# ---- unidade_controle ----
<file path="src/rtl/uc_pkg.sv">
// Shared definitions for the stack-machine control unit: opcodes, FSM states, instruction fields.
package uc_pkg;

  localparam int unsigned INSTR_W = 21;
  localparam int unsigned OPC_W   = 5;
  localparam int unsigned IMM_W   = 16;
  localparam int unsigned OPC_MSB = 20;
  localparam int unsigned OPC_LSB = 16;
  localparam int unsigned IMM_MSB = 15;
  localparam int unsigned IMM_LSB = 0;

  localparam logic [OPC_W-1:0] OP_NOP   = 5'b00000;
  localparam logic [OPC_W-1:0] OP_PUSHI = 5'b00001;
  localparam logic [OPC_W-1:0] OP_POP   = 5'b00010;
  localparam logic [OPC_W-1:0] OP_ADD   = 5'b00100;
  localparam logic [OPC_W-1:0] OP_SUB   = 5'b00101;
  localparam logic [OPC_W-1:0] OP_AND   = 5'b00110;
  localparam logic [OPC_W-1:0] OP_OR    = 5'b00111;
  localparam logic [OPC_W-1:0] OP_XOR   = 5'b01000;
  localparam logic [OPC_W-1:0] OP_SHL   = 5'b01001;
  localparam logic [OPC_W-1:0] OP_SHR   = 5'b01010;
  localparam logic [OPC_W-1:0] OP_NOT   = 5'b01011;
  localparam logic [OPC_W-1:0] OP_JMP   = 5'b01100;
  localparam logic [OPC_W-1:0] OP_JZ    = 5'b01101;
  localparam logic [OPC_W-1:0] OP_HALT  = 5'b11111;

  typedef enum logic [2:0] {
    FETCH  = 3'd0,
    DECODE = 3'd1,
    PUSH   = 3'd2,
    POP1   = 3'd3,
    POP2   = 3'd4,
    EXEC   = 3'd5,
    BRANCH = 3'd6,
    HALT   = 3'd7
  } state_e;

  // Two-operand ULA operations occupy a contiguous opcode range.
  function automatic logic is_binary(input logic [OPC_W-1:0] op);
    return (op >= OP_ADD) && (op <= OP_SHR);
  endfunction

  // Number of stack entries an instruction consumes before it can run.
  function automatic logic [1:0] operands_needed(input logic [OPC_W-1:0] op);
    logic [1:0] n;
    n = 2'd0;
    if (is_binary(op)) begin
      n = 2'd2;
    end else if ((op == OP_NOT) || (op == OP_POP) || (op == OP_JZ)) begin
      n = 2'd1;
    end
    return n;
  endfunction

endpackage

</file>
<file path="src/rtl/uc_depth_ctr.sv">
// Stack-depth tracker: follows the issued push/pop strobes and flags full/underflow for decode.
module uc_depth_ctr #(
  parameter int unsigned DEPTH = 16,
  localparam int unsigned CNT_W = $clog2(DEPTH + 1)
) (
  input  logic       clk,
  input  logic       rst,
  input  logic       inc_i,
  input  logic       dec_i,
  input  logic [1:0] need_i,
  output logic       full_c_o,
  output logic       underflow_c_o
);

  logic [CNT_W-1:0] depth_q;

  // Up/down counter; a simultaneous push and pop leaves the depth unchanged.
  always_ff @(posedge clk or posedge rst) begin
    if (rst) begin
      depth_q <= '0;
    end else if (inc_i && !dec_i) begin
      depth_q <= depth_q + CNT_W'(1);
    end else if (dec_i && !inc_i) begin
      depth_q <= depth_q - CNT_W'(1);
    end
  end

  assign full_c_o      = (depth_q == CNT_W'(DEPTH));
  assign underflow_c_o = (depth_q < CNT_W'(need_i));

endmodule

</file>
<file path="src/rtl/unidade_controle.sv">
// Control unit: fetches from a registered ROM, decodes and sequences the stack datapath strobes.
module unidade_controle
  import uc_pkg::*;
#(
  parameter int unsigned PC_W   = 8,
  parameter int unsigned DEPTH  = 16,
  parameter int unsigned DATA_W = 16
) (
  input  logic                 clk,
  input  logic                 reset,
  input  logic [INSTR_W-1:0]   instr,
  input  logic [DATA_W-1:0]    tos,
  output logic [PC_W-1:0]      pc,
  output logic [DATA_W-1:0]    din_UC,
  output logic [OPC_W-1:0]     opcode,
  output logic                 wren,
  output logic                 controle_pilha,
  output logic                 pilha_en,
  output logic                 load_temp1,
  output logic                 load_temp2,
  output logic                 halted,
  output logic                 erro
);

  state_e              state_q, state_d;
  logic [PC_W-1:0]     pc_q, pc_d;
  logic [INSTR_W-1:0]  ir_q, ir_d;
  logic                zero_q, zero_d;
  logic [DATA_W-1:0]   din_q, din_d;
  logic [OPC_W-1:0]    opc_q, opc_d;
  logic                wren_q, wren_d;
  logic                cp_q, cp_d;
  logic                pe_q, pe_d;
  logic                lt1_q, lt1_d;
  logic                lt2_q, lt2_d;
  logic                halted_q, halted_d;
  logic                erro_q, erro_d;

  logic [OPC_W-1:0]    instr_opc;
  logic [OPC_W-1:0]    ir_opc;
  logic [PC_W-1:0]     pc_inc;
  logic [1:0]          need_c;
  logic                full_c;
  logic                underflow_c;

  assign instr_opc = instr[OPC_MSB:OPC_LSB];
  assign ir_opc    = ir_q[OPC_MSB:OPC_LSB];
  assign pc_inc    = pc_q + PC_W'(1);
  assign need_c    = operands_needed(instr_opc);

  // Depth follows the strobes actually issued, so it is settled by the next DECODE.
  uc_depth_ctr #(
    .DEPTH(DEPTH)
  ) u_depth (
    .clk          (clk),
    .rst          (reset),
    .inc_i        (pe_q && wren_q),
    .dec_i        (pe_q && !wren_q),
    .need_i       (need_c),
    .full_c_o     (full_c),
    .underflow_c_o(underflow_c)
  );

  // State, program counter, IR and registered datapath controls.
  always_ff @(posedge clk or posedge reset) begin
    if (reset) begin
      state_q  <= FETCH;
      pc_q     <= '0;
      ir_q     <= '0;
      zero_q   <= 1'b0;
      din_q    <= '0;
      opc_q    <= '0;
      wren_q   <= 1'b0;
      cp_q     <= 1'b0;
      pe_q     <= 1'b0;
      lt1_q    <= 1'b0;
      lt2_q    <= 1'b0;
      halted_q <= 1'b0;
      erro_q   <= 1'b0;
    end else begin
      state_q  <= state_d;
      pc_q     <= pc_d;
      ir_q     <= ir_d;
      zero_q   <= zero_d;
      din_q    <= din_d;
      opc_q    <= opc_d;
      wren_q   <= wren_d;
      cp_q     <= cp_d;
      pe_q     <= pe_d;
      lt1_q    <= lt1_d;
      lt2_q    <= lt2_d;
      halted_q <= halted_d;
      erro_q   <= erro_d;
    end
  end

  // Next state; strobes are computed for the state being entered so they appear registered in it.
  always_comb begin
    state_d  = state_q;
    pc_d     = pc_q;
    ir_d     = ir_q;
    zero_d   = zero_q;
    din_d    = '0;
    opc_d    = '0;
    wren_d   = 1'b0;
    cp_d     = 1'b0;
    pe_d     = 1'b0;
    lt1_d    = 1'b0;
    lt2_d    = 1'b0;
    halted_d = halted_q;
    erro_d   = erro_q;

    case (state_q)
      FETCH: begin
        state_d = DECODE;
      end

      DECODE: begin
        ir_d   = instr;
        zero_d = (tos == '0);
        if (underflow_c || ((instr_opc == OP_PUSHI) && full_c)) begin
          state_d  = HALT;
          halted_d = 1'b1;
          erro_d   = 1'b1;
        end else if (is_binary(instr_opc) || (instr_opc == OP_NOT)) begin
          state_d = POP1;
          pe_d    = 1'b1;
          lt1_d   = 1'b1;
          lt2_d   = (instr_opc == OP_NOT);
          opc_d   = instr_opc;
        end else begin
          case (instr_opc)
            OP_PUSHI: begin
              state_d = PUSH;
              pe_d    = 1'b1;
              wren_d  = 1'b1;
              din_d   = DATA_W'(instr[IMM_MSB:IMM_LSB]);
            end
            OP_POP: begin
              state_d = POP1;
              pe_d    = 1'b1;
            end
            OP_JMP: begin
              pc_d    = PC_W'(instr[IMM_MSB:IMM_LSB]);
              state_d = FETCH;
            end
            OP_JZ: begin
              state_d = BRANCH;
              pe_d    = 1'b1;
            end
            OP_HALT: begin
              state_d  = HALT;
              halted_d = 1'b1;
            end
            default: begin
              pc_d    = pc_inc;
              state_d = FETCH;
            end
          endcase
        end
      end

      PUSH: begin
        pc_d    = pc_inc;
        state_d = FETCH;
      end

      POP1: begin
        if (ir_opc == OP_POP) begin
          pc_d    = pc_inc;
          state_d = FETCH;
        end else if (ir_opc == OP_NOT) begin
          state_d = EXEC;
          pe_d    = 1'b1;
          wren_d  = 1'b1;
          cp_d    = 1'b1;
          opc_d   = ir_opc;
        end else begin
          state_d = POP2;
          pe_d    = 1'b1;
          lt2_d   = 1'b1;
          opc_d   = ir_opc;
        end
      end

      POP2: begin
        state_d = EXEC;
        pe_d    = 1'b1;
        wren_d  = 1'b1;
        cp_d    = 1'b1;
        opc_d   = ir_opc;
      end

      EXEC: begin
        pc_d    = pc_inc;
        state_d = FETCH;
      end

      BRANCH: begin
        pc_d    = zero_q ? PC_W'(ir_q[IMM_MSB:IMM_LSB]) : pc_inc;
        state_d = FETCH;
      end

      HALT: begin
        state_d = HALT;
      end

      default: begin
        state_d = FETCH;
      end
    endcase
  end

  assign pc             = pc_q;
  assign din_UC         = din_q;
  assign opcode         = opc_q;
  assign wren           = wren_q;
  assign controle_pilha = cp_q;
  assign pilha_en       = pe_q;
  assign load_temp1     = lt1_q;
  assign load_temp2     = lt2_q;
  assign halted         = halted_q;
  assign erro           = erro_q;

endmodule

</file>
<file path="config.mk">
export PLATFORM = sky130hd
export DESIGN_NAME = unidade_controle
export DESIGN_NICKNAME = d
export VERILOG_FILES = /design/src/rtl/uc_pkg.sv /design/src/rtl/uc_depth_ctr.sv /design/src/rtl/unidade_controle.sv
export SDC_FILE = /design/constraint.sdc
export NUM_CORES = 1
export LEC_CHECK = 0
export CAP_MARGIN = 25
export CORE_ASPECT_RATIO = 1.2
export CORE_UTILIZATION = 39
export DETAILED_ROUTE_END_ITERATION = 10
export GPL_ROUTABILITY_DRIVEN = 0
export PLACE_DENSITY_LB_ADDON = 0.25
export REMOVE_ABC_BUFFERS = 1
export SLEW_MARGIN = 25
export SYNTH_ARGS = -nofsm -noshare
export SYNTH_HDL_FRONTEND = slang
export SYNTH_SLANG_ARGS = --single-unit
</file>
<file path="constraint.sdc">
create_clock -name clk -period 5.2 [get_ports clk]
set_input_delay 1.04 -clock clk [delete_from_list [all_inputs] [get_ports clk]]
set_output_delay 1.04 -clock clk [all_outputs]
set_load 0.03 [all_outputs]
</file>
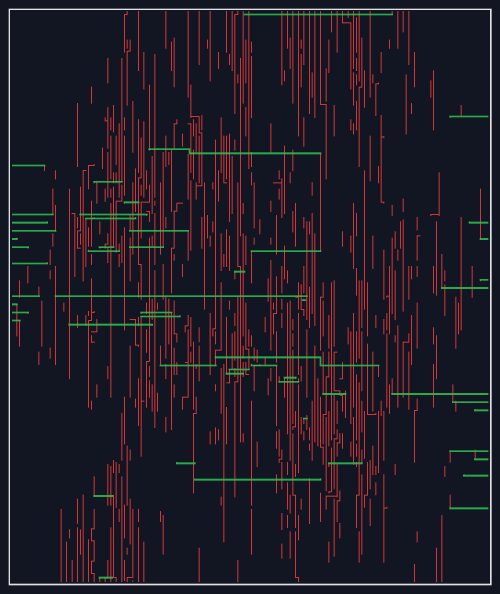
unidade_controle/metal_stack.png
Scale: 6 px per um. Only two layers are drawn.
legend:
  met3:
    color: green
    wire_length: 378 um
  met2:
    color: red
    wire_length: 3500 um
routed wire length: 6856 um
vias: 2386
GRT Overall Usage: 19.67%
wire per inst: 15.13 um

==> notes.md <==
flow finished, numbers: status=complete, no violations, pwr dens=512.0 nW/um^2, Netlist Area Pre-Place=~2800 sq um, Top logic family=simple AND/OR/NAND/NOR gates, Finish-stage setup viols=0, Post-Syn Instances=roughly 290, Die Width=roughly 80 um, CP Cell Sequence=clkdlybuf4s50_1 > or2b_1 > a21o_1 > ha_1 > o211ai_1 > and3_4 > or3_4 > a221o_1 > mux2_4, cycle use final=between 70 and 80%, worst-margin pin slew=slightly above 0.8 ns, largest net degree at the start of global routing=59, Fin. Hold Viols=0, Vias/cell=about 5.3, DRT iter0 DRCs=about 150, via count of the first global-routing pass=around 2300, worst setup margin=1.323 ns, Non-clock buffers=77, Worst Path Arrival=4.10 ns, Num CTS Buffers=9, Commonest flop=dfrtp_1, number of enable flip-flop cells=0, top cells by area=dfrtp_1 (51%), nand2_1 (7.9%), and2_1 (4.0%), invs w/o clock=9, synthesized flop and latch total=roughly 58, WP buf/inv=1, fmax=between 200 and 300 MHz, Row Count=33, max-cap violations=0, top cells by count, synth=nand2_1 (60), dfrtp_1 (58), and2_1 (18), CTS resizes=0, RSZ-0062 raised after global routing=false, CP peak stage delay=0.62 ns, Setup crit start kind=input port, xor+xnor area frac=about 3.7%, share of cells above drive strength 1=under 10%, mux share=between 4 and 5%, CTS root buffer=clkbuf_8, CP required=between 5 and 6 ns, Adder Share, Synth=between 2 and 3%, initial antenna violation count=0, Crit path max-delay family=simple AND/OR/NAND/NOR gates, Post-Place Worst Slack=approximately 0.98 ns, cell type with the largest total area=dfrtp_1
==> routing by layer <==
metal  track usage, %  vias to the layer above  share of wire [%]
li1                 -                     1147                  -
met1            24.92                     1153                 42
met2            31.41                       77                 51
met3            5.837                        9                5.5
met4            7.887                        0                1.4
met5                0                        -                  0
==> final timing paths <==
path	from	end	slack (ns)	depth (start not counted)
max in group asynchronous	reset	ir_q[20]	3.48	3
hold / removal	ir_q[1]	ir_q[1]	0.47	2
setup / recovery	instr[18]	pc[1]	1.32	9
hold reg to reg	ir_q[1]	ir_q[1]	0.47	2
min in group asynchronous	reset	din_UC[15]	1.21	3
setup reg to reg	u_depth.depth_q[1]	pc[1]	2.67	6
==> state kept, by name, summed over array words and instances (netlist names) <==
register / count
state_q: 3
controle_pilha: 1
zero_q: 1
erro: 1
halted: 1
pilha_en: 1
pc: 8
wren: 1
opcode: 5
u_depth.depth_q: 5
din_UC: 16
load_temp2: 1
load_temp1: 1
ir_q: 13
==> report_power, final <==
group	internal [mW]	total [mW]	switching (mW)
clock network	0.185	0.374	0.189
logic	0.390	0.851	0.461
registers	0.592	0.742	0.150
total	1.17	1.97	0.799

# ---- cbfp_reorder_s1_flat ----
cbfp_reorder_s1_flat/final_congestion.png
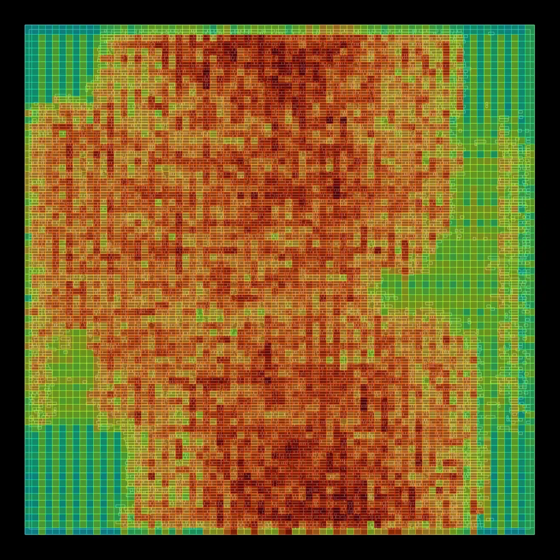
cbfp_reorder_s1_flat/met4.png
Scale: 1 px per um.
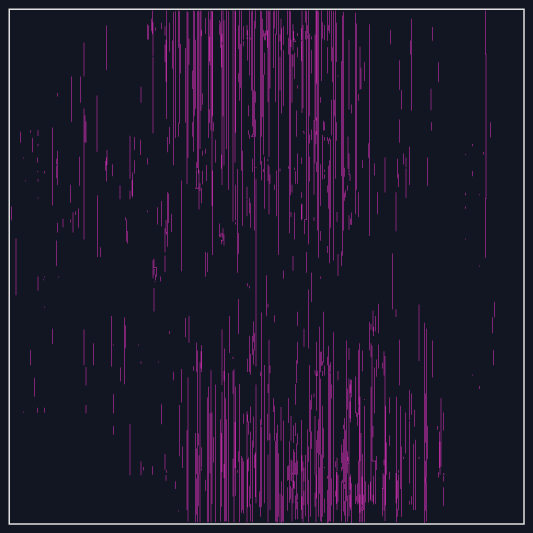
cbfp_reorder_s1_flat/pdn.png
Scale: 1 px per um. Pins as bars on the die edge.
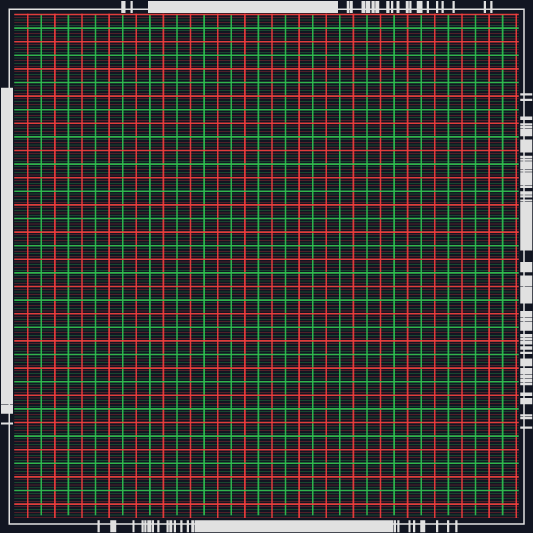
--- src/rtl/cbfp_reorder_s1_if.sv ---
// Beat-level bus between the stage-0 CBFP normaliser, the stride-4 reorder buffer and stage 1.
// Carries 16-lane two's complement re/im samples plus a per-sample CBFP index in each direction.
// CBFP_BLKIDX_EN adds blk_index_out, the per-block minimum CBFP index.
interface cbfp_reorder_s1_if #(
    parameter int BW         = 11,
    parameter int IDX_W      = 5,
    parameter int BATCH_SIZE = 16
);
    // Each lane is a two's complement sample; lane l occupies [l*BW +: BW].
    logic [BATCH_SIZE-1:0][BW-1:0]    real_in;
    logic [BATCH_SIZE-1:0][BW-1:0]    imag_in;
    logic [BATCH_SIZE-1:0][IDX_W-1:0] index_in;
    logic                             in_valid;
    logic [BATCH_SIZE-1:0][BW-1:0]    real_out;
    logic [BATCH_SIZE-1:0][BW-1:0]    imag_out;
    logic [BATCH_SIZE-1:0][IDX_W-1:0] index_out;
    logic                             valid_out;
    logic                             overflow;
`ifdef CBFP_BLKIDX_EN
    logic [IDX_W-1:0]                 blk_index_out;
`endif

    modport master (
`ifdef CBFP_BLKIDX_EN
        input  blk_index_out,
`endif
        output real_in, imag_in, index_in, in_valid,
        input  real_out, imag_out, index_out, valid_out, overflow
    );

    modport slave (
`ifdef CBFP_BLKIDX_EN
        output blk_index_out,
`endif
        input  real_in, imag_in, index_in, in_valid,
        output real_out, imag_out, index_out, valid_out, overflow
    );
endinterface

--- src/rtl/cbfp_reorder_s1.sv ---
// Purpose: ping-pong buffer that collects a 64-sample block (4 beats x 16 lanes) and re-emits it in stride-4 order.
// Latency: first output beat registered one cycle after the 4th input beat; 4 contiguous output beats follow.
// Backpressure: none; a block arriving while both banks are full is dropped whole and overflow sticks high.
// Optional: CBFP_BLKIDX_EN adds blk_index_out, the minimum CBFP index of the block being emitted.
module cbfp_reorder_s1 #(
    parameter int BW         = 11,
    parameter int IDX_W      = 5,
    parameter int BATCH_SIZE = 16,
    parameter int BLOCK_SIZE = 64
) (
    input logic              clk,
    input logic              rstn,
    cbfp_reorder_s1_if.slave bus
);
    localparam int NBEAT  = BLOCK_SIZE / BATCH_SIZE;
    localparam int BEAT_W = $clog2(NBEAT);
    localparam int LANE_W = $clog2(BATCH_SIZE);
    localparam logic [BEAT_W-1:0] LAST_BEAT = BEAT_W'(NBEAT - 1);

    typedef enum logic {IDLE = 1'b0, READ = 1'b1} state_t;

    logic [BW-1:0]    mem_re [2][BLOCK_SIZE];
    logic [BW-1:0]    mem_im [2][BLOCK_SIZE];
    logic [IDX_W-1:0] mem_ix [2][BLOCK_SIZE];

    logic [BEAT_W-1:0] wr_beat, drop_cnt, rd_beat;
    logic              wr_bank, rd_bank, dropping, overflow;
    logic [1:0]        bank_full;
    state_t            state, state_nxt;
    logic              wr_fire, drop_start, wr_done, emit, rd_done;

    logic [BATCH_SIZE-1:0][BW-1:0]    re_nxt, im_nxt, re_q, im_q;
    logic [BATCH_SIZE-1:0][IDX_W-1:0] ix_nxt, ix_q;
    logic                             vld_q;

    // Classify each incoming beat: store it, start dropping a block, or count it off a drop in progress
    always_comb begin
        drop_start = bus.in_valid && !dropping && (wr_beat == '0) && bank_full[wr_bank];
        wr_fire    = bus.in_valid && !dropping && !drop_start;
        wr_done    = wr_fire && (wr_beat == LAST_BEAT);
    end

    // Write pointer, drop tracking and sticky overflow flag
    always_ff @(posedge clk or negedge rstn) begin
        if (!rstn) begin
            wr_beat  <= '0;
            wr_bank  <= 1'b0;
            dropping <= 1'b0;
            drop_cnt <= '0;
            overflow <= 1'b0;
        end else begin
            if (wr_fire) begin
                wr_beat <= wr_done ? '0 : wr_beat + 1'b1;
                if (wr_done) wr_bank <= ~wr_bank;
            end
            // A dropped block still consumes 4 valid beats so the next block starts aligned.
            if (drop_start) begin
                dropping <= 1'b1;
                drop_cnt <= BEAT_W'(1);
                overflow <= 1'b1;
            end else if (bus.in_valid && dropping) begin
                drop_cnt <= drop_cnt + 1'b1;
                if (drop_cnt == LAST_BEAT) dropping <= 1'b0;
            end
        end
    end

    // Bank occupancy: set when a block finishes writing, cleared after its last beat is read
    always_ff @(posedge clk or negedge rstn) begin
        if (!rstn) begin
            bank_full <= 2'b00;
        end else begin
            if (wr_done) bank_full[wr_bank] <= 1'b1;
            if (rd_done) bank_full[rd_bank] <= 1'b0;
        end
    end

    // Sample storage: beat b lane l lands at sample 16b+l of the write bank
    always_ff @(posedge clk) begin
        if (wr_fire) begin
            for (int l = 0; l < BATCH_SIZE; l++) begin
                mem_re[wr_bank][{wr_beat, LANE_W'(l)}] <= bus.real_in[l];
                mem_im[wr_bank][{wr_beat, LANE_W'(l)}] <= bus.imag_in[l];
                mem_ix[wr_bank][{wr_beat, LANE_W'(l)}] <= bus.index_in[l];
            end
        end
    end

    // Read FSM state register with beat and bank pointers
    always_ff @(posedge clk or negedge rstn) begin
        if (!rstn) begin
            state   <= IDLE;
            rd_beat <= '0;
            rd_bank <= 1'b0;
        end else begin
            state <= state_nxt;
            if (emit) begin
                rd_beat <= rd_done ? '0 : rd_beat + 1'b1;
                if (rd_done) rd_bank <= ~rd_bank;
            end
        end
    end

    // Next state: stay in READ across block boundaries when the other bank is (or just became) full
    always_comb begin
        state_nxt = state;
        case (state)
            IDLE:    if (bank_full[rd_bank]) state_nxt = READ;
            READ:    if (rd_done && !bank_full[!rd_bank] && !wr_done) state_nxt = IDLE;
            default: state_nxt = IDLE;
        endcase
    end

    // Output decode: the first beat leaves straight from IDLE so a block costs no extra cycle
    always_comb begin
        emit   = 1'b0;
        re_nxt = '0;
        im_nxt = '0;
        ix_nxt = '0;
        case (state)
            IDLE:    emit = bank_full[rd_bank];
            READ:    emit = 1'b1;
            default: emit = 1'b0;
        endcase
        rd_done = emit && (rd_beat == LAST_BEAT);
        if (emit) begin
            for (int l = 0; l < BATCH_SIZE; l++) begin
                re_nxt[l] = mem_re[rd_bank][{LANE_W'(l), rd_beat}];
                im_nxt[l] = mem_im[rd_bank][{LANE_W'(l), rd_beat}];
                ix_nxt[l] = mem_ix[rd_bank][{LANE_W'(l), rd_beat}];
            end
        end
    end

    // Registered outputs; all-zero whenever no beat is being emitted
    always_ff @(posedge clk or negedge rstn) begin
        if (!rstn) begin
            re_q  <= '0;
            im_q  <= '0;
            ix_q  <= '0;
            vld_q <= 1'b0;
        end else begin
            re_q  <= re_nxt;
            im_q  <= im_nxt;
            ix_q  <= ix_nxt;
            vld_q <= emit;
        end
    end

    assign bus.real_out  = re_q;
    assign bus.imag_out  = im_q;
    assign bus.index_out = ix_q;
    assign bus.valid_out = vld_q;
    assign bus.overflow  = overflow;

`ifdef CBFP_BLKIDX_EN
    logic [IDX_W-1:0] beat_min, run_min, blk_cand, blk_q;
    logic [IDX_W-1:0] blk_min [2];

    // Smallest index in the current beat, folded into the running block minimum
    always_comb begin
        beat_min = '1;
        for (int l = 0; l < BATCH_SIZE; l++) begin
            if (bus.index_in[l] < beat_min) beat_min = bus.index_in[l];
        end
        blk_cand = ((wr_beat == '0) || (beat_min < run_min)) ? beat_min : run_min;
    end

    // Running minimum of the block being written
    always_ff @(posedge clk or negedge rstn) begin
        if (!rstn) run_min <= '1;
        else if (wr_fire) run_min <= blk_cand;
    end

    // Per-bank block minimum, latched with the block's last beat
    always_ff @(posedge clk) begin
        if (wr_done) blk_min[wr_bank] <= blk_cand;
    end

    // Block minimum travels with every output beat of its block
    always_ff @(posedge clk or negedge rstn) begin
        if (!rstn) blk_q <= '0;
        else blk_q <= emit ? blk_min[rd_bank] : '0;
    end

    assign bus.blk_index_out = blk_q;
`endif
endmodule

--- src/flat_wrapper.sv ---
// flat-port wrapper written by rule: the top's interface ports become plain ports
module cbfp_reorder_s1_flat 
#(
    parameter int BW         = 11,
    parameter int IDX_W      = 5,
    parameter int BATCH_SIZE = 16,
    parameter int BLOCK_SIZE = 64
)
  (clk, rstn, bus_real_in, bus_imag_in, bus_index_in, bus_in_valid, bus_real_out, bus_imag_out, bus_index_out, bus_valid_out, bus_overflow);
  cbfp_reorder_s1_if #(.BW(BW), .IDX_W(IDX_W), .BATCH_SIZE(BATCH_SIZE)) bus_i ();
  input logic clk;
  input logic rstn;
  input wire logic [$bits(bus_i.real_in)-1:0] bus_real_in;
  input wire logic [$bits(bus_i.imag_in)-1:0] bus_imag_in;
  input wire logic [$bits(bus_i.index_in)-1:0] bus_index_in;
  input wire logic [$bits(bus_i.in_valid)-1:0] bus_in_valid;
  output wire logic [$bits(bus_i.real_out)-1:0] bus_real_out;
  output wire logic [$bits(bus_i.imag_out)-1:0] bus_imag_out;
  output wire logic [$bits(bus_i.index_out)-1:0] bus_index_out;
  output wire logic [$bits(bus_i.valid_out)-1:0] bus_valid_out;
  output wire logic [$bits(bus_i.overflow)-1:0] bus_overflow;
  assign bus_i.real_in = bus_real_in;
  assign bus_i.imag_in = bus_imag_in;
  assign bus_i.index_in = bus_index_in;
  assign bus_i.in_valid = bus_in_valid;
  assign bus_real_out = bus_i.real_out;
  assign bus_imag_out = bus_i.imag_out;
  assign bus_index_out = bus_i.index_out;
  assign bus_valid_out = bus_i.valid_out;
  assign bus_overflow = bus_i.overflow;
  cbfp_reorder_s1 #(.BW(BW), .IDX_W(IDX_W), .BATCH_SIZE(BATCH_SIZE), .BLOCK_SIZE(BLOCK_SIZE)) u_core (.clk(clk), .rstn(rstn), .bus(bus_i));
endmodule
--- config.mk ---
export PLATFORM = sky130hd
export DESIGN_NAME = cbfp_reorder_s1_flat
export DESIGN_NICKNAME = d
export VERILOG_FILES = /design/src/rtl/cbfp_reorder_s1_if.sv /design/src/rtl/cbfp_reorder_s1.sv /design/src/flat_wrapper.sv
export SDC_FILE = /design/constraint.sdc
export NUM_CORES = 2
export LEC_CHECK = 0
export CAP_MARGIN = 15
export CORE_MARGIN = 4
export CORE_UTILIZATION = 62
export CTS_BUF_LIST = sky130_fd_sc_hd__clkbuf_2
export CTS_CLUSTER_SIZE = 14
export DETAILED_ROUTE_END_ITERATION = 10
export PLACE_DENSITY = 0.86
export SLEW_MARGIN = 25
export SYNTH_ARGS = -nofsm -noshare
export SYNTH_HDL_FRONTEND = slang
export SYNTH_SLANG_ARGS = --single-unit
--- constraint.sdc ---
create_clock -name clk -period 38.7 [get_ports clk]
set_input_delay 5.805 -clock clk [delete_from_list [all_inputs] [get_ports clk]]
set_output_delay 5.805 -clock clk [all_outputs]
set_load 0.01 [all_outputs]
==> notes.md <==
flow finished, numbers: Dominant cell area share=65.60%, CP required=~40 ns, Boundary Pins=around 870, first-pass GRT wire length=693800 um, crit path from=bus_in_valid, Switch Pwr=between 5 and 6 mW, Sw Ratio=~37%, CP dominant cell by count=buf_4, clk_skew=approximately 0.17 ns, RSZ-0062 raised after global routing=false, final core utilization=70.44%, DIE HEIGHT=~500 um, hpwl dp=326100 um, clock power share=between 10% and 20%, CP peak stage delay=approximately 0.92 ns, M2 GR Usage=~48%, worst r2r src=u_core.wr_bank, register share after synthesis=slightly above 70%, Longest Clk Path Bufs=4, routed wire length=around 500000 um, Setup TNS Final=0 ns, Yosys chip area=around 160000 sq um, Regs by FF count=u_core.mem_im x1408, u_core.mem_re x1408, u_core.mem_ix x640, Post-Place Worst Slack=27.13 ns, Die ar.=about 260000 sq um, Fin. Hold Viols=0, critical path's slowest cell=buf_4, max-cap violations=0, Crit Path Max Fanout=72, CTS resizes=0, CTS H-Tree Depth=6, Lkg Pwr=a little over 60 nW, status=complete, no violations, M1 wire length=158200 um, placed insts=approximately 12000, worst setup margin=28.85 ns, top cells by area=edfxtp_1 (66%), mux4_2 (12%), dfrtp_1 (7.1%), worst-margin pin slew=around 1.2 ns, initial antenna violation count=between 200 and 300, critical path endpoint category=register, DRC violations left=0, Row Count=around 190, Synth async-reset ratio=11.43%, worst hold margin=about 0.51 ns, Comb power frac=around two fifths, Worst Path Arrival=11.35 ns, non-filler instance count after layout=between 10000 and 15000, TritonCTS clock tree=built, GRT overflow=0, share of cells above drive strength 1=~28%, Routed Antenna Nets=0, DRT iter0 DRCs=18670
About cbfp_reorder_s1_flat/final_congestion.png:
GRT met3 Usage: 24.02%
busiest grt layer: met1

About cbfp_reorder_s1_flat/met4.png:
main direction: vertical
share of all routed wire: 5.7%
wire length on this layer: 28.8 mm
longest straight run: 249 um
nets with wire on the layer: 539

About cbfp_reorder_s1_flat/pdn.png:
legend:
  VDD:
    color: green
  VSS:
    color: red
met5 straps: 37
met1 rails: 186
met4 straps: 37

-- worst max-delay path, delay by kind of cell --
family	cells	cell delay (ns)
AOI/OAI and AO/OA	1	0.71
buffers and inverters	4	3.26
and+or+nand+nor	2	1.34
-- kinds of logic (layout without fill, tap and decap cells) --
| group | count (synthesis) | count (layout) | synth area share [%] |
|---|---|---|---|
| buffers and inverters | 820 | 2737 | 2.330 |
| other | 0 | 312 | 0 |
| adder cells (fa/ha/maj) | 6 | 6 | 0.04745 |
| flip-flops | 3902 | 3902 | 72.65 |
| AND/OR/NAND/NOR | 834 | 834 | 2.010 |
| AND-OR/OR-AND | 1691 | 1691 | 7.704 |
| multiplexers | 1278 | 1278 | 15.25 |
| XOR/XNOR | 2 | 2 | 0.01107 |
-- area by class of cell --
class,count,area (sq um),share of cell area [%]
Sequential cell,3902,114900,64.27
Multi-Input combinational cell,3811,39810,22.26
Timing Repair Buffer,1071,10770,6.024
Clock buffer,1364,6827,3.817
Tap cell,3366,4212,2.355
Clock inverter,270,1394,0.7793
Antenna cell,312,780.7,0.4365
Inverter,32,120.1,0.06715

# ---- ex_muldiv_ctrl ----
ex_muldiv_ctrl/met4.png
Scale: 1.5 px per um.
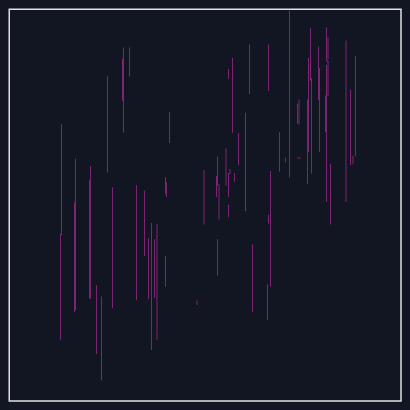
$ cat src/rtl/md_pkg.sv
// Shared encodings for the EX-stage multiply/divide unit.
// Optional build macro used by the unit: MD_FAST_MULT_EN.
package md_pkg;

  typedef enum logic [1:0] {
    OP_MULT  = 2'd0,
    OP_MULTU = 2'd1,
    OP_DIV   = 2'd2,
    OP_DIVU  = 2'd3
  } md_op_e;

  typedef enum logic [1:0] {
    IDLE = 2'd0,
    RUN  = 2'd1,
    FIX  = 2'd2
  } md_state_e;

  localparam int MD_ITER = 32;

  function automatic logic is_signed_op(input md_op_e op);
    return (op == OP_MULT) || (op == OP_DIV);
  endfunction

endpackage

$ cat src/rtl/md_iter_core.sv
// Iterative unsigned datapath: shift-add multiply and restoring divide, one step per clock.
// Result after MD_ITER steps: multiply {res_hi,res_lo}=product; divide res_hi=remainder, res_lo=quotient.
module md_iter_core
  import md_pkg::*;
(
  input  logic               clk,
  input  logic               reset,
  input  logic               load,
  input  logic               step,
  input  logic               is_div,
  input  logic [MD_ITER-1:0] op_a,
  input  logic [MD_ITER-1:0] op_b,
  output logic [MD_ITER-1:0] res_hi,
  output logic [MD_ITER-1:0] res_lo
);

  logic [2*MD_ITER-1:0] acc;
  logic [2*MD_ITER-1:0] acc_next;
  logic [MD_ITER-1:0]   divisor;
  logic [MD_ITER:0]     sum;
  logic [MD_ITER:0]     diff;

  // acc holds {partial product, multiplier} or {remainder, dividend/quotient}
  always_comb begin
    sum  = {1'b0, acc[2*MD_ITER-1:MD_ITER]} + (acc[0] ? {1'b0, divisor} : '0);
    diff = acc[2*MD_ITER-1:MD_ITER-1] - {1'b0, divisor};
    if (is_div) begin
      if (diff[MD_ITER])
        acc_next = {acc[2*MD_ITER-2:0], 1'b0};
      else
        acc_next = {diff[MD_ITER-1:0], acc[MD_ITER-2:0], 1'b1};
    end else begin
      acc_next = {sum, acc[MD_ITER-1:1]};
    end
  end

  always_ff @(posedge clk or negedge reset) begin
    if (!reset) begin
      acc     <= '0;
      divisor <= '0;
    end else if (load) begin
      acc     <= {{MD_ITER{1'b0}}, op_a};
      divisor <= op_b;
    end else if (step) begin
      acc     <= acc_next;
    end
  end

  assign res_hi = acc[2*MD_ITER-1:MD_ITER];
  assign res_lo = acc[MD_ITER-1:0];

endmodule

$ cat src/rtl/ex_muldiv_ctrl.sv
// EX-stage MULT/MULTU/DIV/DIVU controller with architectural HI/LO and pipeline stall.
// Build macro MD_FAST_MULT_EN selects a single-cycle multiplier; divide stays iterative.
module ex_muldiv_ctrl
  import md_pkg::*;
(
  input  logic        clk,
  input  logic        reset,
  input  logic        md_start,
  input  logic [1:0]  md_op,
  input  logic [31:0] md_a,
  input  logic [31:0] md_b,
  input  logic        hilo_rd,
  input  logic        hi_wr,
  input  logic        lo_wr,
  input  logic        flush,
  output logic        busy,
  output logic        stall,
  output logic        done,
  output logic [31:0] hi,
  output logic [31:0] lo
);

  md_state_e   state, state_next;
  logic [5:0]  cnt;
  md_op_e      op_in, op_q;
  logic        in_sign_a, in_sign_b, in_div, in_zero, in_fast, start_go;
  logic [31:0] in_mag_a, in_mag_b;
  logic        sign_a_q, sign_b_q, dz_q, fast_q, div_q;
  logic [31:0] mag_a_q;
  logic [31:0] core_hi, core_lo;
  logic [63:0] fast_prod, prod, res;

  always_comb begin
    op_in     = md_op_e'(md_op);
    in_sign_a = is_signed_op(op_in) & md_a[31];
    in_sign_b = is_signed_op(op_in) & md_b[31];
    in_mag_a  = in_sign_a ? -md_a : md_a;
    in_mag_b  = in_sign_b ? -md_b : md_b;
    in_div    = (op_in == OP_DIV) || (op_in == OP_DIVU);
    in_zero   = in_div && (md_b == 32'd0);
`ifdef MD_FAST_MULT_EN
    in_fast   = !in_div;
`else
    in_fast   = 1'b0;
`endif
    start_go  = (state == IDLE) && md_start && !flush;
  end

  // Divide-by-zero and fast multiply skip RUN and finish in FIX one edge later
  always_comb begin
    state_next = state;
    case (state)
      IDLE: if (start_go) state_next = (in_zero || in_fast) ? FIX : RUN;
      RUN: begin
        if (flush)                             state_next = IDLE;
        else if (cnt == 6'(MD_ITER - 1))       state_next = FIX;
      end
      FIX:     state_next = IDLE;
      default: state_next = IDLE;
    endcase
  end

  always_ff @(posedge clk or negedge reset) begin
    if (!reset) state <= IDLE;
    else        state <= state_next;
  end

  always_ff @(posedge clk or negedge reset) begin
    if (!reset) begin
      cnt      <= '0;
      op_q     <= OP_MULT;
      sign_a_q <= 1'b0;
      sign_b_q <= 1'b0;
      mag_a_q  <= '0;
      dz_q     <= 1'b0;
      fast_q   <= 1'b0;
      done     <= 1'b0;
      hi       <= '0;
      lo       <= '0;
    end else begin
      if (state == RUN && !flush && cnt != 6'(MD_ITER - 1)) cnt <= cnt + 6'd1;
      else                                                  cnt <= '0;
      done <= (state == FIX) && !flush;
      if (start_go) begin
        op_q     <= op_in;
        sign_a_q <= in_sign_a;
        sign_b_q <= in_sign_b;
        mag_a_q  <= in_mag_a;
        dz_q     <= in_zero;
        fast_q   <= in_fast;
      end
      if (state == FIX && !flush) begin
        hi <= res[63:32];
        lo <= res[31:0];
      end else if (state == IDLE && !flush && !md_start) begin
        if (hi_wr) hi <= md_a;
        if (lo_wr) lo <= md_a;
      end
    end
  end

`ifdef MD_FAST_MULT_EN
  logic [31:0] mag_b_q;

  always_ff @(posedge clk or negedge reset) begin
    if (!reset)        mag_b_q <= '0;
    else if (start_go) mag_b_q <= in_mag_b;
  end

  assign fast_prod = {32'd0, mag_a_q} * {32'd0, mag_b_q};
`else
  assign fast_prod = '0;
`endif

  assign div_q = (op_q == OP_DIV) || (op_q == OP_DIVU);

  md_iter_core u_core (
    .clk    (clk),
    .reset  (reset),
    .load   (start_go),
    .step   ((state == RUN) && !flush),
    .is_div (div_q),
    .op_a   (in_mag_a),
    .op_b   (in_mag_b),
    .res_hi (core_hi),
    .res_lo (core_lo)
  );

  // Quotient truncates toward zero; remainder takes the dividend's sign
  always_comb begin
    prod = fast_q ? fast_prod : {core_hi, core_lo};
    if (div_q) begin
      if (dz_q)
        res = {(sign_a_q ? -mag_a_q : mag_a_q), 32'hFFFF_FFFF};
      else
        res = {(sign_a_q ? -core_hi : core_hi),
               ((sign_a_q ^ sign_b_q) ? -core_lo : core_lo)};
    end else begin
      res = (sign_a_q ^ sign_b_q) ? -prod : prod;
    end
  end

  assign busy  = (state != IDLE);
  assign stall = busy & (md_start | hilo_rd | hi_wr | lo_wr);

endmodule

$ cat config.mk
export PLATFORM = sky130hd
export DESIGN_NAME = ex_muldiv_ctrl
export DESIGN_NICKNAME = d
export VERILOG_FILES = /design/src/rtl/md_pkg.sv /design/src/rtl/md_iter_core.sv /design/src/rtl/ex_muldiv_ctrl.sv
export SDC_FILE = /design/constraint.sdc
export NUM_CORES = 1
export LEC_CHECK = 0
export ABC_AREA = 1
export CORE_MARGIN = 5
export CORE_UTILIZATION = 32
export DETAILED_ROUTE_END_ITERATION = 10
export PLACE_DENSITY = 0.61
export SYNTH_ARGS = -nofsm -noshare
export SYNTH_HDL_FRONTEND = slang
export SYNTH_SLANG_ARGS = --single-unit
$ cat constraint.sdc
create_clock -name clk -period 3.65 [get_ports clk]
set_clock_uncertainty 0.2 [all_clocks]
set_input_delay 0.9125 -clock clk [delete_from_list [all_inputs] [get_ports clk]]
set_output_delay 0.9125 -clock clk [all_outputs]
set_load 0.01 [all_outputs]
==> notes.md <==
flow finished, numbers: via count of the first global-routing pass=21590, RD Place Congestion=a little over 1, GRT overflow=0, critical path endpoint category=register, routed wl met2=roughly 39000 um, status=complete, no violations, Top logic family=simple AND/OR/NAND/NOR gates, Routed Antenna Nets=0, Post-Syn Nets=between 3000 and 4000, most frequent logic cell in the layout=nand2_1, largest net degree at the start of global routing=a little under 100, wire per inst=between 20 and 25 um, flop2flop setup slack=a little over 0.1 ns, worst-margin pin slew=between 0.8 and 0.9 ns, slew margin rel.=between 40 and 50%, clock sink count=about 210
About ex_muldiv_ctrl/met4.png:
nets with wire on the layer: 53
main direction: vertical
share of all routed wire: 2.9%
wire length on this layer: 2710 um
longest straight run: 111 um
routed wire length: 92790 um
vias: 23660

final cells by class:
type	instances	area [sq um]
antenna	2	5.005
clock buffer	33	738.2
clock inverter	12	170.2
fill	6880	38010
inverter	464	1742
multi-input combinational	2619	12680
sequential	205	5135
tap	837	1047
timing repair buffer	248	2302
critical path: cells and delay by family (launching register included):
family,cells,cell delay [ns]
AOI/OAI and AO/OA,1,0.27
and+or+nand+nor,10,2.28
buffers and inverters,1,0.15
DFF,1,0.51
where the power goes:
| group | total [mW] | switching [mW] | internal [mW] |
|---|---|---|---|
| Combinational | 15.1 | 10.1 | 4.91 |
| Clock | 2.81 | 1.11 | 1.70 |
| Sequential | 4.51 | 1.22 | 3.28 |
| Total | 22.4 | 12.5 | 9.90 |
cell families after synthesis:
group | after synthesis
buf+inv | 581
xor+xnor | 63
simple gates | 1901
compound gates | 583
fa+ha+maj | 72
flops | 205
flip-flops by register name, indices dropped and copies added, names as in the netlist:
register,flops
cnt,6
done,1
dz_q,1
hi,32
lo,32
mag_a_q,32
op_q,1
sign_a_q,1
sign_b_q,1
state,2
u_core.acc,64
u_core.divisor,32

# ---- cache_mem_arbiter ----
<file path="src/rtl/cache_mem_arbiter.sv">
// Word-serial burst sequencer sharing one memory port between I-cache refills and
// D-cache refills/write-backs, with round-robin arbitration on simultaneous requests.
module cache_mem_arbiter #(
    parameter int unsigned LINE_WORDS = 4,
    parameter int unsigned ADDR_W     = 32,
    localparam int unsigned IDX_W     = $clog2(LINE_WORDS)
) (
    input  logic              clk,
    input  logic              rst,
    input  logic              ic_req,
    input  logic [ADDR_W-1:0] ic_addr,
    output logic              ic_gnt,
    output logic [31:0]       ic_rdata,
    output logic              ic_valid,
    output logic              ic_done,
    input  logic              dc_req,
    input  logic              dc_we,
    input  logic [ADDR_W-1:0] dc_addr,
    input  logic [31:0]       dc_wdata,
    output logic              dc_gnt,
    output logic [31:0]       dc_rdata,
    output logic              dc_valid,
    output logic              dc_done,
    output logic [IDX_W-1:0]  word_idx,
    output logic              mem_cs,
    output logic              mem_we,
    output logic [ADDR_W-1:0] mem_addr,
    output logic [31:0]       mem_dout,
    input  logic [31:0]       mem_din,
    input  logic              mem_ack
);

    localparam logic [ADDR_W-1:0] OFF_MASK = ADDR_W'(LINE_WORDS * 4 - 1);
    localparam logic [IDX_W-1:0]  LAST_IDX = IDX_W'(LINE_WORDS - 1);

    typedef enum logic [1:0] {StIdle, StBurst, StDone} state_e;

    state_e            state_q, state_d;
    logic [IDX_W-1:0]  cnt_q, cnt_d;
    logic [ADDR_W-1:0] base_q, base_d;
    logic              we_q, we_d;
    // Doubles as last_gnt: it keeps pointing at the previous owner between bursts.
    logic              dc_own_q, dc_own_d;
    logic [31:0]       rdata_q, rdata_d;
    logic              valid_q, valid_d;
    logic [IDX_W-1:0]  vidx_q, vidx_d;
    logic              grant_dc;
    logic              busy;

    always_ff @(posedge clk) begin
        if (rst) begin
            state_q  <= StIdle;
            cnt_q    <= '0;
            base_q   <= '0;
            we_q     <= 1'b0;
            dc_own_q <= 1'b0;
            rdata_q  <= '0;
            valid_q  <= 1'b0;
            vidx_q   <= '0;
        end else begin
            state_q  <= state_d;
            cnt_q    <= cnt_d;
            base_q   <= base_d;
            we_q     <= we_d;
            dc_own_q <= dc_own_d;
            rdata_q  <= rdata_d;
            valid_q  <= valid_d;
            vidx_q   <= vidx_d;
        end
    end

    always_comb begin
        state_d  = state_q;
        cnt_d    = cnt_q;
        base_d   = base_q;
        we_d     = we_q;
        dc_own_d = dc_own_q;
        rdata_d  = rdata_q;
        valid_d  = 1'b0;
        vidx_d   = vidx_q;
        grant_dc = 1'b0;
        unique case (state_q)
            StIdle: begin
                if (ic_req || dc_req) begin
                    // On a tie the D-cache wins unless it owned the previous burst.
                    grant_dc = dc_req && (!ic_req || !dc_own_q);
                    dc_own_d = grant_dc;
                    base_d   = (grant_dc ? dc_addr : ic_addr) & ~OFF_MASK;
                    we_d     = grant_dc && dc_we;
                    cnt_d    = '0;
                    state_d  = StBurst;
                end
            end
            StBurst: begin
                if (mem_ack) begin
                    cnt_d = cnt_q + 1'b1;
                    if (!we_q) begin
                        rdata_d = mem_din;
                        valid_d = 1'b1;
                        vidx_d  = cnt_q;
                    end
                    if (cnt_q == LAST_IDX) begin
                        state_d = StDone;
                    end
                end
            end
            StDone: begin
                state_d = StIdle;
            end
            default: begin
                state_d = StIdle;
            end
        endcase
    end

    always_comb begin
        busy     = (state_q == StBurst) || (state_q == StDone);
        ic_gnt   = busy && !dc_own_q;
        dc_gnt   = busy && dc_own_q;
        ic_valid = valid_q && !dc_own_q;
        dc_valid = valid_q && dc_own_q;
        ic_done  = (state_q == StDone) && !dc_own_q;
        dc_done  = (state_q == StDone) && dc_own_q;
        ic_rdata = dc_own_q ? '0 : rdata_q;
        dc_rdata = dc_own_q ? rdata_q : '0;
        mem_cs   = (state_q == StBurst);
        mem_we   = mem_cs && we_q;
        mem_addr = mem_cs ? (base_q | ADDR_W'({cnt_q, 2'b00})) : '0;
        mem_dout = mem_cs ? dc_wdata : '0;
        // Read beats report the index of the word just returned; write beats the word in flight.
        word_idx = valid_q ? vidx_q : (mem_cs ? cnt_q : '0);
    end

endmodule
</file>
<file path="config.mk">
export PLATFORM = sky130hd
export DESIGN_NAME = cache_mem_arbiter
export DESIGN_NICKNAME = d
export VERILOG_FILES = /design/src/rtl/cache_mem_arbiter.sv
export SDC_FILE = /design/constraint.sdc
export NUM_CORES = 1
export LEC_CHECK = 0
export CORE_MARGIN = 2
export CORE_UTILIZATION = 35
export DETAILED_ROUTE_END_ITERATION = 8
export PLACE_DENSITY = 0.78
export SLEW_MARGIN = 5
export SYNTH_ARGS = -nofsm -noshare
export SYNTH_HDL_FRONTEND = slang
export SYNTH_SLANG_ARGS = --single-unit
</file>
<file path="constraint.sdc">
create_clock -name clk -period 1.65 [get_ports clk]
set_input_delay 0.165 -clock clk [delete_from_list [all_inputs] [get_ports clk]]
set_output_delay 0.165 -clock clk [all_outputs]
set_load 0.02 [all_outputs]
</file>
==> notes.md <==
flow finished, numbers: xor+xnor area frac=0%, Seq/total area=between 10% and 20%, CTS resizes=~420, Setup crit start kind=register, CTS hold repair buffers=0, Crit Path Max Fanout=8, routed wl met2=8112 um, Setup crit end=mem_dout[0], hpwl dp=10710 um, critical path's slowest cell=dfxtp_2, Final clock-cell share=about 2.7%, class of the worst hold path=in -> reg, CP required=1.48 ns, share of cells above drive strength 1=31.96%, Top Consumer=combinational logic, crit path from=state_q[1], Internal Power=~4.0 mW, Top logic family=simple AND/OR/NAND/NOR gates, Min Clock Period, post-route=~1.7 ns, FP Util=between 30% and 40%, multi-input logic area=between 2000 and 3000 sq um, Finish-stage setup viols=39, Slew Viols, Final=0, first-pass GRT wire length=around 22000 um, Crit path max-delay family=buffers and inverters, clock power share=between 20% and 30%, status=finished, violations left, fmax=575.3 MHz, ys cells=between 500 and 600, WP buf/inv=5, Power Clock=about 1.4 mW, failing checks=setup timing, drt pass-1 iters=4, cell type with the largest total area=dfxtp_1, design area=7475 sq um, tool warnings=39, GRT overflow=0, DRC violations left=0, ao+oa area frac=17.92%, DRT iter0 DRCs=around 210, worst setup margin=-0.08826 ns, synthesized flop and latch total=69
-- layout by cell type (no fill, tap or decap), types with 2 or more instances in the layout --
| master | instances |
|---|---|
| conb_1 | 2 |
| clkbuf_2 | 4 |
| clkbuf_16 | 5 |
| nor2b_1 | 37 |
| dfxtp_2 | 3 |
| nand2_4 | 8 |
| nor3_1 | 2 |
| nor2_1 | 30 |
| buf_2 | 8 |
| ha_4 | 2 |
| clkdlybuf4s50_1 | 124 |
| ha_1 | 3 |
| buf_4 | 20 |
| buf_12 | 10 |
| and2_4 | 50 |
| clkinvlp_4 | 3 |
| buf_6 | 65 |
| nand3b_1 | 2 |
| a211oi_2 | 10 |
| clkinv_2 | 2 |
| a21oi_2 | 33 |
| a21oi_1 | 32 |
| buf_16 | 3 |
| and2_1 | 48 |
| a211oi_1 | 18 |
| clkdlybuf4s15_1 | 9 |
| dlygate4sd2_1 | 55 |
| dfxtp_1 | 66 |
| nand2_1 | 89 |
| mux2_4 | 2 |
| clkbuf_8 | 10 |
| inv_2 | 2 |
-- registers in the layout (all words and copies together) (netlist names) --
signal    flops
vidx_q        2
dc_own_q      1
valid_q       1
base_q       28
cnt_q         2
we_q          1
rdata_q      32
state_q       2
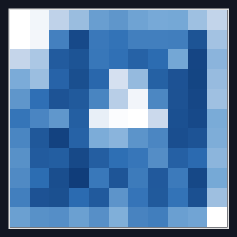
cache_mem_arbiter/density.png
Scale: 2 px per um. The die is cut into 11 by 11 equal tiles; white is low, dark blue is high, 0 to 100% covered.
fullest tile: 95%
tiles over 75% full: 36%
mean over tiles: 62%

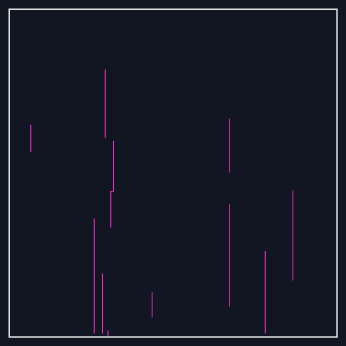
cache_mem_arbiter/met4.png
Scale: 3 px per um.
main direction: vertical
nets with wire on the layer: 10
share of all routed wire: 1.5%
wire length on this layer: 237 um
routed wire length: 16000 um
vias: 4501


# ---- reg_scoreboard_flat ----
[config.mk]
export PLATFORM = sky130hd
export DESIGN_NAME = reg_scoreboard_flat
export DESIGN_NICKNAME = d
export VERILOG_FILES = /design/src/rtl/reg_scoreboard_if.sv /design/src/rtl/reg_scoreboard.sv /design/src/flat_wrapper.sv
export SDC_FILE = /design/constraint.sdc
export NUM_CORES = 1
export LEC_CHECK = 0
export ABC_AREA = 0
export CORE_ASPECT_RATIO = 1.75
export CORE_MARGIN = 8
export CORE_UTILIZATION = 57
export CTS_CLUSTER_DIAMETER = 120
export CTS_CLUSTER_SIZE = 12
export DETAILED_ROUTE_END_ITERATION = 8
export GPL_TIMING_DRIVEN = 0
export PLACE_DENSITY = 0.89
export SETUP_SLACK_MARGIN = 0.02
export SLEW_MARGIN = 20
export SYNTH_ARGS = -nofsm -noshare
export SYNTH_HDL_FRONTEND = slang
export SYNTH_SLANG_ARGS = --single-unit
[constraint.sdc]
create_clock -name i_clk -period 5.62 [get_ports i_clk]
set_input_delay 1.124 -clock i_clk [delete_from_list [all_inputs] [get_ports i_clk]]
set_output_delay 1.124 -clock i_clk [all_outputs]
set_load 0.02 [all_outputs]
[src/rtl/reg_scoreboard_if.sv]
// Issue, writeback and status bundle between decode/writeback
// and the register hazard scoreboard.
`ifndef XADDR
`define XADDR 5
`endif

interface reg_scoreboard_if;
  logic               i_issue_valid;
  logic               o_issue_ready;
  logic [`XADDR-1:0]  i_rs1_addr;
  logic               i_rs1_used;
  logic [`XADDR-1:0]  i_rs2_addr;
  logic               i_rs2_used;
  logic [`XADDR-1:0]  i_rd_addr;
  logic               i_rd_wen;
  logic               i_wb_valid;
  logic [`XADDR-1:0]  i_wb_addr;
  logic               i_flush;
  logic [31:0]        or_busy;
  logic [6:0]         or_outstanding;
  logic [31:0]        or_stall_cycles;
  logic               or_wb_error;

  modport master (
    output i_issue_valid, i_rs1_addr, i_rs1_used,
    output i_rs2_addr, i_rs2_used, i_rd_addr, i_rd_wen,
    output i_wb_valid, i_wb_addr, i_flush,
    input  o_issue_ready, or_busy, or_outstanding,
    input  or_stall_cycles, or_wb_error
  );

  modport slave (
    input  i_issue_valid, i_rs1_addr, i_rs1_used,
    input  i_rs2_addr, i_rs2_used, i_rd_addr, i_rd_wen,
    input  i_wb_valid, i_wb_addr, i_flush,
    output o_issue_ready, or_busy, or_outstanding,
    output or_stall_cycles, or_wb_error
  );
endinterface

[src/rtl/reg_scoreboard.sv]
// RV32I register hazard scoreboard: per-register in-flight
// write counters gating issue on RAW and WAW-headroom hazards.
`ifndef XADDR
`define XADDR 5
`endif

module reg_scoreboard #(
  parameter int MAX_PENDING = 3
) (
  input logic              i_clk,
  input logic              i_rst,
  reg_scoreboard_if.slave  sb
);

  logic [31:0][1:0] cnt;
  logic [31:0][1:0] cnt_nxt;
  logic [31:0]      busy_nxt;
  logic             raw1;
  logic             raw2;
  logic             waw_full;
  logic             ready;
  logic             fire;
  logic             inc_any;
  logic             dec_any;
  logic             wb_orphan;
  logic             stall;
  logic [6:0]       outst_nxt;

  always_comb begin
    raw1 = sb.i_rs1_used && (sb.i_rs1_addr != '0)
        && (cnt[sb.i_rs1_addr] != 2'd0);
    raw2 = sb.i_rs2_used && (sb.i_rs2_addr != '0)
        && (cnt[sb.i_rs2_addr] != 2'd0);
    waw_full = sb.i_rd_wen && (sb.i_rd_addr != '0)
        && (cnt[sb.i_rd_addr] == 2'(MAX_PENDING));
    ready = !sb.i_flush && !raw1 && !raw2 && !waw_full;
    fire  = sb.i_issue_valid && ready;
    inc_any = fire && sb.i_rd_wen && (sb.i_rd_addr != '0);
    dec_any = sb.i_wb_valid && (sb.i_wb_addr != '0)
        && (cnt[sb.i_wb_addr] != 2'd0);
    wb_orphan = sb.i_wb_valid && (sb.i_wb_addr != '0)
        && (cnt[sb.i_wb_addr] == 2'd0);
    stall = sb.i_issue_valid && !ready;
  end

  assign sb.o_issue_ready = ready;

  // Same-register issue and retire cancel out, so the
  // running total can follow inc_any/dec_any directly.
  always_comb begin
    cnt_nxt  = '0;
    busy_nxt = '0;
    for (int r = 1; r < 32; r++) begin
      cnt_nxt[r] = cnt[r];
      if (inc_any && (sb.i_rd_addr == 5'(r))
          && !(dec_any && (sb.i_wb_addr == 5'(r))))
        cnt_nxt[r] = cnt[r] + 2'd1;
      else if (dec_any && (sb.i_wb_addr == 5'(r))
          && !(inc_any && (sb.i_rd_addr == 5'(r))))
        cnt_nxt[r] = cnt[r] - 2'd1;
      if (sb.i_flush)
        cnt_nxt[r] = 2'd0;
      busy_nxt[r] = (cnt_nxt[r] != 2'd0);
    end
    outst_nxt = sb.or_outstanding
        + 7'(inc_any) - 7'(dec_any);
    if (sb.i_flush)
      outst_nxt = '0;
  end

  always_ff @(posedge i_clk) begin
    if (i_rst) begin
      cnt                <= '0;
      sb.or_busy         <= '0;
      sb.or_outstanding  <= '0;
      sb.or_stall_cycles <= '0;
      sb.or_wb_error     <= 1'b0;
    end else begin
      cnt               <= cnt_nxt;
      sb.or_busy        <= busy_nxt;
      sb.or_outstanding <= outst_nxt;
      if (stall && (sb.or_stall_cycles != '1))
        sb.or_stall_cycles <= sb.or_stall_cycles + 32'd1;
      if (wb_orphan)
        sb.or_wb_error <= 1'b1;
    end
  end

endmodule

[src/flat_wrapper.sv]
// flat-port wrapper written by rule: the top's interface ports become plain ports
module reg_scoreboard_flat 
#(
  parameter int MAX_PENDING = 3
)
  (i_clk, i_rst, sb_i_issue_valid, sb_i_rs1_addr, sb_i_rs1_used, sb_i_rs2_addr, sb_i_rs2_used, sb_i_rd_addr, sb_i_rd_wen, sb_i_wb_valid, sb_i_wb_addr, sb_i_flush, sb_o_issue_ready, sb_or_busy, sb_or_outstanding, sb_or_stall_cycles, sb_or_wb_error);
  reg_scoreboard_if sb_i ();
  input logic i_clk;
  input logic i_rst;
  input wire logic [$bits(sb_i.i_issue_valid)-1:0] sb_i_issue_valid;
  input wire logic [$bits(sb_i.i_rs1_addr)-1:0] sb_i_rs1_addr;
  input wire logic [$bits(sb_i.i_rs1_used)-1:0] sb_i_rs1_used;
  input wire logic [$bits(sb_i.i_rs2_addr)-1:0] sb_i_rs2_addr;
  input wire logic [$bits(sb_i.i_rs2_used)-1:0] sb_i_rs2_used;
  input wire logic [$bits(sb_i.i_rd_addr)-1:0] sb_i_rd_addr;
  input wire logic [$bits(sb_i.i_rd_wen)-1:0] sb_i_rd_wen;
  input wire logic [$bits(sb_i.i_wb_valid)-1:0] sb_i_wb_valid;
  input wire logic [$bits(sb_i.i_wb_addr)-1:0] sb_i_wb_addr;
  input wire logic [$bits(sb_i.i_flush)-1:0] sb_i_flush;
  output wire logic [$bits(sb_i.o_issue_ready)-1:0] sb_o_issue_ready;
  output wire logic [$bits(sb_i.or_busy)-1:0] sb_or_busy;
  output wire logic [$bits(sb_i.or_outstanding)-1:0] sb_or_outstanding;
  output wire logic [$bits(sb_i.or_stall_cycles)-1:0] sb_or_stall_cycles;
  output wire logic [$bits(sb_i.or_wb_error)-1:0] sb_or_wb_error;
  assign sb_i.i_issue_valid = sb_i_issue_valid;
  assign sb_i.i_rs1_addr = sb_i_rs1_addr;
  assign sb_i.i_rs1_used = sb_i_rs1_used;
  assign sb_i.i_rs2_addr = sb_i_rs2_addr;
  assign sb_i.i_rs2_used = sb_i_rs2_used;
  assign sb_i.i_rd_addr = sb_i_rd_addr;
  assign sb_i.i_rd_wen = sb_i_rd_wen;
  assign sb_i.i_wb_valid = sb_i_wb_valid;
  assign sb_i.i_wb_addr = sb_i_wb_addr;
  assign sb_i.i_flush = sb_i_flush;
  assign sb_o_issue_ready = sb_i.o_issue_ready;
  assign sb_or_busy = sb_i.or_busy;
  assign sb_or_outstanding = sb_i.or_outstanding;
  assign sb_or_stall_cycles = sb_i.or_stall_cycles;
  assign sb_or_wb_error = sb_i.or_wb_error;
  reg_scoreboard #(.MAX_PENDING(MAX_PENDING)) u_core (.i_clk(i_clk), .i_rst(i_rst), .sb(sb_i));
endmodule
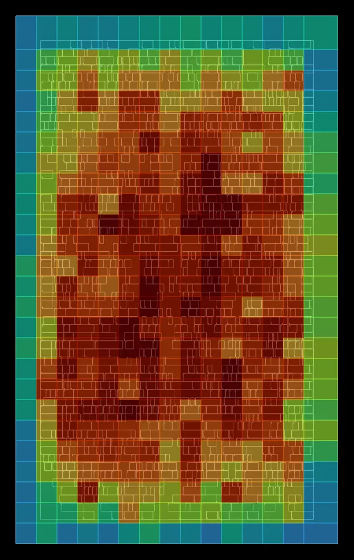
reg_scoreboard_flat/final_congestion.png
M2 GR Usage: 61.65%
GRT met3 Usage: 9.154%
final core utilization: 69.57%
met1 Use GR: 37.22%

==> notes.md <==
flow finished, numbers: Post-Syn Nets=roughly 1100, GRT Overall Usage=a little over a third, multi-input logic area=about 5400 sq um, post-synthesis simple-gate area fraction=a little over 30%, ao+oa area frac=between 20% and 30%, Boundary Pins=about 100, Final clock-cell share=about 5.7%, design area=approximately 10000 sq um, Die ar.=roughly 19000 sq um, CTS hold repair buffers=0, worst-margin pin slew=1.020 ns, status=complete, no violations, non-filler instance count after layout=1349, Lkg Pwr=3.369 nW, Adder Share, Synth=approximately 1.5%, TritonCTS clock tree=built
-- routing by layer --
| metal | GRT usage, % | wire length, um |
|---|---|---|
| met1 | 37.22 | 11900 |
| met2 | 61.65 | 17090 |
| met3 | 9.154 | 3341 |
| met4 | 29.84 | 3209 |
| met5 | 0 | 0 |
-- power by group --
group	internal (mW)	switching [mW]
Sequential	0.954	0.0105
Clock	0.657	0.476
Combinational	0.121	0.229
Total	1.73	0.715
-- path summary, 6_finish.rpt --
check / startpoint / endpoint / slack (ns) / cells past startpoint
max: sb_i_rd_addr[1] / sb_o_issue_ready / 0.08 / 11
min: u_core.sb.or_wb_error / u_core.sb.or_wb_error / 0.47 / 2
max reg2reg: u_core.cnt[61] / u_core.sb.or_outstanding[6] / 1.22 / 16
min reg2reg: u_core.sb.or_wb_error / u_core.sb.or_wb_error / 0.47 / 2
-- cell families after synthesis --
group,Yosys count
and+or+nand+nor,479
AOI/OAI and AO/OA,249
DFF,133
buffers and inverters,95
muxes,45
xor gates and xnor gates,25
adders and majority gates,10
other,1
-- critical path, delay by kind of cell --
kind                   cells  cell delay, ns
and+or+nand+nor            3            0.65
AOI/OAI and AO/OA          2            0.37
muxes                      1            0.23
buffers and inverters      5            2.00

# ---- mem_arbiter ----
mem_arbiter/metal_stack.png
Scale: 6 px per um. Only two layers are drawn.
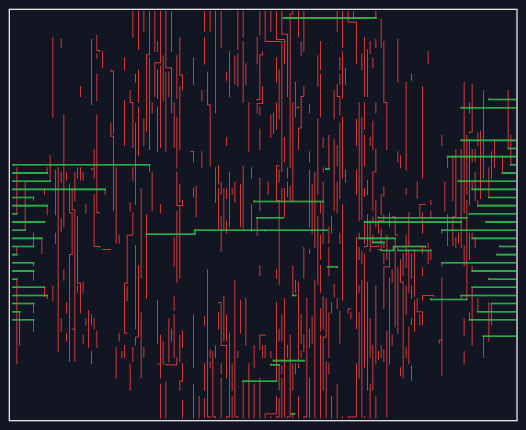
mem_arbiter/final_congestion.png
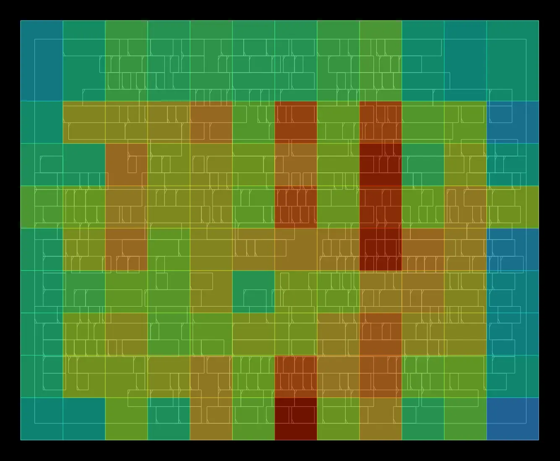
### src/rtl/mem_arbiter.sv
// Two-port round-robin arbiter/sequencer in front of the single-port cpumemory.
// One transaction at a time: IDLE -> ISSUE -> RESP -> DONE, fixed 3-cycle latency.

package common_types;
  typedef enum logic {READ = 1'b0, WRITE = 1'b1} mw_t;
  typedef logic [15:0] addr_t;
  typedef logic [7:0]  data_t;
endpackage

module mem_arbiter
  import common_types::*;
#(
  parameter int unsigned DEPTH = 2048
) (
  input  logic  clk,
  input  logic  rst,
  input  logic  req0,
  input  logic  req1,
  input  mw_t   mw0,
  input  mw_t   mw1,
  input  addr_t addr0,
  input  addr_t addr1,
  input  data_t wdata0,
  input  data_t wdata1,
  output logic  ack0,
  output logic  ack1,
  output logic  err0,
  output logic  err1,
  output data_t rdata0,
  output data_t rdata1,
  output mw_t   mem_mw,
  output addr_t mem_addr,
  output data_t mem_wdata,
  input  data_t mem_rdata,
  output logic  busy
);

  typedef enum logic [1:0] {IDLE, ISSUE, RESP, DONE} state_t;

  state_t state;
  mw_t    lat_mw;
  logic   lat_port;
  logic   lat_oor;
  logic   last;

  logic   grant_c;
  mw_t    sel_mw_c;
  addr_t  sel_addr_c;
  data_t  sel_wdata_c;
  logic   sel_oor_c;

  // Port 1 wins when alone, or on a tie when port 0 was served last.
  assign grant_c     = req1 & (~req0 | ~last);
  assign sel_mw_c    = grant_c ? mw1    : mw0;
  assign sel_addr_c  = grant_c ? addr1  : addr0;
  assign sel_wdata_c = grant_c ? wdata1 : wdata0;
  assign sel_oor_c   = 32'(sel_addr_c) >= DEPTH;

  always_ff @(posedge clk or posedge rst) begin
    if (rst) begin
      state     <= IDLE;
      lat_mw    <= READ;
      lat_port  <= 1'b0;
      lat_oor   <= 1'b0;
      last      <= 1'b1;
      ack0      <= 1'b0;
      ack1      <= 1'b0;
      err0      <= 1'b0;
      err1      <= 1'b0;
      rdata0    <= 8'h00;
      rdata1    <= 8'h00;
      mem_mw    <= READ;
      mem_addr  <= 16'h0000;
      mem_wdata <= 8'h00;
      busy      <= 1'b0;
    end else begin
      ack0 <= 1'b0;
      ack1 <= 1'b0;
      err0 <= 1'b0;
      err1 <= 1'b0;
      unique case (state)
        IDLE: begin
          if (req0 | req1) begin
            state     <= ISSUE;
            busy      <= 1'b1;
            lat_port  <= grant_c;
            last      <= grant_c;
            lat_mw    <= sel_mw_c;
            lat_oor   <= sel_oor_c;
            mem_addr  <= sel_addr_c;
            mem_wdata <= sel_wdata_c;
            // Out-of-range writes are presented to the memory as reads.
            mem_mw    <= (sel_mw_c == WRITE && !sel_oor_c) ? WRITE : READ;
          end
        end
        ISSUE: begin
          state  <= RESP;
          mem_mw <= READ;
        end
        RESP: begin
          state <= DONE;
          if (lat_mw == READ && !lat_oor) begin
            if (lat_port) rdata1 <= mem_rdata;
            else          rdata0 <= mem_rdata;
          end
          if (lat_port) begin
            ack1 <= 1'b1;
            err1 <= lat_oor;
          end else begin
            ack0 <= 1'b1;
            err0 <= lat_oor;
          end
        end
        DONE: begin
          state <= IDLE;
          busy  <= 1'b0;
        end
      endcase
    end
  end

endmodule
### config.mk
export PLATFORM = sky130hd
export DESIGN_NAME = mem_arbiter
export DESIGN_NICKNAME = d
export VERILOG_FILES = /design/src/rtl/mem_arbiter.sv
export SDC_FILE = /design/constraint.sdc
export NUM_CORES = 1
export LEC_CHECK = 0
export ABC_AREA = 1
export CORE_ASPECT_RATIO = 0.8
export CORE_MARGIN = 2
export CORE_UTILIZATION = 44
export DETAILED_ROUTE_END_ITERATION = 7
export PLACE_DENSITY = 0.93
export SLEW_MARGIN = 15
export SYNTH_ARGS = -nofsm -noshare
export SYNTH_HDL_FRONTEND = slang
export SYNTH_SLANG_ARGS = --single-unit
### constraint.sdc
create_clock -name clk -period 2.3 [get_ports clk]
set_input_delay 0.23 -clock clk [delete_from_list [all_inputs] [get_ports clk]]
set_output_delay 0.23 -clock clk [all_outputs]
set_load 0.005 [all_outputs]
==> notes.md <==
flow finished, numbers: DRC violations left=0, syn_area_per_cell=about 8.6 sq um, vias=~2100, Routed Antenna Nets=0, share of cells above drive strength 1=5.391%, register share after synthesis=57.26%, drt pass-1 iters=4, Stages on worst setup path=7, slew margin rel.=between 60% and 70%, flip-flop and latch area=1303 sq um, largest net degree at the start of global routing=36, clk_skew=0.006563 ns, DIE HEIGHT=68.31 um, clock sink count=52, Clock Latency Late Sink=0.30 ns, worst vdd ir=0.6497 mV, reg2reg end=lat_oor, Vias/cell=roughly 5, Unique cell types=21, hpwl dp=~4200 um, Adder Share, Synth=2.750%, initial antenna violation count=0, GRT overflow=0, Setup crit start kind=register, flop2flop setup slack=between 0.6 and 0.7 ns, class of the worst hold path=in -> async, status=complete, no violations, worst-margin pin slew=about 0.54 ns, Largest Register=mem_addr, critical path's slowest cell=inv_2, Yosys chip area=2275 sq um, worst setup margin=0.6631 ns
Notes on mem_arbiter/metal_stack.png above:
legend:
  met2:
    color: red
    wire_length: 2740 um
  met3:
    color: green
    wire_length: 402 um

Notes on mem_arbiter/final_congestion.png above:
M2 GR Usage: 34.23%
GRT Overall Usage: 19.73%
GRT met3 Usage: 4.101%
wire per inst: 13.04 um
met1 Use GR: 25.33%

synth_stat cells (all sizes together):
| cell | count | area, sq um |
|---|---|---|
| buf | 8 | 42.54 |
| clkbuf | 3 | 12.51 |
| dfrtp | 51 | 1276 |
| dfstp | 1 | 26.28 |
| ha | 5 | 62.56 |
| inv | 26 | 97.59 |
| nand2 | 71 | 269.0 |
| nand3 | 4 | 20.02 |
| nand3b | 2 | 15.01 |
| nor2 | 26 | 107.6 |
| nor3 | 1 | 5.000 |
| o211ai | 1 | 12.51 |
| o21ai | 64 | 320.3 |
| o21bai | 1 | 7.510 |
layout make-up:
type | count | area share, %
well taps | 62 | 2.219
multi-input cells | 175 | 23.44
clock buffers | 6 | 2.362
clock inverters | 2 | 0.2863
flip-flops and latches | 52 | 37.26
inverters | 26 | 2.792
repair buffers | 110 | 31.64
report_power, final:
| group | internal [mW] | total, mW | switching (mW) |
|---|---|---|---|
| Combinational | 1.05 | 1.85 | 0.808 |
| Sequential | 1.37 | 1.61 | 0.245 |
| Clock | 0.241 | 0.524 | 0.284 |

# ---- syscall_unit ----
syscall_unit/met4.png
Scale: 2 px per um.
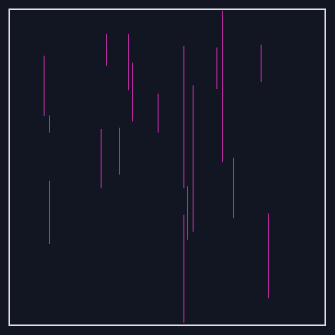
[src/rtl/syscall_unit.sv]
// Syscall service controller for the pipelined MIPS CPU.
// Decodes $v0 at WB-stage SYSCALL retirement and handles three services:
// exit, print-hex and print-decimal. Print arguments are queued in a small
// FIFO that the display driver drains through a valid/ready handshake. The
// unit also drives the pipeline halt for exit, for FIFO back-pressure, and
// for an optional single-step pause that the GO button releases.
module syscall_unit #(
  parameter int DATA_W           = 32,
  parameter int FIFO_DEPTH       = 4,
  parameter int SVC_EXIT         = 10,
  parameter int SVC_PRINT_HEX    = 34,
  parameter int SVC_PRINT_DEC    = 1,
  parameter int PAUSE_ON_SYSCALL = 1,
  parameter int CNT_W            = 16
) (
  input  logic              CLK,
  input  logic              CLR,
  input  logic              SYSCALL,
  input  logic              GO,
  input  logic [DATA_W-1:0] v0,
  input  logic [DATA_W-1:0] a0,
  output logic              halt,
  output logic [DATA_W-1:0] dout,
  output logic              dout_mode,
  output logic              dout_valid,
  input  logic              dout_ready,
  output logic [DATA_W-1:0] display,
  output logic              exited,
  output logic [CNT_W-1:0]  syscall_cnt
);

  localparam int PTR_W = $clog2(FIFO_DEPTH);
  localparam logic [DATA_W-1:0] V_EXIT = DATA_W'(SVC_EXIT);
  localparam logic [DATA_W-1:0] V_HEX  = DATA_W'(SVC_PRINT_HEX);
  localparam logic [DATA_W-1:0] V_DEC  = DATA_W'(SVC_PRINT_DEC);

  typedef enum logic [1:0] {RUN, PAUSE, FULL_WAIT, EXIT} state_t;

  state_t             state_q, state_d;
  logic               halt_q, halt_d;
  logic               exited_q, exited_d;
  logic               go_q;
  logic [CNT_W-1:0]   cnt_q, cnt_d;
  logic [PTR_W:0]     wptr_q, wptr_d;
  logic [PTR_W:0]     rptr_q, rptr_d;
  logic [DATA_W-1:0]  display_q, display_d;
  logic [DATA_W-1:0]  pend_data_q, pend_data_d;
  logic               pend_mode_q, pend_mode_d;

  logic [DATA_W-1:0]  mem_data_q [FIFO_DEPTH];
  logic               mem_mode_q [FIFO_DEPTH];

  logic               go_rise, full, empty, pop, can_push;
  logic               is_exit, is_hex, is_dec, is_print;
  logic               push;
  logic [DATA_W-1:0]  push_data;
  logic               push_mode;
  state_t             after_svc;

  assign go_rise  = GO & ~go_q;
  assign empty    = (wptr_q == rptr_q);
  assign full     = (wptr_q[PTR_W] != rptr_q[PTR_W]) &&
                    (wptr_q[PTR_W-1:0] == rptr_q[PTR_W-1:0]);
  assign pop      = ~empty & dout_ready;
  // A pop on the same edge frees the head slot, so a push can land even when full.
  assign can_push = ~full | pop;

  assign is_exit  = (v0 == V_EXIT);
  assign is_hex   = (v0 == V_HEX);
  assign is_dec   = (v0 == V_DEC);
  assign is_print = is_hex | is_dec;
  assign after_svc = (PAUSE_ON_SYSCALL != 0) ? PAUSE : RUN;

  // Service decode, FIFO pointer update and next-state selection.
  always_comb begin
    state_d     = state_q;
    cnt_d       = cnt_q;
    push        = 1'b0;
    push_data   = a0;
    push_mode   = is_dec;
    pend_data_d = pend_data_q;
    pend_mode_d = pend_mode_q;
    case (state_q)
      RUN: begin
        if (SYSCALL) begin
          if (is_exit) begin
            state_d = EXIT;
            cnt_d   = cnt_q + CNT_W'(1);
          end else if (is_print) begin
            if (can_push) begin
              push    = 1'b1;
              cnt_d   = cnt_q + CNT_W'(1);
              state_d = after_svc;
            end else begin
              pend_data_d = a0;
              pend_mode_d = is_dec;
              state_d     = FULL_WAIT;
            end
          end else begin
            cnt_d   = cnt_q + CNT_W'(1);
            state_d = after_svc;
          end
        end
      end
      FULL_WAIT: begin
        push_data = pend_data_q;
        push_mode = pend_mode_q;
        if (can_push) begin
          push    = 1'b1;
          cnt_d   = cnt_q + CNT_W'(1);
          state_d = after_svc;
        end
      end
      PAUSE: begin
        if (go_rise) state_d = RUN;
      end
      default: state_d = EXIT;
    endcase

    wptr_d    = push ? wptr_q + (PTR_W+1)'(1) : wptr_q;
    rptr_d    = pop  ? rptr_q + (PTR_W+1)'(1) : rptr_q;
    display_d = pop  ? dout : display_q;
    halt_d    = (state_d != RUN);
    exited_d  = (state_d == EXIT);
  end

  // Control state, pointers, counters and registered status outputs.
  always_ff @(posedge CLK or posedge CLR) begin
    if (CLR) begin
      state_q   <= RUN;
      halt_q    <= 1'b0;
      exited_q  <= 1'b0;
      go_q      <= 1'b0;
      cnt_q     <= '0;
      wptr_q    <= '0;
      rptr_q    <= '0;
      display_q <= '0;
    end else begin
      state_q   <= state_d;
      halt_q    <= halt_d;
      exited_q  <= exited_d;
      go_q      <= GO;
      cnt_q     <= cnt_d;
      wptr_q    <= wptr_d;
      rptr_q    <= rptr_d;
      display_q <= display_d;
    end
  end

  // FIFO storage and the held-back entry; contents are meaningless while empty/idle.
  always_ff @(posedge CLK) begin
    if (push) begin
      mem_data_q[wptr_q[PTR_W-1:0]] <= push_data;
      mem_mode_q[wptr_q[PTR_W-1:0]] <= push_mode;
    end
    pend_data_q <= pend_data_d;
    pend_mode_q <= pend_mode_d;
  end

  // Head is masked while empty so stale storage never reaches the display path.
  assign dout        = empty ? '0   : mem_data_q[rptr_q[PTR_W-1:0]];
  assign dout_mode   = empty ? 1'b0 : mem_mode_q[rptr_q[PTR_W-1:0]];
  assign dout_valid  = ~empty;
  assign halt        = halt_q;
  assign exited      = exited_q;
  assign display     = display_q;
  assign syscall_cnt = cnt_q;

endmodule

[config.mk]
export PLATFORM = sky130hd
export DESIGN_NAME = syscall_unit
export DESIGN_NICKNAME = d
export VERILOG_FILES = /design/src/rtl/syscall_unit.sv
export SDC_FILE = /design/constraint.sdc
export NUM_CORES = 1
export LEC_CHECK = 0
export CAP_MARGIN = 10
export CELL_PAD_IN_SITES_DETAIL_PLACEMENT = 1
export CELL_PAD_IN_SITES_GLOBAL_PLACEMENT = 2
export CORE_MARGIN = 1.5
export CORE_UTILIZATION = 38
export CTS_CLUSTER_DIAMETER = 30
export CTS_CLUSTER_SIZE = 16
export DETAILED_ROUTE_END_ITERATION = 8
export HOLD_SLACK_MARGIN = 0.05
export PLACE_DENSITY = 0.9
export SYNTH_ARGS = -nofsm -noshare
export SYNTH_HDL_FRONTEND = slang
export SYNTH_SLANG_ARGS = --single-unit
[constraint.sdc]
create_clock -name CLK -period 3.5 [get_ports CLK]
set_input_delay 0.7 -clock CLK [delete_from_list [all_inputs] [get_ports CLK]]
set_output_delay 0.7 -clock CLK [all_outputs]
set_load 0.05 [all_outputs]
==> notes.md <==
flow finished, numbers: RSZ-0062 raised after global routing=false, Port Buffers=around 150, cycle use final=roughly nine tenths, Vias/cell=about 5.0, share of cells above drive strength 1=between 20% and 30%, RD Place Congestion=about 0.74, design area=around 13000 sq um, Post-Place Worst Slack=roughly 0.11 ns, Internal Power=slightly below 8 mW, final core utilization=a little over half, Clk pin slew, worst setup/hold paths=around 0.05 ns, worst-margin pin slew=between 0.9 and 1 ns, Sw Ratio=36.42%, Post-Syn Nets=between 600 and 700, clk_skew=approximately 0.015 ns, synth warn=0, Longest Clk Path Bufs=3, GRT Overall Usage=about a fifth, worst hold start=syscall_cnt[15], top cells by count, synth=edfxtp_1 (165), nand2_1 (103), dfrtp_1 (59), TritonCTS clock tree=built, hpwl dp=14790 um, top cells by area=edfxtp_1 (55%), dfrtp_1 (16%), mux4_2 (8.2%), critical path endpoint category=primary output, non-filler instance count after layout=~1100, worst hold margin=0.4729 ns, largest net degree at the start of global routing=36, Comb group=between 4 and 5 mW, WS Path Type=reg -> out, status=complete, no violations, Die ar.=between 20000 and 25000 sq um, CTS resizes=0, most frequent logic cell in the layout=edfxtp_1, Netlist Area Pre-Place=9044 sq um, ys cells=~560, M2 GR Usage=35.43%, Finish-stage setup viols=0, Comb power frac=40.8%, Final Power=12.08 mW, Clock Latency Late Sink=0.52 ns, ao+oa area frac=less than 1%, crit path from=wptr_q[0], DIE HEIGHT=157.3 um, GRT met3 Usage=2.671%
## Picture notes: syscall_unit/met4.png
wire length on this layer: 624 um
main direction: vertical
routed wire length: 23020 um
vias: 5484

registers in the layout, indices dropped and copies added, names as in the netlist:
| name | count |
|---|---|
| mem_mode_q | 4 |
| pend_mode_q | 1 |
| mem_data_q | 128 |
| syscall_cnt | 16 |
| state_q | 2 |
| pend_data_q | 32 |
| exited | 1 |
| go_q | 1 |
| display | 32 |
| halt | 1 |
| rptr_q | 3 |
| wptr_q | 3 |
worst max-delay path: stages, from the launching register on:
cell and delay, ns:
dfrtp_1 0.46, xor2_1 0.32, nor2_1 0.07, nand2_1 0.40, buf_4 0.31, and2_1 0.21
buf_12 0.15
cell type report:
class	count	area (sq um)	share of cell area, %
diodes	1	2.502	0.01954
clock buffers	45	1084	8.460
clock inverters	33	307.8	2.403
inverters	3	11.26	0.08792
multi-input cells	307	2519	19.66
flip-flops and latches	224	6434	50.23
well taps	319	399.1	3.116
repair buffers	169	2052	16.02
per-layer routing:
layer / part of all wire (%) / routed length, um
met1: 39 / 9044
met2: 54 / 12540
met3: 3.5 / 815
met4: 2.7 / 623
met5: 0 / 0

# ---- spi_disp_slave ----
spi_disp_slave/pdn.png
Scale: 4 px per um. Pins as bars on the die edge.
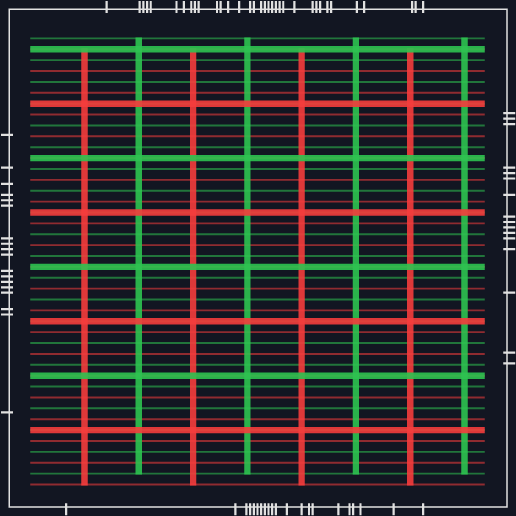
spi_disp_slave/final_congestion.png
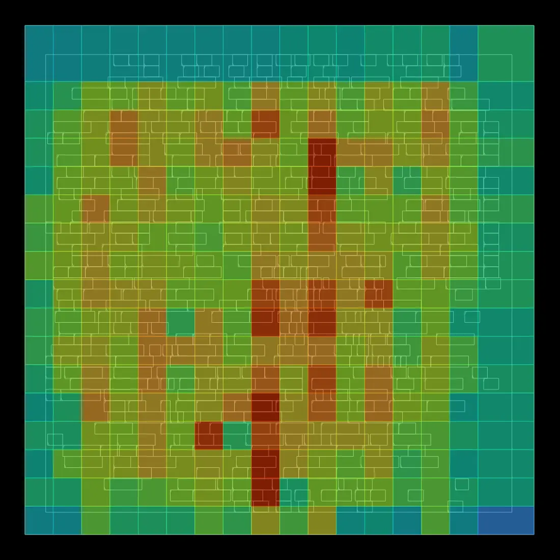
$ cat src/rtl/spi_disp_pkg.sv
// Shared opcodes, FSM encoding and window defaults
// for the SPI display slave.
package spi_disp_pkg;

  localparam logic [7:0] CMD_NOP    = 8'h00;
  localparam logic [7:0] CMD_CASET  = 8'h2A;
  localparam logic [7:0] CMD_RASET  = 8'h2B;
  localparam logic [7:0] CMD_RAMWR  = 8'h2C;
  localparam logic [7:0] CMD_RAMWRC = 8'h3C;

  localparam logic [15:0] COL_START_RST = 16'h0000;
  localparam logic [15:0] COL_END_RST   = 16'h00EF;
  localparam logic [15:0] ROW_START_RST = 16'h0000;
  localparam logic [15:0] ROW_END_RST   = 16'h013F;

  typedef enum logic [2:0] {
    ST_IDLE,
    ST_CASET,
    ST_RASET,
    ST_PIXEL,
    ST_SKIP
  } disp_st_e;

  function automatic disp_st_e cmd_state(
    input logic [7:0] cmd
  );
    disp_st_e st;
    unique case (1'b1)
      cmd == CMD_NOP:    st = ST_IDLE;
      cmd == CMD_CASET:  st = ST_CASET;
      cmd == CMD_RASET:  st = ST_RASET;
      cmd == CMD_RAMWR:  st = ST_PIXEL;
      cmd == CMD_RAMWRC: st = ST_PIXEL;
      default:           st = ST_SKIP;
    endcase
    return st;
  endfunction

endpackage

$ cat src/rtl/spi_byte_rx.sv
// SPI mode-0 byte receiver: input synchronisers,
// SCLK edge detect, bit counter, byte strobe.
module spi_byte_rx #(
  parameter int P_SYNC_STG = 2
) (
  input  logic       i_clk,
  input  logic       i_rst,
  input  logic       i_spi_clk,
  input  logic       i_spi_cs,
  input  logic       i_spi_mosi,
  input  logic       i_spi_dc,
  output logic [7:0] o_byte,
  output logic       o_byte_vld,
  output logic       o_byte_dc,
  output logic       o_cs_rise
);

  logic [P_SYNC_STG-1:0] sclk_sync;
  logic [P_SYNC_STG-1:0] cs_sync;
  logic [P_SYNC_STG-1:0] mosi_sync;
  logic [P_SYNC_STG-1:0] dc_sync;
  logic                  sclk_d;
  logic                  cs_d;
  logic [2:0]            bit_cnt;
  logic [7:0]            shreg;

  logic sclk_s;
  logic cs_s;
  logic mosi_s;
  logic dc_s;
  logic sclk_rise;
  logic cs_rise;
  logic [7:0] shreg_nxt;

  assign sclk_s    = sclk_sync[P_SYNC_STG-1];
  assign cs_s      = cs_sync[P_SYNC_STG-1];
  assign mosi_s    = mosi_sync[P_SYNC_STG-1];
  assign dc_s      = dc_sync[P_SYNC_STG-1];
  assign sclk_rise = sclk_s & ~sclk_d;
  assign cs_rise   = cs_s & ~cs_d;
  assign shreg_nxt = {shreg[6:0], mosi_s};

  // CS idles high, so its stages reset to 1
  always_ff @(posedge i_clk or posedge i_rst) begin
    if (i_rst) begin
      sclk_sync <= '0;
      cs_sync   <= '1;
      mosi_sync <= '0;
      dc_sync   <= '0;
      sclk_d    <= 1'b0;
      cs_d      <= 1'b1;
    end else begin
      sclk_sync <= {sclk_sync[P_SYNC_STG-2:0], i_spi_clk};
      cs_sync   <= {cs_sync[P_SYNC_STG-2:0], i_spi_cs};
      mosi_sync <= {mosi_sync[P_SYNC_STG-2:0], i_spi_mosi};
      dc_sync   <= {dc_sync[P_SYNC_STG-2:0], i_spi_dc};
      sclk_d    <= sclk_s;
      cs_d      <= cs_s;
    end
  end

  always_ff @(posedge i_clk or posedge i_rst) begin
    if (i_rst) begin
      bit_cnt    <= 3'd0;
      shreg      <= 8'h00;
      o_byte     <= 8'h00;
      o_byte_vld <= 1'b0;
      o_byte_dc  <= 1'b0;
      o_cs_rise  <= 1'b0;
    end else begin
      o_byte_vld <= 1'b0;
      o_cs_rise  <= cs_rise;
      if (cs_rise) begin
        bit_cnt <= 3'd0;
      end else if (sclk_rise && !cs_s) begin
        shreg   <= shreg_nxt;
        bit_cnt <= bit_cnt + 3'd1;
        if (bit_cnt == 3'd7) begin
          o_byte     <= shreg_nxt;
          o_byte_vld <= 1'b1;
          o_byte_dc  <= dc_s;
        end
      end
    end
  end

endmodule

$ cat src/rtl/spi_disp_slave.sv
// SPI display slave: command FSM, window registers
// and pixel assembly on top of spi_byte_rx.
module spi_disp_slave
  import spi_disp_pkg::*;
#(
  parameter int P_PIX_BYTES = 2,
  parameter int P_SYNC_STG  = 2
) (
  input  logic                     i_clk,
  input  logic                     i_rst,
  input  logic                     i_spi_clk,
  input  logic                     i_spi_cs,
  input  logic                     i_spi_mosi,
  input  logic                     i_spi_dc,
  output logic [8*P_PIX_BYTES-1:0] o_pixel_data,
  output logic                     o_pixel_en_pls,
  output logic                     o_vsync_pls,
  output logic [15:0]              o_col_start,
  output logic [15:0]              o_col_end,
  output logic [15:0]              o_row_start,
  output logic [15:0]              o_row_end,
  output logic                     o_win_upd_pls
);

  localparam int PW = 8 * P_PIX_BYTES;

  logic [7:0] rx_byte;
  logic       rx_vld;
  logic       rx_dc;
  logic       cs_rise;

  spi_byte_rx #(
    .P_SYNC_STG (P_SYNC_STG)
  ) u_rx (
    .i_clk      (i_clk),
    .i_rst      (i_rst),
    .i_spi_clk  (i_spi_clk),
    .i_spi_cs   (i_spi_cs),
    .i_spi_mosi (i_spi_mosi),
    .i_spi_dc   (i_spi_dc),
    .o_byte     (rx_byte),
    .o_byte_vld (rx_vld),
    .o_byte_dc  (rx_dc),
    .o_cs_rise  (cs_rise)
  );

  disp_st_e      state;
  disp_st_e      state_nxt;
  logic [1:0]    prm_cnt;
  logic [1:0]    prm_cnt_nxt;
  logic [1:0]    pix_cnt;
  logic [23:0]   prm_sr;
  logic [PW-9:0] pix_acc;
  logic [PW-1:0] pix_sh;

  logic cmd_byte;
  logic dat_byte;
  logic vsync_nxt;
  logic win_ld;
  logic pix_ld;

  assign cmd_byte = rx_vld & ~rx_dc & ~cs_rise;
  assign dat_byte = rx_vld & rx_dc & ~cs_rise;
  assign pix_sh   = {pix_acc, rx_byte};

  always_ff @(posedge i_clk or posedge i_rst) begin
    if (i_rst) begin
      state   <= ST_IDLE;
      prm_cnt <= 2'd0;
    end else begin
      state   <= state_nxt;
      prm_cnt <= prm_cnt_nxt;
    end
  end

  // Commands override whatever state we are in
  always_comb begin
    state_nxt   = state;
    prm_cnt_nxt = prm_cnt;
    vsync_nxt   = 1'b0;
    win_ld      = 1'b0;
    pix_ld      = 1'b0;
    if (cmd_byte) begin
      state_nxt   = cmd_state(rx_byte);
      prm_cnt_nxt = 2'd0;
      vsync_nxt   = (rx_byte == CMD_RAMWR);
    end else if (dat_byte) begin
      unique case (state)
        ST_CASET, ST_RASET: begin
          if (prm_cnt == 2'd3) begin
            win_ld      = 1'b1;
            state_nxt   = ST_SKIP;
            prm_cnt_nxt = 2'd0;
          end else begin
            prm_cnt_nxt = prm_cnt + 2'd1;
          end
        end
        ST_PIXEL: begin
          pix_ld = (pix_cnt == 2'(P_PIX_BYTES - 1));
        end
        default: ;
      endcase
    end
  end

  always_ff @(posedge i_clk or posedge i_rst) begin
    if (i_rst) begin
      pix_cnt        <= 2'd0;
      pix_acc        <= '0;
      prm_sr         <= 24'h0;
      o_pixel_data   <= '0;
      o_pixel_en_pls <= 1'b0;
      o_vsync_pls    <= 1'b0;
      o_win_upd_pls  <= 1'b0;
      o_col_start    <= COL_START_RST;
      o_col_end      <= COL_END_RST;
      o_row_start    <= ROW_START_RST;
      o_row_end      <= ROW_END_RST;
    end else begin
      o_vsync_pls    <= vsync_nxt;
      o_win_upd_pls  <= win_ld;
      o_pixel_en_pls <= pix_ld;
      if (cs_rise || cmd_byte) begin
        pix_cnt <= 2'd0;
      end else if (dat_byte && state == ST_PIXEL) begin
        pix_acc <= pix_sh[PW-9:0];
        if (pix_ld) begin
          o_pixel_data <= pix_sh;
          pix_cnt      <= 2'd0;
        end else begin
          pix_cnt <= pix_cnt + 2'd1;
        end
      end
      if (dat_byte) begin
        prm_sr <= {prm_sr[15:0], rx_byte};
      end
      if (win_ld && state == ST_CASET) begin
        o_col_start <= prm_sr[23:8];
        o_col_end   <= {prm_sr[7:0], rx_byte};
      end
      if (win_ld && state == ST_RASET) begin
        o_row_start <= prm_sr[23:8];
        o_row_end   <= {prm_sr[7:0], rx_byte};
      end
    end
  end

endmodule

$ cat config.mk
export PLATFORM = sky130hd
export DESIGN_NAME = spi_disp_slave
export DESIGN_NICKNAME = d
export VERILOG_FILES = /design/src/rtl/spi_disp_pkg.sv /design/src/rtl/spi_byte_rx.sv /design/src/rtl/spi_disp_slave.sv
export SDC_FILE = /design/constraint.sdc
export NUM_CORES = 1
export LEC_CHECK = 0
export CORE_MARGIN = 5
export CORE_UTILIZATION = 45
export DETAILED_ROUTE_END_ITERATION = 8
export PLACE_DENSITY = 0.65
export SETUP_SLACK_MARGIN = 0.05
export SLEW_MARGIN = 20
export SYNTH_ARGS = -nofsm -noshare
export SYNTH_HDL_FRONTEND = slang
export SYNTH_SLANG_ARGS = --single-unit
$ cat constraint.sdc
create_clock -name i_clk -period 8.15 [get_ports i_clk]
set_input_delay 1.63 -clock i_clk [delete_from_list [all_inputs] [get_ports i_clk]]
set_output_delay 1.63 -clock i_clk [all_outputs]
set_load 0.02 [all_outputs]
==> notes.md <==
flow finished, numbers: Unique cell types=37, slew margin rel.=roughly half, DRC violations left=0, Flops=about 150, design area=between 7000 and 8000 sq um, mux share=~26%, vias=3241, ao+oa area frac=about 1.6%, cycle use final=between 30% and 40%, RD Place Congestion=between 0.7 and 0.8, Finish-stage setup viols=0, CTS hold repair buffers=0, R2R cell count=5, Longest Clk Path Bufs=2, Sw Ratio=between 20 and 25%, Commonest flop=dfrtp_1, critical path endpoint category=primary output, CTS root buffer=clkbuf_16, Die Width=approximately 120 um, Seq/total area=between 50% and 60%, Setup crit end=o_row_end[1], Flop pwr share=between 50% and 60%, Area after DPL=6903 sq um, worst r2r src=u_rx.o_byte_dc, Top logic family=multiplexers, Slew Viols, Final=0, top metal layer carrying routed signals=met4, ANT cells=0, via count of the first global-routing pass=around 3500, Non-clock buffer share=between 10 and 15%, Fin. Hold Viols=0, pwr dens=between 200 and 250 nW/um^2, post-synthesis simple-gate area fraction=approximately 4%, most frequent cells in the layout=dfrtp_1 (136), mux2_2 (117), clkdlybuf4s50_1 (88), DIE HEIGHT=roughly 120 um, Largest Register=prm_sr, GRT Overall Usage=approximately 16%, worst vdd ir=0.1530 mV, logic share of the area=25.33%, Comb group=between 30 and 40 uW, count of multi-input gates=approximately 190, status=complete, no violations, Min Clock Period, post-route=roughly 3.2 ns, CTS H-Tree Depth=4, Routed Antenna Nets=0, multi-input logic area=roughly 1900 sq um, synth warn=0, CP required=6.52 ns, Synth async-reset ratio=100.0%, Boundary Pins=around 89, Post-Syn Instances=between 300 and 400, number of enable flip-flop cells=0, Setup TNS Final=0 ns, Lkg Pwr=about 3.6 nW, Post-CTS Setup Bufs=0, invs w/o clock=6, clock sink count=roughly 150, Port Buffers=approximately 88, Crit path max-delay family=buffers and inverters, Netlist Area Pre-Place=5854 sq um, share of cells above drive strength 1=38.32%, routed wl met2=5862 um, Worst Path Arrival=around 1.6 ns, clk_buf instances=25
About spi_disp_slave/pdn.png:
legend:
  VSS:
    color: red
  VDD:
    color: green
signal pins: 89
met5 straps: 8
met4 straps: 8
rows: 41
met1 rails: 42

About spi_disp_slave/final_congestion.png:
GRT met3 Usage: 5.858%
M2 GR Usage: 25.68%
wire per inst: 17.86 um
busiest grt layer: met2

worst min-delay path by stage:
stage	cells after the start	slack [ns]	endpoint	start
final	0	0.35	u_rx.sclk_sync[1]	u_rx.sclk_sync[0]
after global routing	0	0.36	u_rx.sclk_sync[1]	u_rx.sclk_sync[0]
after CTS	0	0.35	u_rx.sclk_sync[1]	u_rx.sclk_sync[0]
after detailed placement	0	0.34	u_rx.sclk_sync[1]	u_rx.sclk_sync[0]
after global placement	0	0.33	u_rx.sclk_sync[1]	u_rx.sclk_sync[0]
after floorplan	0	0.33	u_rx.dc_sync[1]	u_rx.dc_sync[0]
through the flow:
| stage | utilization, % | hold WS, ns | setup WS, ns | total power, mW | std cells |
|---|---|---|---|---|---|
| floorplan | - | 0.3312 | 2.427 | 0.8288 | 367 |
| global placement | 54.48 | 0.3350 | 4.495 | 0.8401 | 615 |
| detailed placement | 54.48 | 0.3394 | 4.468 | 0.8434 | 615 |
| CTS | 58.91 | 0.3522 | 4.932 | 1.586 | 647 |
| global route | 58.94 | 0.3633 | 4.910 | 1.630 | 647 |
| finish | 58.94 | 0.3502 | 4.970 | 1.565 | 647 |

# ---- microcode_sequencer_flat ----
$ cat src/rtl/arch_defs_pkg.sv
`default_nettype none
// ============================================================================
//  Module   : arch_defs_pkg
//  Brief    : SAP-1.5 shared types: opcodes, ALU ops, FSM states, control word
//  Revision : 1.0
// ============================================================================
package arch_defs_pkg;

  localparam int OPCODE_WIDTH    = 4;
  localparam int MICROSTEP_WIDTH = 4;

  typedef enum logic [OPCODE_WIDTH-1:0] {
    OP_NOP  = 4'b0000,
    OP_LDA  = 4'b0001,
    OP_LDB  = 4'b0010,
    OP_ADD  = 4'b0011,
    OP_SUB  = 4'b0100,
    OP_AND  = 4'b0101,
    OP_OR   = 4'b0110,
    OP_STA  = 4'b0111,
    OP_LDI  = 4'b1000,
    OP_JMP  = 4'b1001,
    OP_JC   = 4'b1010,
    OP_JZ   = 4'b1011,
    OP_OUTM = 4'b1101,
    OP_OUTA = 4'b1110,
    OP_HLT  = 4'b1111
  } opcode_t;

  typedef enum logic [1:0] {
    ALU_ADD = 2'b00,
    ALU_SUB = 2'b01,
    ALU_AND = 2'b10,
    ALU_OR  = 2'b11
  } alu_op_t;

  typedef enum logic [2:0] {
    S_RESET    = 3'd0,
    S_FETCH_0  = 3'd1,
    S_FETCH_1  = 3'd2,
    S_DECODE_0 = 3'd3,
    S_DECODE_1 = 3'd4,
    S_EXECUTE  = 3'd5,
    S_HALT     = 3'd6,
    S_WAIT     = 3'd7
  } fsm_state_t;

  typedef logic [MICROSTEP_WIDTH-1:0] microstep_t;

  localparam microstep_t MS0 = 4'd0;
  localparam microstep_t MS1 = 4'd1;
  localparam microstep_t MS2 = 4'd2;

  typedef struct packed {
    logic    halt;
    logic    oe_pc;
    logic    load_mar;
    logic    oe_ram;
    logic    load_ir;
    logic    pc_enable;
    logic    oe_ir;
    logic    load_a;
    logic    load_b;
    logic    oe_alu;
    logic    load_flags;
    alu_op_t alu_op;
    logic    load_ram;
    logic    oe_a;
    logic    load_pc;
    logic    check_carry;
    logic    check_zero;
    logic    load_o;
    logic    last_step;
  } control_word_t;

  localparam control_word_t CW_NOP = '0;

  function automatic alu_op_t alu_op_for(input opcode_t op);
    case (op)
      OP_SUB:  return ALU_SUB;
      OP_AND:  return ALU_AND;
      OP_OR:   return ALU_OR;
      default: return ALU_ADD;
    endcase
  endfunction

endpackage
`default_nettype wire

$ cat src/rtl/microcode_sequencer_if.sv
`default_nettype none
// ============================================================================
//  Module   : microcode_sequencer_if
//  Brief    : Opcode/flag inputs and control/debug outputs of the sequencer
//  Revision : 1.0
// ============================================================================
interface microcode_sequencer_if
  import arch_defs_pkg::*;
();

  opcode_t       opcode_in;
  logic          flag_zero;
  logic          flag_carry;
  control_word_t control_word;
  fsm_state_t    state;
  microstep_t    microstep;

  modport master (
    input  opcode_in, flag_zero, flag_carry,
    output control_word, state, microstep
  );

  modport slave (
    output opcode_in, flag_zero, flag_carry,
    input  control_word, state, microstep
  );

endinterface
`default_nettype wire

$ cat src/rtl/microcode_rom.sv
`default_nettype none
// ============================================================================
//  Module   : microcode_rom
//  Brief    : Combinational execute-phase control word per opcode/microstep
//  Revision : 1.0
// ============================================================================
module microcode_rom
  import arch_defs_pkg::*;
(
  input  opcode_t       opcode_i,
  input  microstep_t    microstep_i,
  input  logic          flag_zero_i,
  input  logic          flag_carry_i,
  output control_word_t control_word_o
);

  always_comb begin
    control_word_o = CW_NOP;
    // Unreachable steps emit a bare last_step so the sequencer resyncs to fetch.
    if (microstep_i > MS2) begin
      control_word_o.last_step = 1'b1;
    end else begin
      case (opcode_i)
        OP_LDA, OP_LDB, OP_STA, OP_OUTM: begin
          case (microstep_i)
            MS0: begin
              control_word_o.oe_ir    = 1'b1;
              control_word_o.load_mar = 1'b1;
            end
            MS1: begin
              control_word_o.last_step = 1'b1;
              case (opcode_i)
                OP_LDA: begin
                  control_word_o.oe_ram = 1'b1;
                  control_word_o.load_a = 1'b1;
                end
                OP_LDB: begin
                  control_word_o.oe_ram = 1'b1;
                  control_word_o.load_b = 1'b1;
                end
                OP_STA: begin
                  control_word_o.oe_a     = 1'b1;
                  control_word_o.load_ram = 1'b1;
                end
                default: begin
                  control_word_o.oe_ram = 1'b1;
                  control_word_o.load_o = 1'b1;
                end
              endcase
            end
            default: control_word_o.last_step = 1'b1;
          endcase
        end

        OP_ADD, OP_SUB, OP_AND, OP_OR: begin
          case (microstep_i)
            MS0: begin
              control_word_o.oe_ir    = 1'b1;
              control_word_o.load_mar = 1'b1;
            end
            MS1: begin
              control_word_o.oe_ram = 1'b1;
              control_word_o.load_b = 1'b1;
            end
            default: begin
              control_word_o.alu_op     = alu_op_for(opcode_i);
              control_word_o.oe_alu     = 1'b1;
              control_word_o.load_a     = 1'b1;
              control_word_o.load_flags = 1'b1;
              control_word_o.last_step  = 1'b1;
            end
          endcase
        end

        OP_LDI: begin
          control_word_o.last_step = 1'b1;
          if (microstep_i == MS0) begin
            control_word_o.oe_ir  = 1'b1;
            control_word_o.load_a = 1'b1;
          end
        end

        OP_JMP: begin
          control_word_o.last_step = 1'b1;
          if (microstep_i == MS0) begin
            control_word_o.oe_ir   = 1'b1;
            control_word_o.load_pc = 1'b1;
          end
        end

        OP_JC: begin
          control_word_o.last_step = 1'b1;
          if (microstep_i == MS0) begin
            control_word_o.oe_ir       = 1'b1;
            control_word_o.check_carry = 1'b1;
            control_word_o.load_pc     = flag_carry_i;
          end
        end

        OP_JZ: begin
          control_word_o.last_step = 1'b1;
          if (microstep_i == MS0) begin
            control_word_o.oe_ir      = 1'b1;
            control_word_o.check_zero = 1'b1;
            control_word_o.load_pc    = flag_zero_i;
          end
        end

        OP_OUTA: begin
          control_word_o.last_step = 1'b1;
          if (microstep_i == MS0) begin
            control_word_o.oe_a   = 1'b1;
            control_word_o.load_o = 1'b1;
          end
        end

        OP_HLT: begin
          control_word_o.last_step = 1'b1;
          if (microstep_i == MS0) begin
            control_word_o.halt = 1'b1;
          end
        end

        // NOP and the undefined 4'b1100 encoding
        default: control_word_o.last_step = 1'b1;
      endcase
    end
  end

endmodule
`default_nettype wire

$ cat src/rtl/microcode_sequencer.sv
`default_nettype none
// ============================================================================
//  Module   : microcode_sequencer
//  Brief    : SAP-1.5 fetch/decode/execute FSM driving the datapath control word
//  Revision : 1.0
// ============================================================================
module microcode_sequencer
  import arch_defs_pkg::*;
(
  input  logic                  clk,
  input  logic                  reset,
  microcode_sequencer_if.master bus
);

  fsm_state_t    state_q, state_d;
  microstep_t    microstep_q, microstep_d;
  opcode_t       opcode_q, opcode_d;
  control_word_t rom_word;
  control_word_t cw;

  microcode_rom u_rom (
    .opcode_i       (opcode_q),
    .microstep_i    (microstep_q),
    .flag_zero_i    (bus.flag_zero),
    .flag_carry_i   (bus.flag_carry),
    .control_word_o (rom_word)
  );

  always_ff @(posedge clk or posedge reset) begin
    if (reset) begin
      state_q     <= S_RESET;
      microstep_q <= MS0;
      opcode_q    <= OP_NOP;
    end else begin
      state_q     <= state_d;
      microstep_q <= microstep_d;
      opcode_q    <= opcode_d;
    end
  end

  always_comb begin
    state_d     = state_q;
    microstep_d = microstep_q;
    opcode_d    = opcode_q;
    cw          = CW_NOP;

    case (state_q)
      S_RESET: begin
        microstep_d = MS0;
        state_d     = S_FETCH_0;
      end

      S_FETCH_0: begin
        cw.oe_pc    = 1'b1;
        cw.load_mar = 1'b1;
        state_d     = S_FETCH_1;
      end

      S_FETCH_1: begin
        cw.oe_ram    = 1'b1;
        cw.load_ir   = 1'b1;
        cw.pc_enable = 1'b1;
        state_d      = S_DECODE_0;
      end

      // IR is valid here; capture it so later opcode_in changes are ignored.
      S_DECODE_0: begin
        opcode_d    = bus.opcode_in;
        microstep_d = MS0;
        state_d     = S_EXECUTE;
      end

      S_EXECUTE: begin
        cw = rom_word;
        if (rom_word.last_step) begin
          microstep_d = MS0;
          state_d     = rom_word.halt ? S_HALT : S_FETCH_0;
        end else begin
          microstep_d = microstep_q + 4'd1;
        end
      end

      S_HALT: begin
        cw.halt = 1'b1;
      end

      // S_DECODE_1 / S_WAIT are never entered intentionally.
      default: begin
        state_d = S_RESET;
      end
    endcase
  end

  assign bus.control_word = cw;
  assign bus.state        = state_q;
  assign bus.microstep    = microstep_q;

endmodule
`default_nettype wire

$ cat src/flat_wrapper.sv
// flat-port wrapper written by rule: the top's interface ports become plain ports
module microcode_sequencer_flat import arch_defs_pkg::*;
  (clk, reset, bus_opcode_in, bus_flag_zero, bus_flag_carry, bus_control_word, bus_state, bus_microstep);
  microcode_sequencer_if bus_i ();
  input  logic clk;
  input  logic reset;
  input wire logic [$bits(bus_i.opcode_in)-1:0] bus_opcode_in;
  input wire logic [$bits(bus_i.flag_zero)-1:0] bus_flag_zero;
  input wire logic [$bits(bus_i.flag_carry)-1:0] bus_flag_carry;
  output wire logic [$bits(bus_i.control_word)-1:0] bus_control_word;
  output wire logic [$bits(bus_i.state)-1:0] bus_state;
  output wire logic [$bits(bus_i.microstep)-1:0] bus_microstep;
  assign bus_i.opcode_in = bus_opcode_in;
  assign bus_i.flag_zero = bus_flag_zero;
  assign bus_i.flag_carry = bus_flag_carry;
  assign bus_control_word = bus_i.control_word;
  assign bus_state = bus_i.state;
  assign bus_microstep = bus_i.microstep;
  microcode_sequencer u_core (.clk(clk), .reset(reset), .bus(bus_i));
endmodule
$ cat config.mk
export PLATFORM = sky130hd
export DESIGN_NAME = microcode_sequencer_flat
export DESIGN_NICKNAME = d
export VERILOG_FILES = /design/src/rtl/arch_defs_pkg.sv /design/src/rtl/microcode_sequencer_if.sv /design/src/rtl/microcode_rom.sv /design/src/rtl/microcode_sequencer.sv /design/src/flat_wrapper.sv
export SDC_FILE = /design/constraint.sdc
export NUM_CORES = 1
export LEC_CHECK = 0
export CAP_MARGIN = 20
export CORE_MARGIN = 10
export CORE_UTILIZATION = 49
export DETAILED_ROUTE_END_ITERATION = 10
export PLACE_DENSITY = 0.88
export SLEW_MARGIN = 20
export SYNTH_ARGS = -nofsm -noshare
export SYNTH_HDL_FRONTEND = slang
export SYNTH_SLANG_ARGS = --single-unit
$ cat constraint.sdc
create_clock -name clk -period 4.65 [get_ports clk]
set_input_delay 0.93 -clock clk [delete_from_list [all_inputs] [get_ports clk]]
set_output_delay 0.93 -clock clk [all_outputs]
set_load 0.01 [all_outputs]
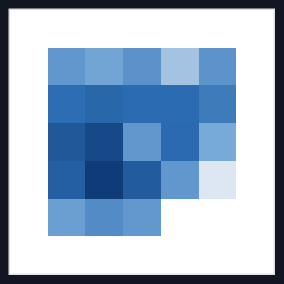
microcode_sequencer_flat/density.png
Scale: 4 px per um. The die is cut into 7 by 7 equal tiles; white is low, dark blue is high, 0 to 100% covered.
nearly empty tiles: 53%
fullest tile: 95%
emptiest ninth of the die: lower right
densest ninth of the die: center
FP Util: 52.08%
final core utilization: 69.07%
Core Area: 1982 sq um

==> notes.md <==
flow finished, numbers: Adder Share, Synth=under 10%, Die ar.=roughly 4300 sq um, WS Path Type=reg -> out, largest net degree at the start of global routing=19, CP Cell Sequence=inv_1 > ha_1 > nor3b_1 > nand2_1 > or3_4 > nor3_2 > clkdlybuf4s50_1, GRT Overall Usage=a little over an eighth, Setup TNS Final=0 ns, Commonest flop=dfrtp_1, cell type with the largest total area=dfrtp_1, drt pass-1 iters=4, Synth top cell by count=nor2_1, Fin. Hold Viols=0, Crit Path Max Fanout=6, slew margin rel.=57.50%, critical path endpoint category=primary output, Area after DPL=between 1000 and 1500 sq um, TritonCTS clock tree=built, status=complete, no violations, Clk pin slew, worst setup/hold paths=about 0.07 ns, GRT overflow=0, Post-Place Worst Slack=1.146 ns, worst r2r src=u_core.bus.microstep[0], Unique cell types=around 46, clk_skew=between 0.0008 and 0.0009 ns, CTS resizes=0, CP peak stage delay=0.55 ns, flop2flop setup slack=~2.5 ns, fmax=around 270 MHz, Row Count=16
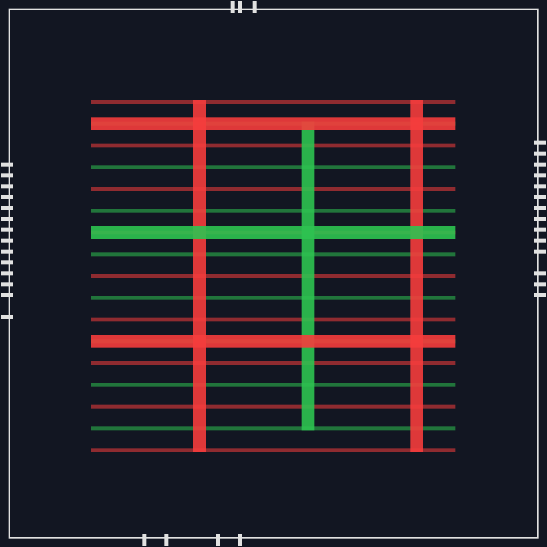
microcode_sequencer_flat/pdn.png
Scale: 8 px per um. Pins as bars on the die edge.
legend:
  VSS:
    color: red
  VDD:
    color: green
met1 rails: 17
met5 straps: 3
signal pins: 35
met4 straps: 3
worst vdd ir: 0.3920 mV
DIE HEIGHT: 65.90 um

## per-layer routing
layer,GRT usage (%),wire (um),vias up,part of all wire [%]
met5,0,0,-,0
met4,3.743,22,0,0.77
met3,4.746,264,4,9.3
met2,21.86,1292,34,46
met1,15.64,1260,492,44
li1,-,-,514,-
## report_power, final
group / internal, mW / switching, mW
Sequential: 0.128 / 0.115
Clock: 0.0332 / 0.0306
Combinational: 0.222 / 0.211
Total: 0.383 / 0.357
## worst reg2reg max path: stages, from the launching register on
cell and delay (ns):
dfrtp_1 0.43, inv_1 0.11, ha_1 0.20, nor3b_1 0.55, maj3_1 0.30, o211ai_1 0.10
o31ai_1 0.15, a22o_1 0.21
## cell families (layout without fill, tap and decap cells)
logic type                 count (synthesis)  after routing
muxes                                      4              4
DFF                                       11             11
AOI/OAI and AO/OA                         29             29
buffers and inverters                     14             42
adders and majority gates                  5              5
and+or+nand+nor                           60             60
xor gates and xnor gates                   2              2
## layout make-up
| cell class | count | area share (%) |
|---|---|---|
| tap | 27 | 2.468 |
| inverter | 4 | 1.097 |
| timing repair buffer | 34 | 24.86 |
| clock buffer | 4 | 1.920 |
| multi-input combinational | 100 | 49.54 |
| sequential | 11 | 20.11 |

# ---- stepdown_corestate_seq ----
stepdown_corestate_seq/pdn.png
Scale: 10 px per um. Pins as bars on the die edge.
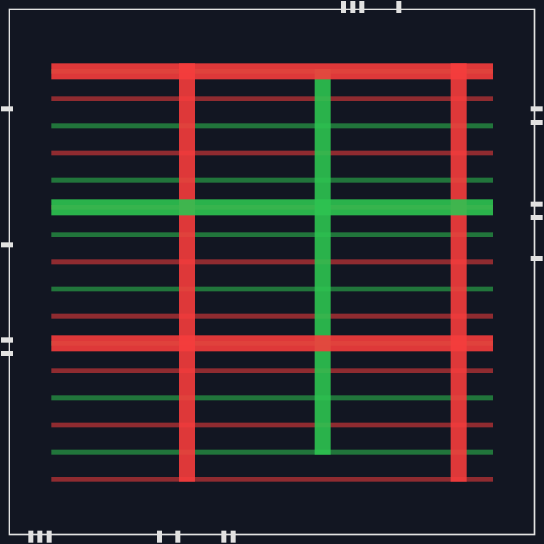
stepdown_corestate_seq/final_congestion.png
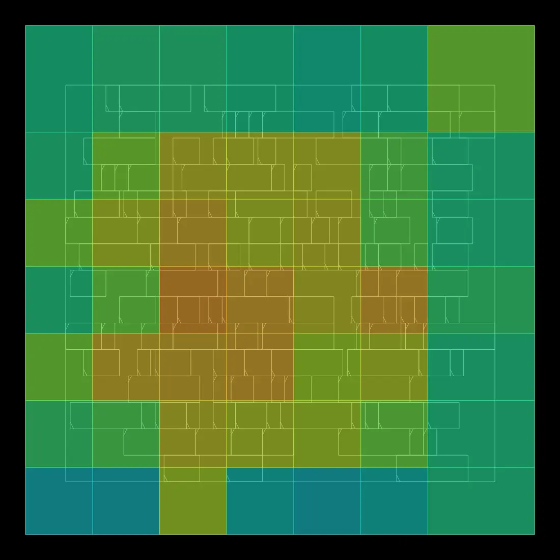
stepdown_corestate_seq/metal_stack.png
Scale: 12 px per um. Only two layers are drawn.
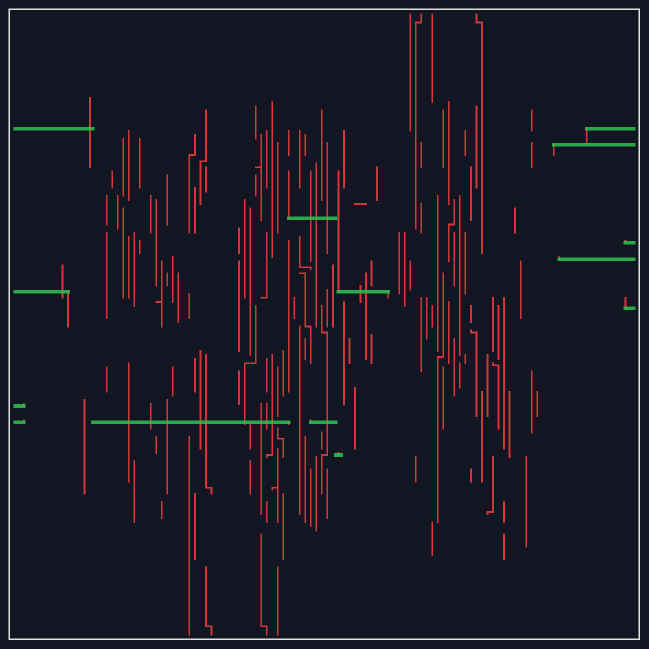
===== config.mk =====
export PLATFORM = sky130hd
export DESIGN_NAME = stepdown_corestate_seq
export DESIGN_NICKNAME = d
export VERILOG_FILES = /design/src/rtl/stepdown_corestate_seq.sv
export SDC_FILE = /design/constraint.sdc
export NUM_CORES = 1
export LEC_CHECK = 0
export CAP_MARGIN = 20
export CORE_MARGIN = 4
export CORE_UTILIZATION = 54
export CTS_CLUSTER_SIZE = 40
export DETAILED_ROUTE_END_ITERATION = 10
export PLACE_DENSITY_LB_ADDON = 0.15
export SLEW_MARGIN = 10
export SYNTH_ARGS = -nofsm -noshare
export SYNTH_HDL_FRONTEND = slang
export SYNTH_SLANG_ARGS = --single-unit

===== constraint.sdc =====
create_clock -name CLK -period 3.7 [get_ports CLK]
set_input_delay 0.74 -clock CLK [delete_from_list [all_inputs] [get_ports CLK]]
set_output_delay 0.74 -clock CLK [all_outputs]
set_load 0.05 [all_outputs]

===== src/rtl/stepdown_corestate_seq.sv =====
// Core-state sequencer for the step-down converter: debounced enable/UVLO,
// soft-start reference ramp, switching gate and over-current hiccup retry.
module stepdown_corestate_seq #(
  parameter int SS_W        = 6,
  parameter int SS_STEP_DIV = 4,
  parameter int DEB_CYC     = 3,
  parameter int OC_LIMIT    = 4,
  parameter int RETRY_CYC   = 64
) (
  input  logic            CLK,
  input  logic            RST,
  input  logic            CELV,
  input  logic            CELG,
  input  logic            SUB,
  input  logic            en,
  input  logic            uvlo_ok,
  input  logic            oc,
  output logic [SS_W-1:0] ss_code,
  output logic            sw_en,
  output logic            run,
  output logic            fault,
  output logic [2:0]      state
);

  localparam int DEB_W   = (DEB_CYC     > 1) ? $clog2(DEB_CYC)     : 1;
  localparam int PRE_W   = (SS_STEP_DIV > 1) ? $clog2(SS_STEP_DIV) : 1;
  localparam int OC_W    = (OC_LIMIT    > 1) ? $clog2(OC_LIMIT)    : 1;
  localparam int RETRY_W = (RETRY_CYC   > 1) ? $clog2(RETRY_CYC)   : 1;

  localparam logic [DEB_W-1:0]   DEB_LAST   = DEB_W'(DEB_CYC - 1);
  localparam logic [PRE_W-1:0]   PRE_LAST   = PRE_W'(SS_STEP_DIV - 1);
  localparam logic [OC_W-1:0]    OC_LAST    = OC_W'(OC_LIMIT - 1);
  localparam logic [RETRY_W-1:0] RETRY_LAST = RETRY_W'(RETRY_CYC - 1);
  localparam logic [SS_W-1:0]    SS_MAX     = {SS_W{1'b1}};

  typedef enum logic [2:0] {
    ST_OFF   = 3'd0,
    ST_SOFT  = 3'd1,
    ST_RUN   = 3'd2,
    ST_FAULT = 3'd3
  } state_t;

  state_t             state_q, state_d;
  logic [SS_W-1:0]    ss_d;
  logic [DEB_W-1:0]   deb_q, deb_d;
  logic [PRE_W-1:0]   pre_q, pre_d;
  logic [OC_W-1:0]    oc_q, oc_d;
  logic [RETRY_W-1:0] retry_q, retry_d;
  logic               q;

  // Power and substrate pins exist only for the brick netlist.
  logic unused_pins;
  assign unused_pins = CELV ^ CELG ^ SUB;

  assign q     = en & uvlo_ok;
  assign state = state_q;

  // NOTE: every output of this block gets a default before the case, so no
  // path leaves a value unassigned and no latch is inferred.
  always_comb begin
    state_d = state_q;
    ss_d    = ss_code;
    pre_d   = pre_q;
    deb_d   = '0;
    oc_d    = '0;
    retry_d = '0;
    unique case (state_q)
      ST_OFF: begin
        ss_d  = '0;
        pre_d = '0;
        if (q) begin
          if (deb_q == DEB_LAST) state_d = ST_SOFT;
          else                   deb_d   = deb_q + DEB_W'(1);
        end
      end
      ST_SOFT, ST_RUN: begin
        if (!q) begin
          state_d = ST_OFF;
          ss_d    = '0;
          pre_d   = '0;
        end else if (oc && (oc_q == OC_LAST)) begin
          // Over-current wins over a coincident soft-start completion.
          state_d = ST_FAULT;
          ss_d    = '0;
          pre_d   = '0;
        end else begin
          oc_d = oc ? oc_q + OC_W'(1) : '0;
          if (state_q == ST_SOFT) begin
            if (pre_q == PRE_LAST) begin
              pre_d = '0;
              if (ss_code == SS_MAX) state_d = ST_RUN;
              else                   ss_d    = ss_code + SS_W'(1);
            end else begin
              pre_d = pre_q + PRE_W'(1);
            end
          end
        end
      end
      ST_FAULT: begin
        ss_d  = '0;
        pre_d = '0;
        if (!q || (retry_q == RETRY_LAST)) state_d = ST_OFF;
        else                               retry_d = retry_q + RETRY_W'(1);
      end
      default: begin
        state_d = ST_OFF;
        ss_d    = '0;
        pre_d   = '0;
      end
    endcase
  end

  // NOTE: state is updated with non-blocking assignments so every register
  // sees the pre-edge values of its peers, exactly like the flops will.
  always_ff @(posedge CLK) begin
    if (RST) begin
      state_q <= ST_OFF;
      ss_code <= '0;
      deb_q   <= '0;
      pre_q   <= '0;
      oc_q    <= '0;
      retry_q <= '0;
      sw_en   <= 1'b0;
      run     <= 1'b0;
      fault   <= 1'b0;
    end else begin
      state_q <= state_d;
      ss_code <= ss_d;
      deb_q   <= deb_d;
      pre_q   <= pre_d;
      oc_q    <= oc_d;
      retry_q <= retry_d;
      sw_en   <= (state_d == ST_SOFT) || (state_d == ST_RUN);
      run     <= (state_d == ST_RUN);
      fault   <= (state_d == ST_FAULT);
    end
  end

endmodule


==> notes.md <==
flow finished, numbers: register share after synthesis=between 40% and 50%, placed insts=149, slew margin rel.=66.12%, Unique cell types=31, multi-input logic area=538.0 sq um, Finish-stage setup viols=0, WS Path Type=reg -> out, Routed Antenna Nets=0, critical path's slowest cell=clkdlybuf4s50_1, CP Cell Sequence=clkdlybuf4s50_1, Tap Count=25, first-pass GRT wire length=around 3200 um, Seq/total area=about two fifths, Post-Syn Nets=about 120, Flops=24, status=complete, no violations, RD Place Congestion=between 0.8 and 0.9, cell type with the largest total area=dfxtp_1, worst r2r src=retry_q[0], Area after DPL=~1200 sq um, DIE HEIGHT=around 52 um, Yosys chip area=between 1000 and 1500 sq um, FP Util=approximately three fifths, # fillers=approximately 140, Non-clock buffer share=12.80%, count of multi-input gates=~80
## Picture notes: stepdown_corestate_seq/pdn.png
legend:
  VDD:
    color: green
  VSS:
    color: red
met1 rails: 16
signal pins: 20
met5 straps: 3
met4 straps: 3

## Picture notes: stepdown_corestate_seq/final_congestion.png
met1 Use GR: 18.45%
GRT Overall Usage: 15.65%

## Picture notes: stepdown_corestate_seq/metal_stack.png
legend:
  met3:
    color: green
    wire_length: 57.0 um
  met2:
    color: red
    wire_length: 836 um
wire per inst: 11.72 um
vias: 783
routed wire length: 1781 um

## layer usage
layer	wire length [um]	track usage, %
met1	843	18.45
met2	836	26.45
met3	57	2.564
met4	44	8.936
met5	0	0
## layout by cell type, fill, tap and decap left out, types with 2 or more instances in the layout
cell and instances:
xnor2_1 3, or3_1 2, ha_1 5, xor2_1 8
mux2i_1 3, nor3b_1 2, inv_1 4, dfxtp_1 24
clkbuf_4 3, a21oi_1 2, or3b_1 2, nand3_1 2
nand4_1 3, clkdlybuf4s50_1 16, nand2_1 8, nor3_1 3
and3_1 3, nor2_1 21
## where the power goes
group	internal [mW]	total (mW)	leakage (nW)	switching (mW)
registers	0.259	0.260	0.194	0.00122
logic	0.00657	0.0128	0.264	0.00625
clock network	0.0380	0.108	0.0138	0.0704
## flip-flops by register name, summed over array words and instances, names as in the netlist
register  count
retry_q       6
oc_q          2
run           1
state         3
sw_en         1
fault         1
deb_q         2
pre_q         2
ss_code       6
## cells by family (layout without fill, tap and decap cells)
group,Yosys count,count (layout),synth area share [%]
buf+inv,8,24,4.234
mux,3,3,2.824
flops,24,24,45.18
fa+ha+maj,5,5,5.882
compound gates,8,8,6.472
xor+xnor,11,11,9.060
other cells,1,1,0.3526
simple gates,51,51,26.00


==> notes/layouts.md <==
Pictures saved along the way, in no particular order.

Clock wires, drivers and flops.
shot_01.png
Scale: 4 px per um.
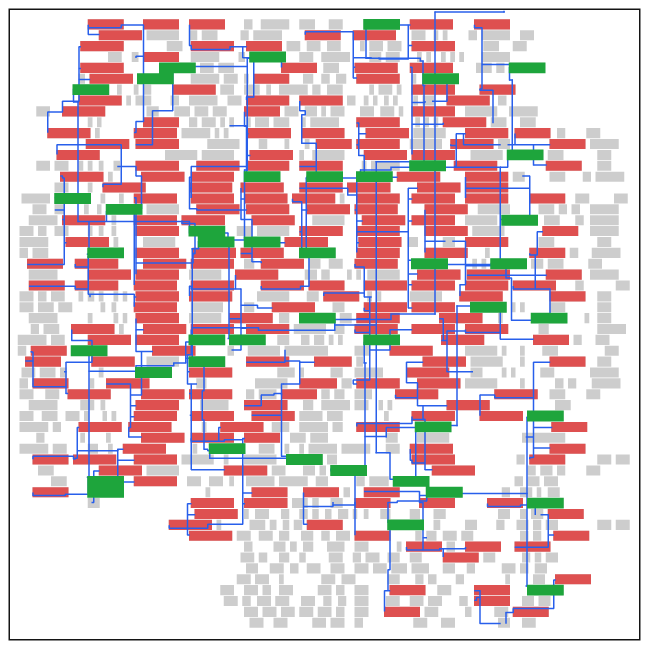
shot_02.png
Scale: 6 px per um.
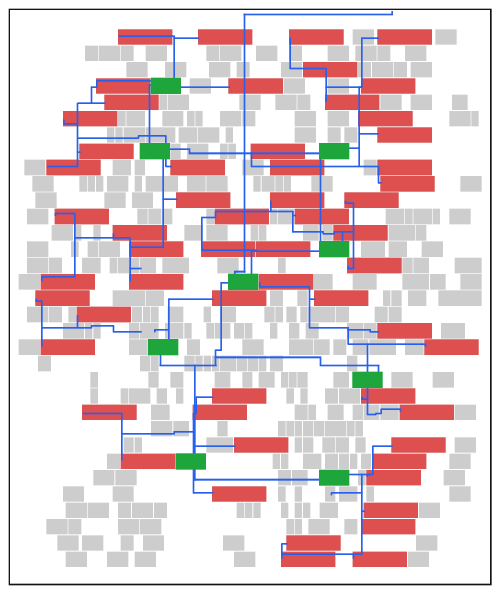
shot_03.png
Scale: 1 px per um.
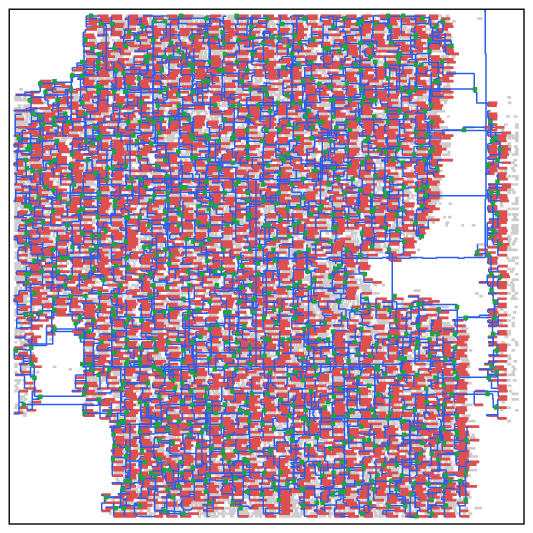
shot_04.png
Scale: 4 px per um.
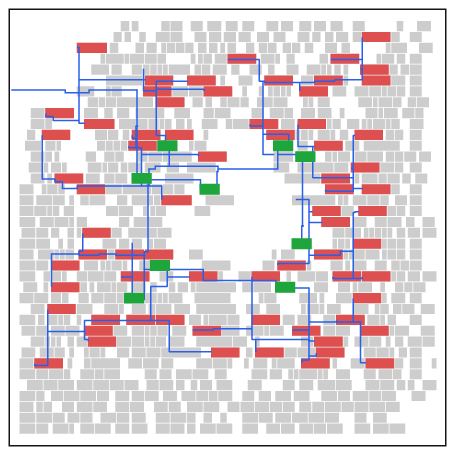
shot_05.png
Scale: 4 px per um.
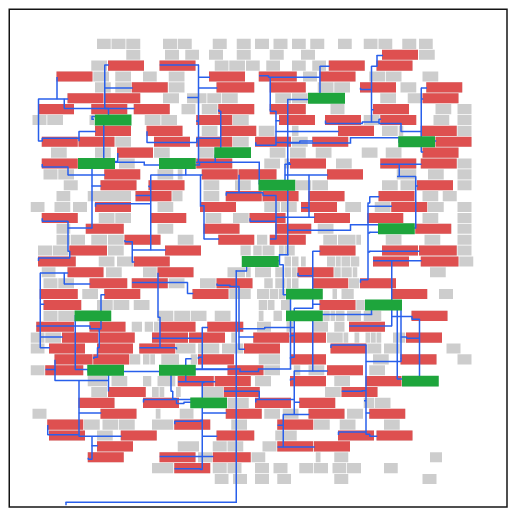
shot_06.png
Scale: 2 px per um.
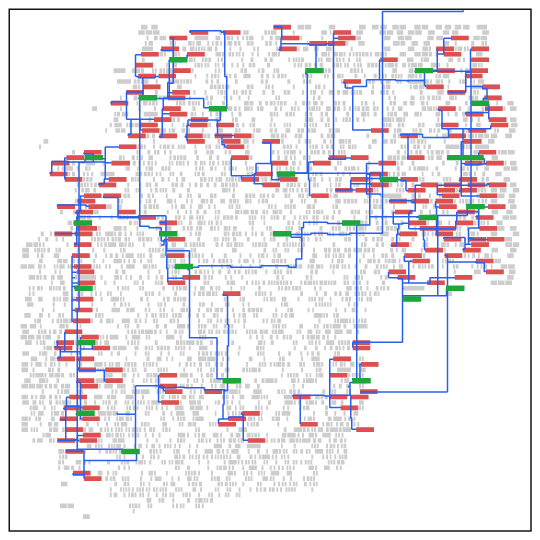
| picture | from |
|---|---|
| shot_05.png | spi_disp_slave |
| shot_02.png | unidade_controle |
| shot_03.png | cbfp_reorder_s1_flat |
| shot_01.png | syscall_unit |
| shot_06.png | ex_muldiv_ctrl |
| shot_04.png | cache_mem_arbiter |
The one with the largest die is shot_03.png.

Key to shot_01.png:
legend:
  flip-flops:
    color: red
    count: 224
  cells driving clock nets:
    color: green
    count: 43
  clock wires:
    color: blue
    length: 2990 um
flops lie: spread over the die
routed clock nets: 44


## Gallery

Local utilization.
Plate I
Scale: 3 px per um. The die is cut into 8 by 7 equal tiles; white is low, dark blue is high, 0 to 100% covered.
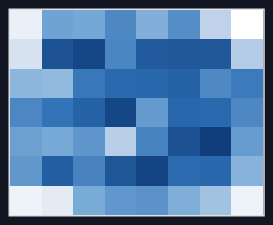
Plate II
Scale: 2 px per um. The die is cut into 12 by 12 equal tiles; white is low, dark blue is high, 0 to 100% covered.
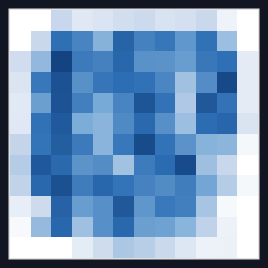
Plate III
Scale: 3 px per um. The die is cut into 8 by 10 equal tiles; white is low, dark blue is high, 0 to 100% covered.
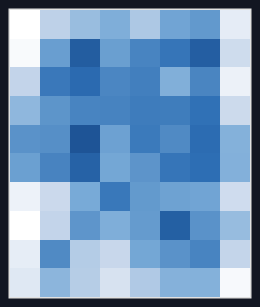
Plate IV
Scale: 1 px per um. The die is cut into 26 by 26 equal tiles; white is low, dark blue is high, 0 to 100% covered.
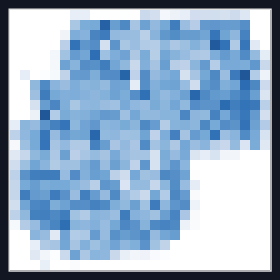
Plate V
Scale: 2 px per um. The die is cut into 16 by 16 equal tiles; white is low, dark blue is high, 0 to 100% covered.
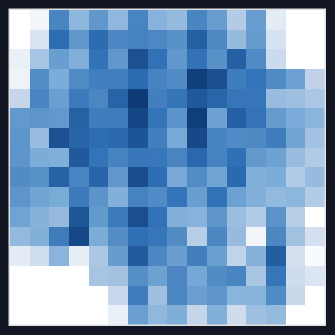
Plate VI
Scale: 2 px per um. The die is cut into 11 by 18 equal tiles; white is low, dark blue is high, 0 to 100% covered.
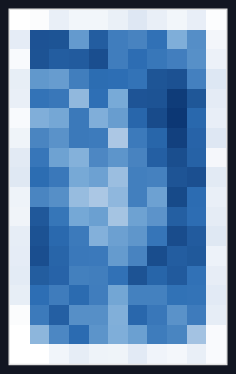
Plate V comes from syscall_unit.
Plate IV comes from ex_muldiv_ctrl.
Plate VI comes from reg_scoreboard_flat.
Plate I comes from mem_arbiter.
Plate III comes from unidade_controle.
Plate II comes from spi_disp_slave.
Of these, largest die: Plate IV
Of these, smallest die: Plate I

Power and IR drop assume default switching activity.
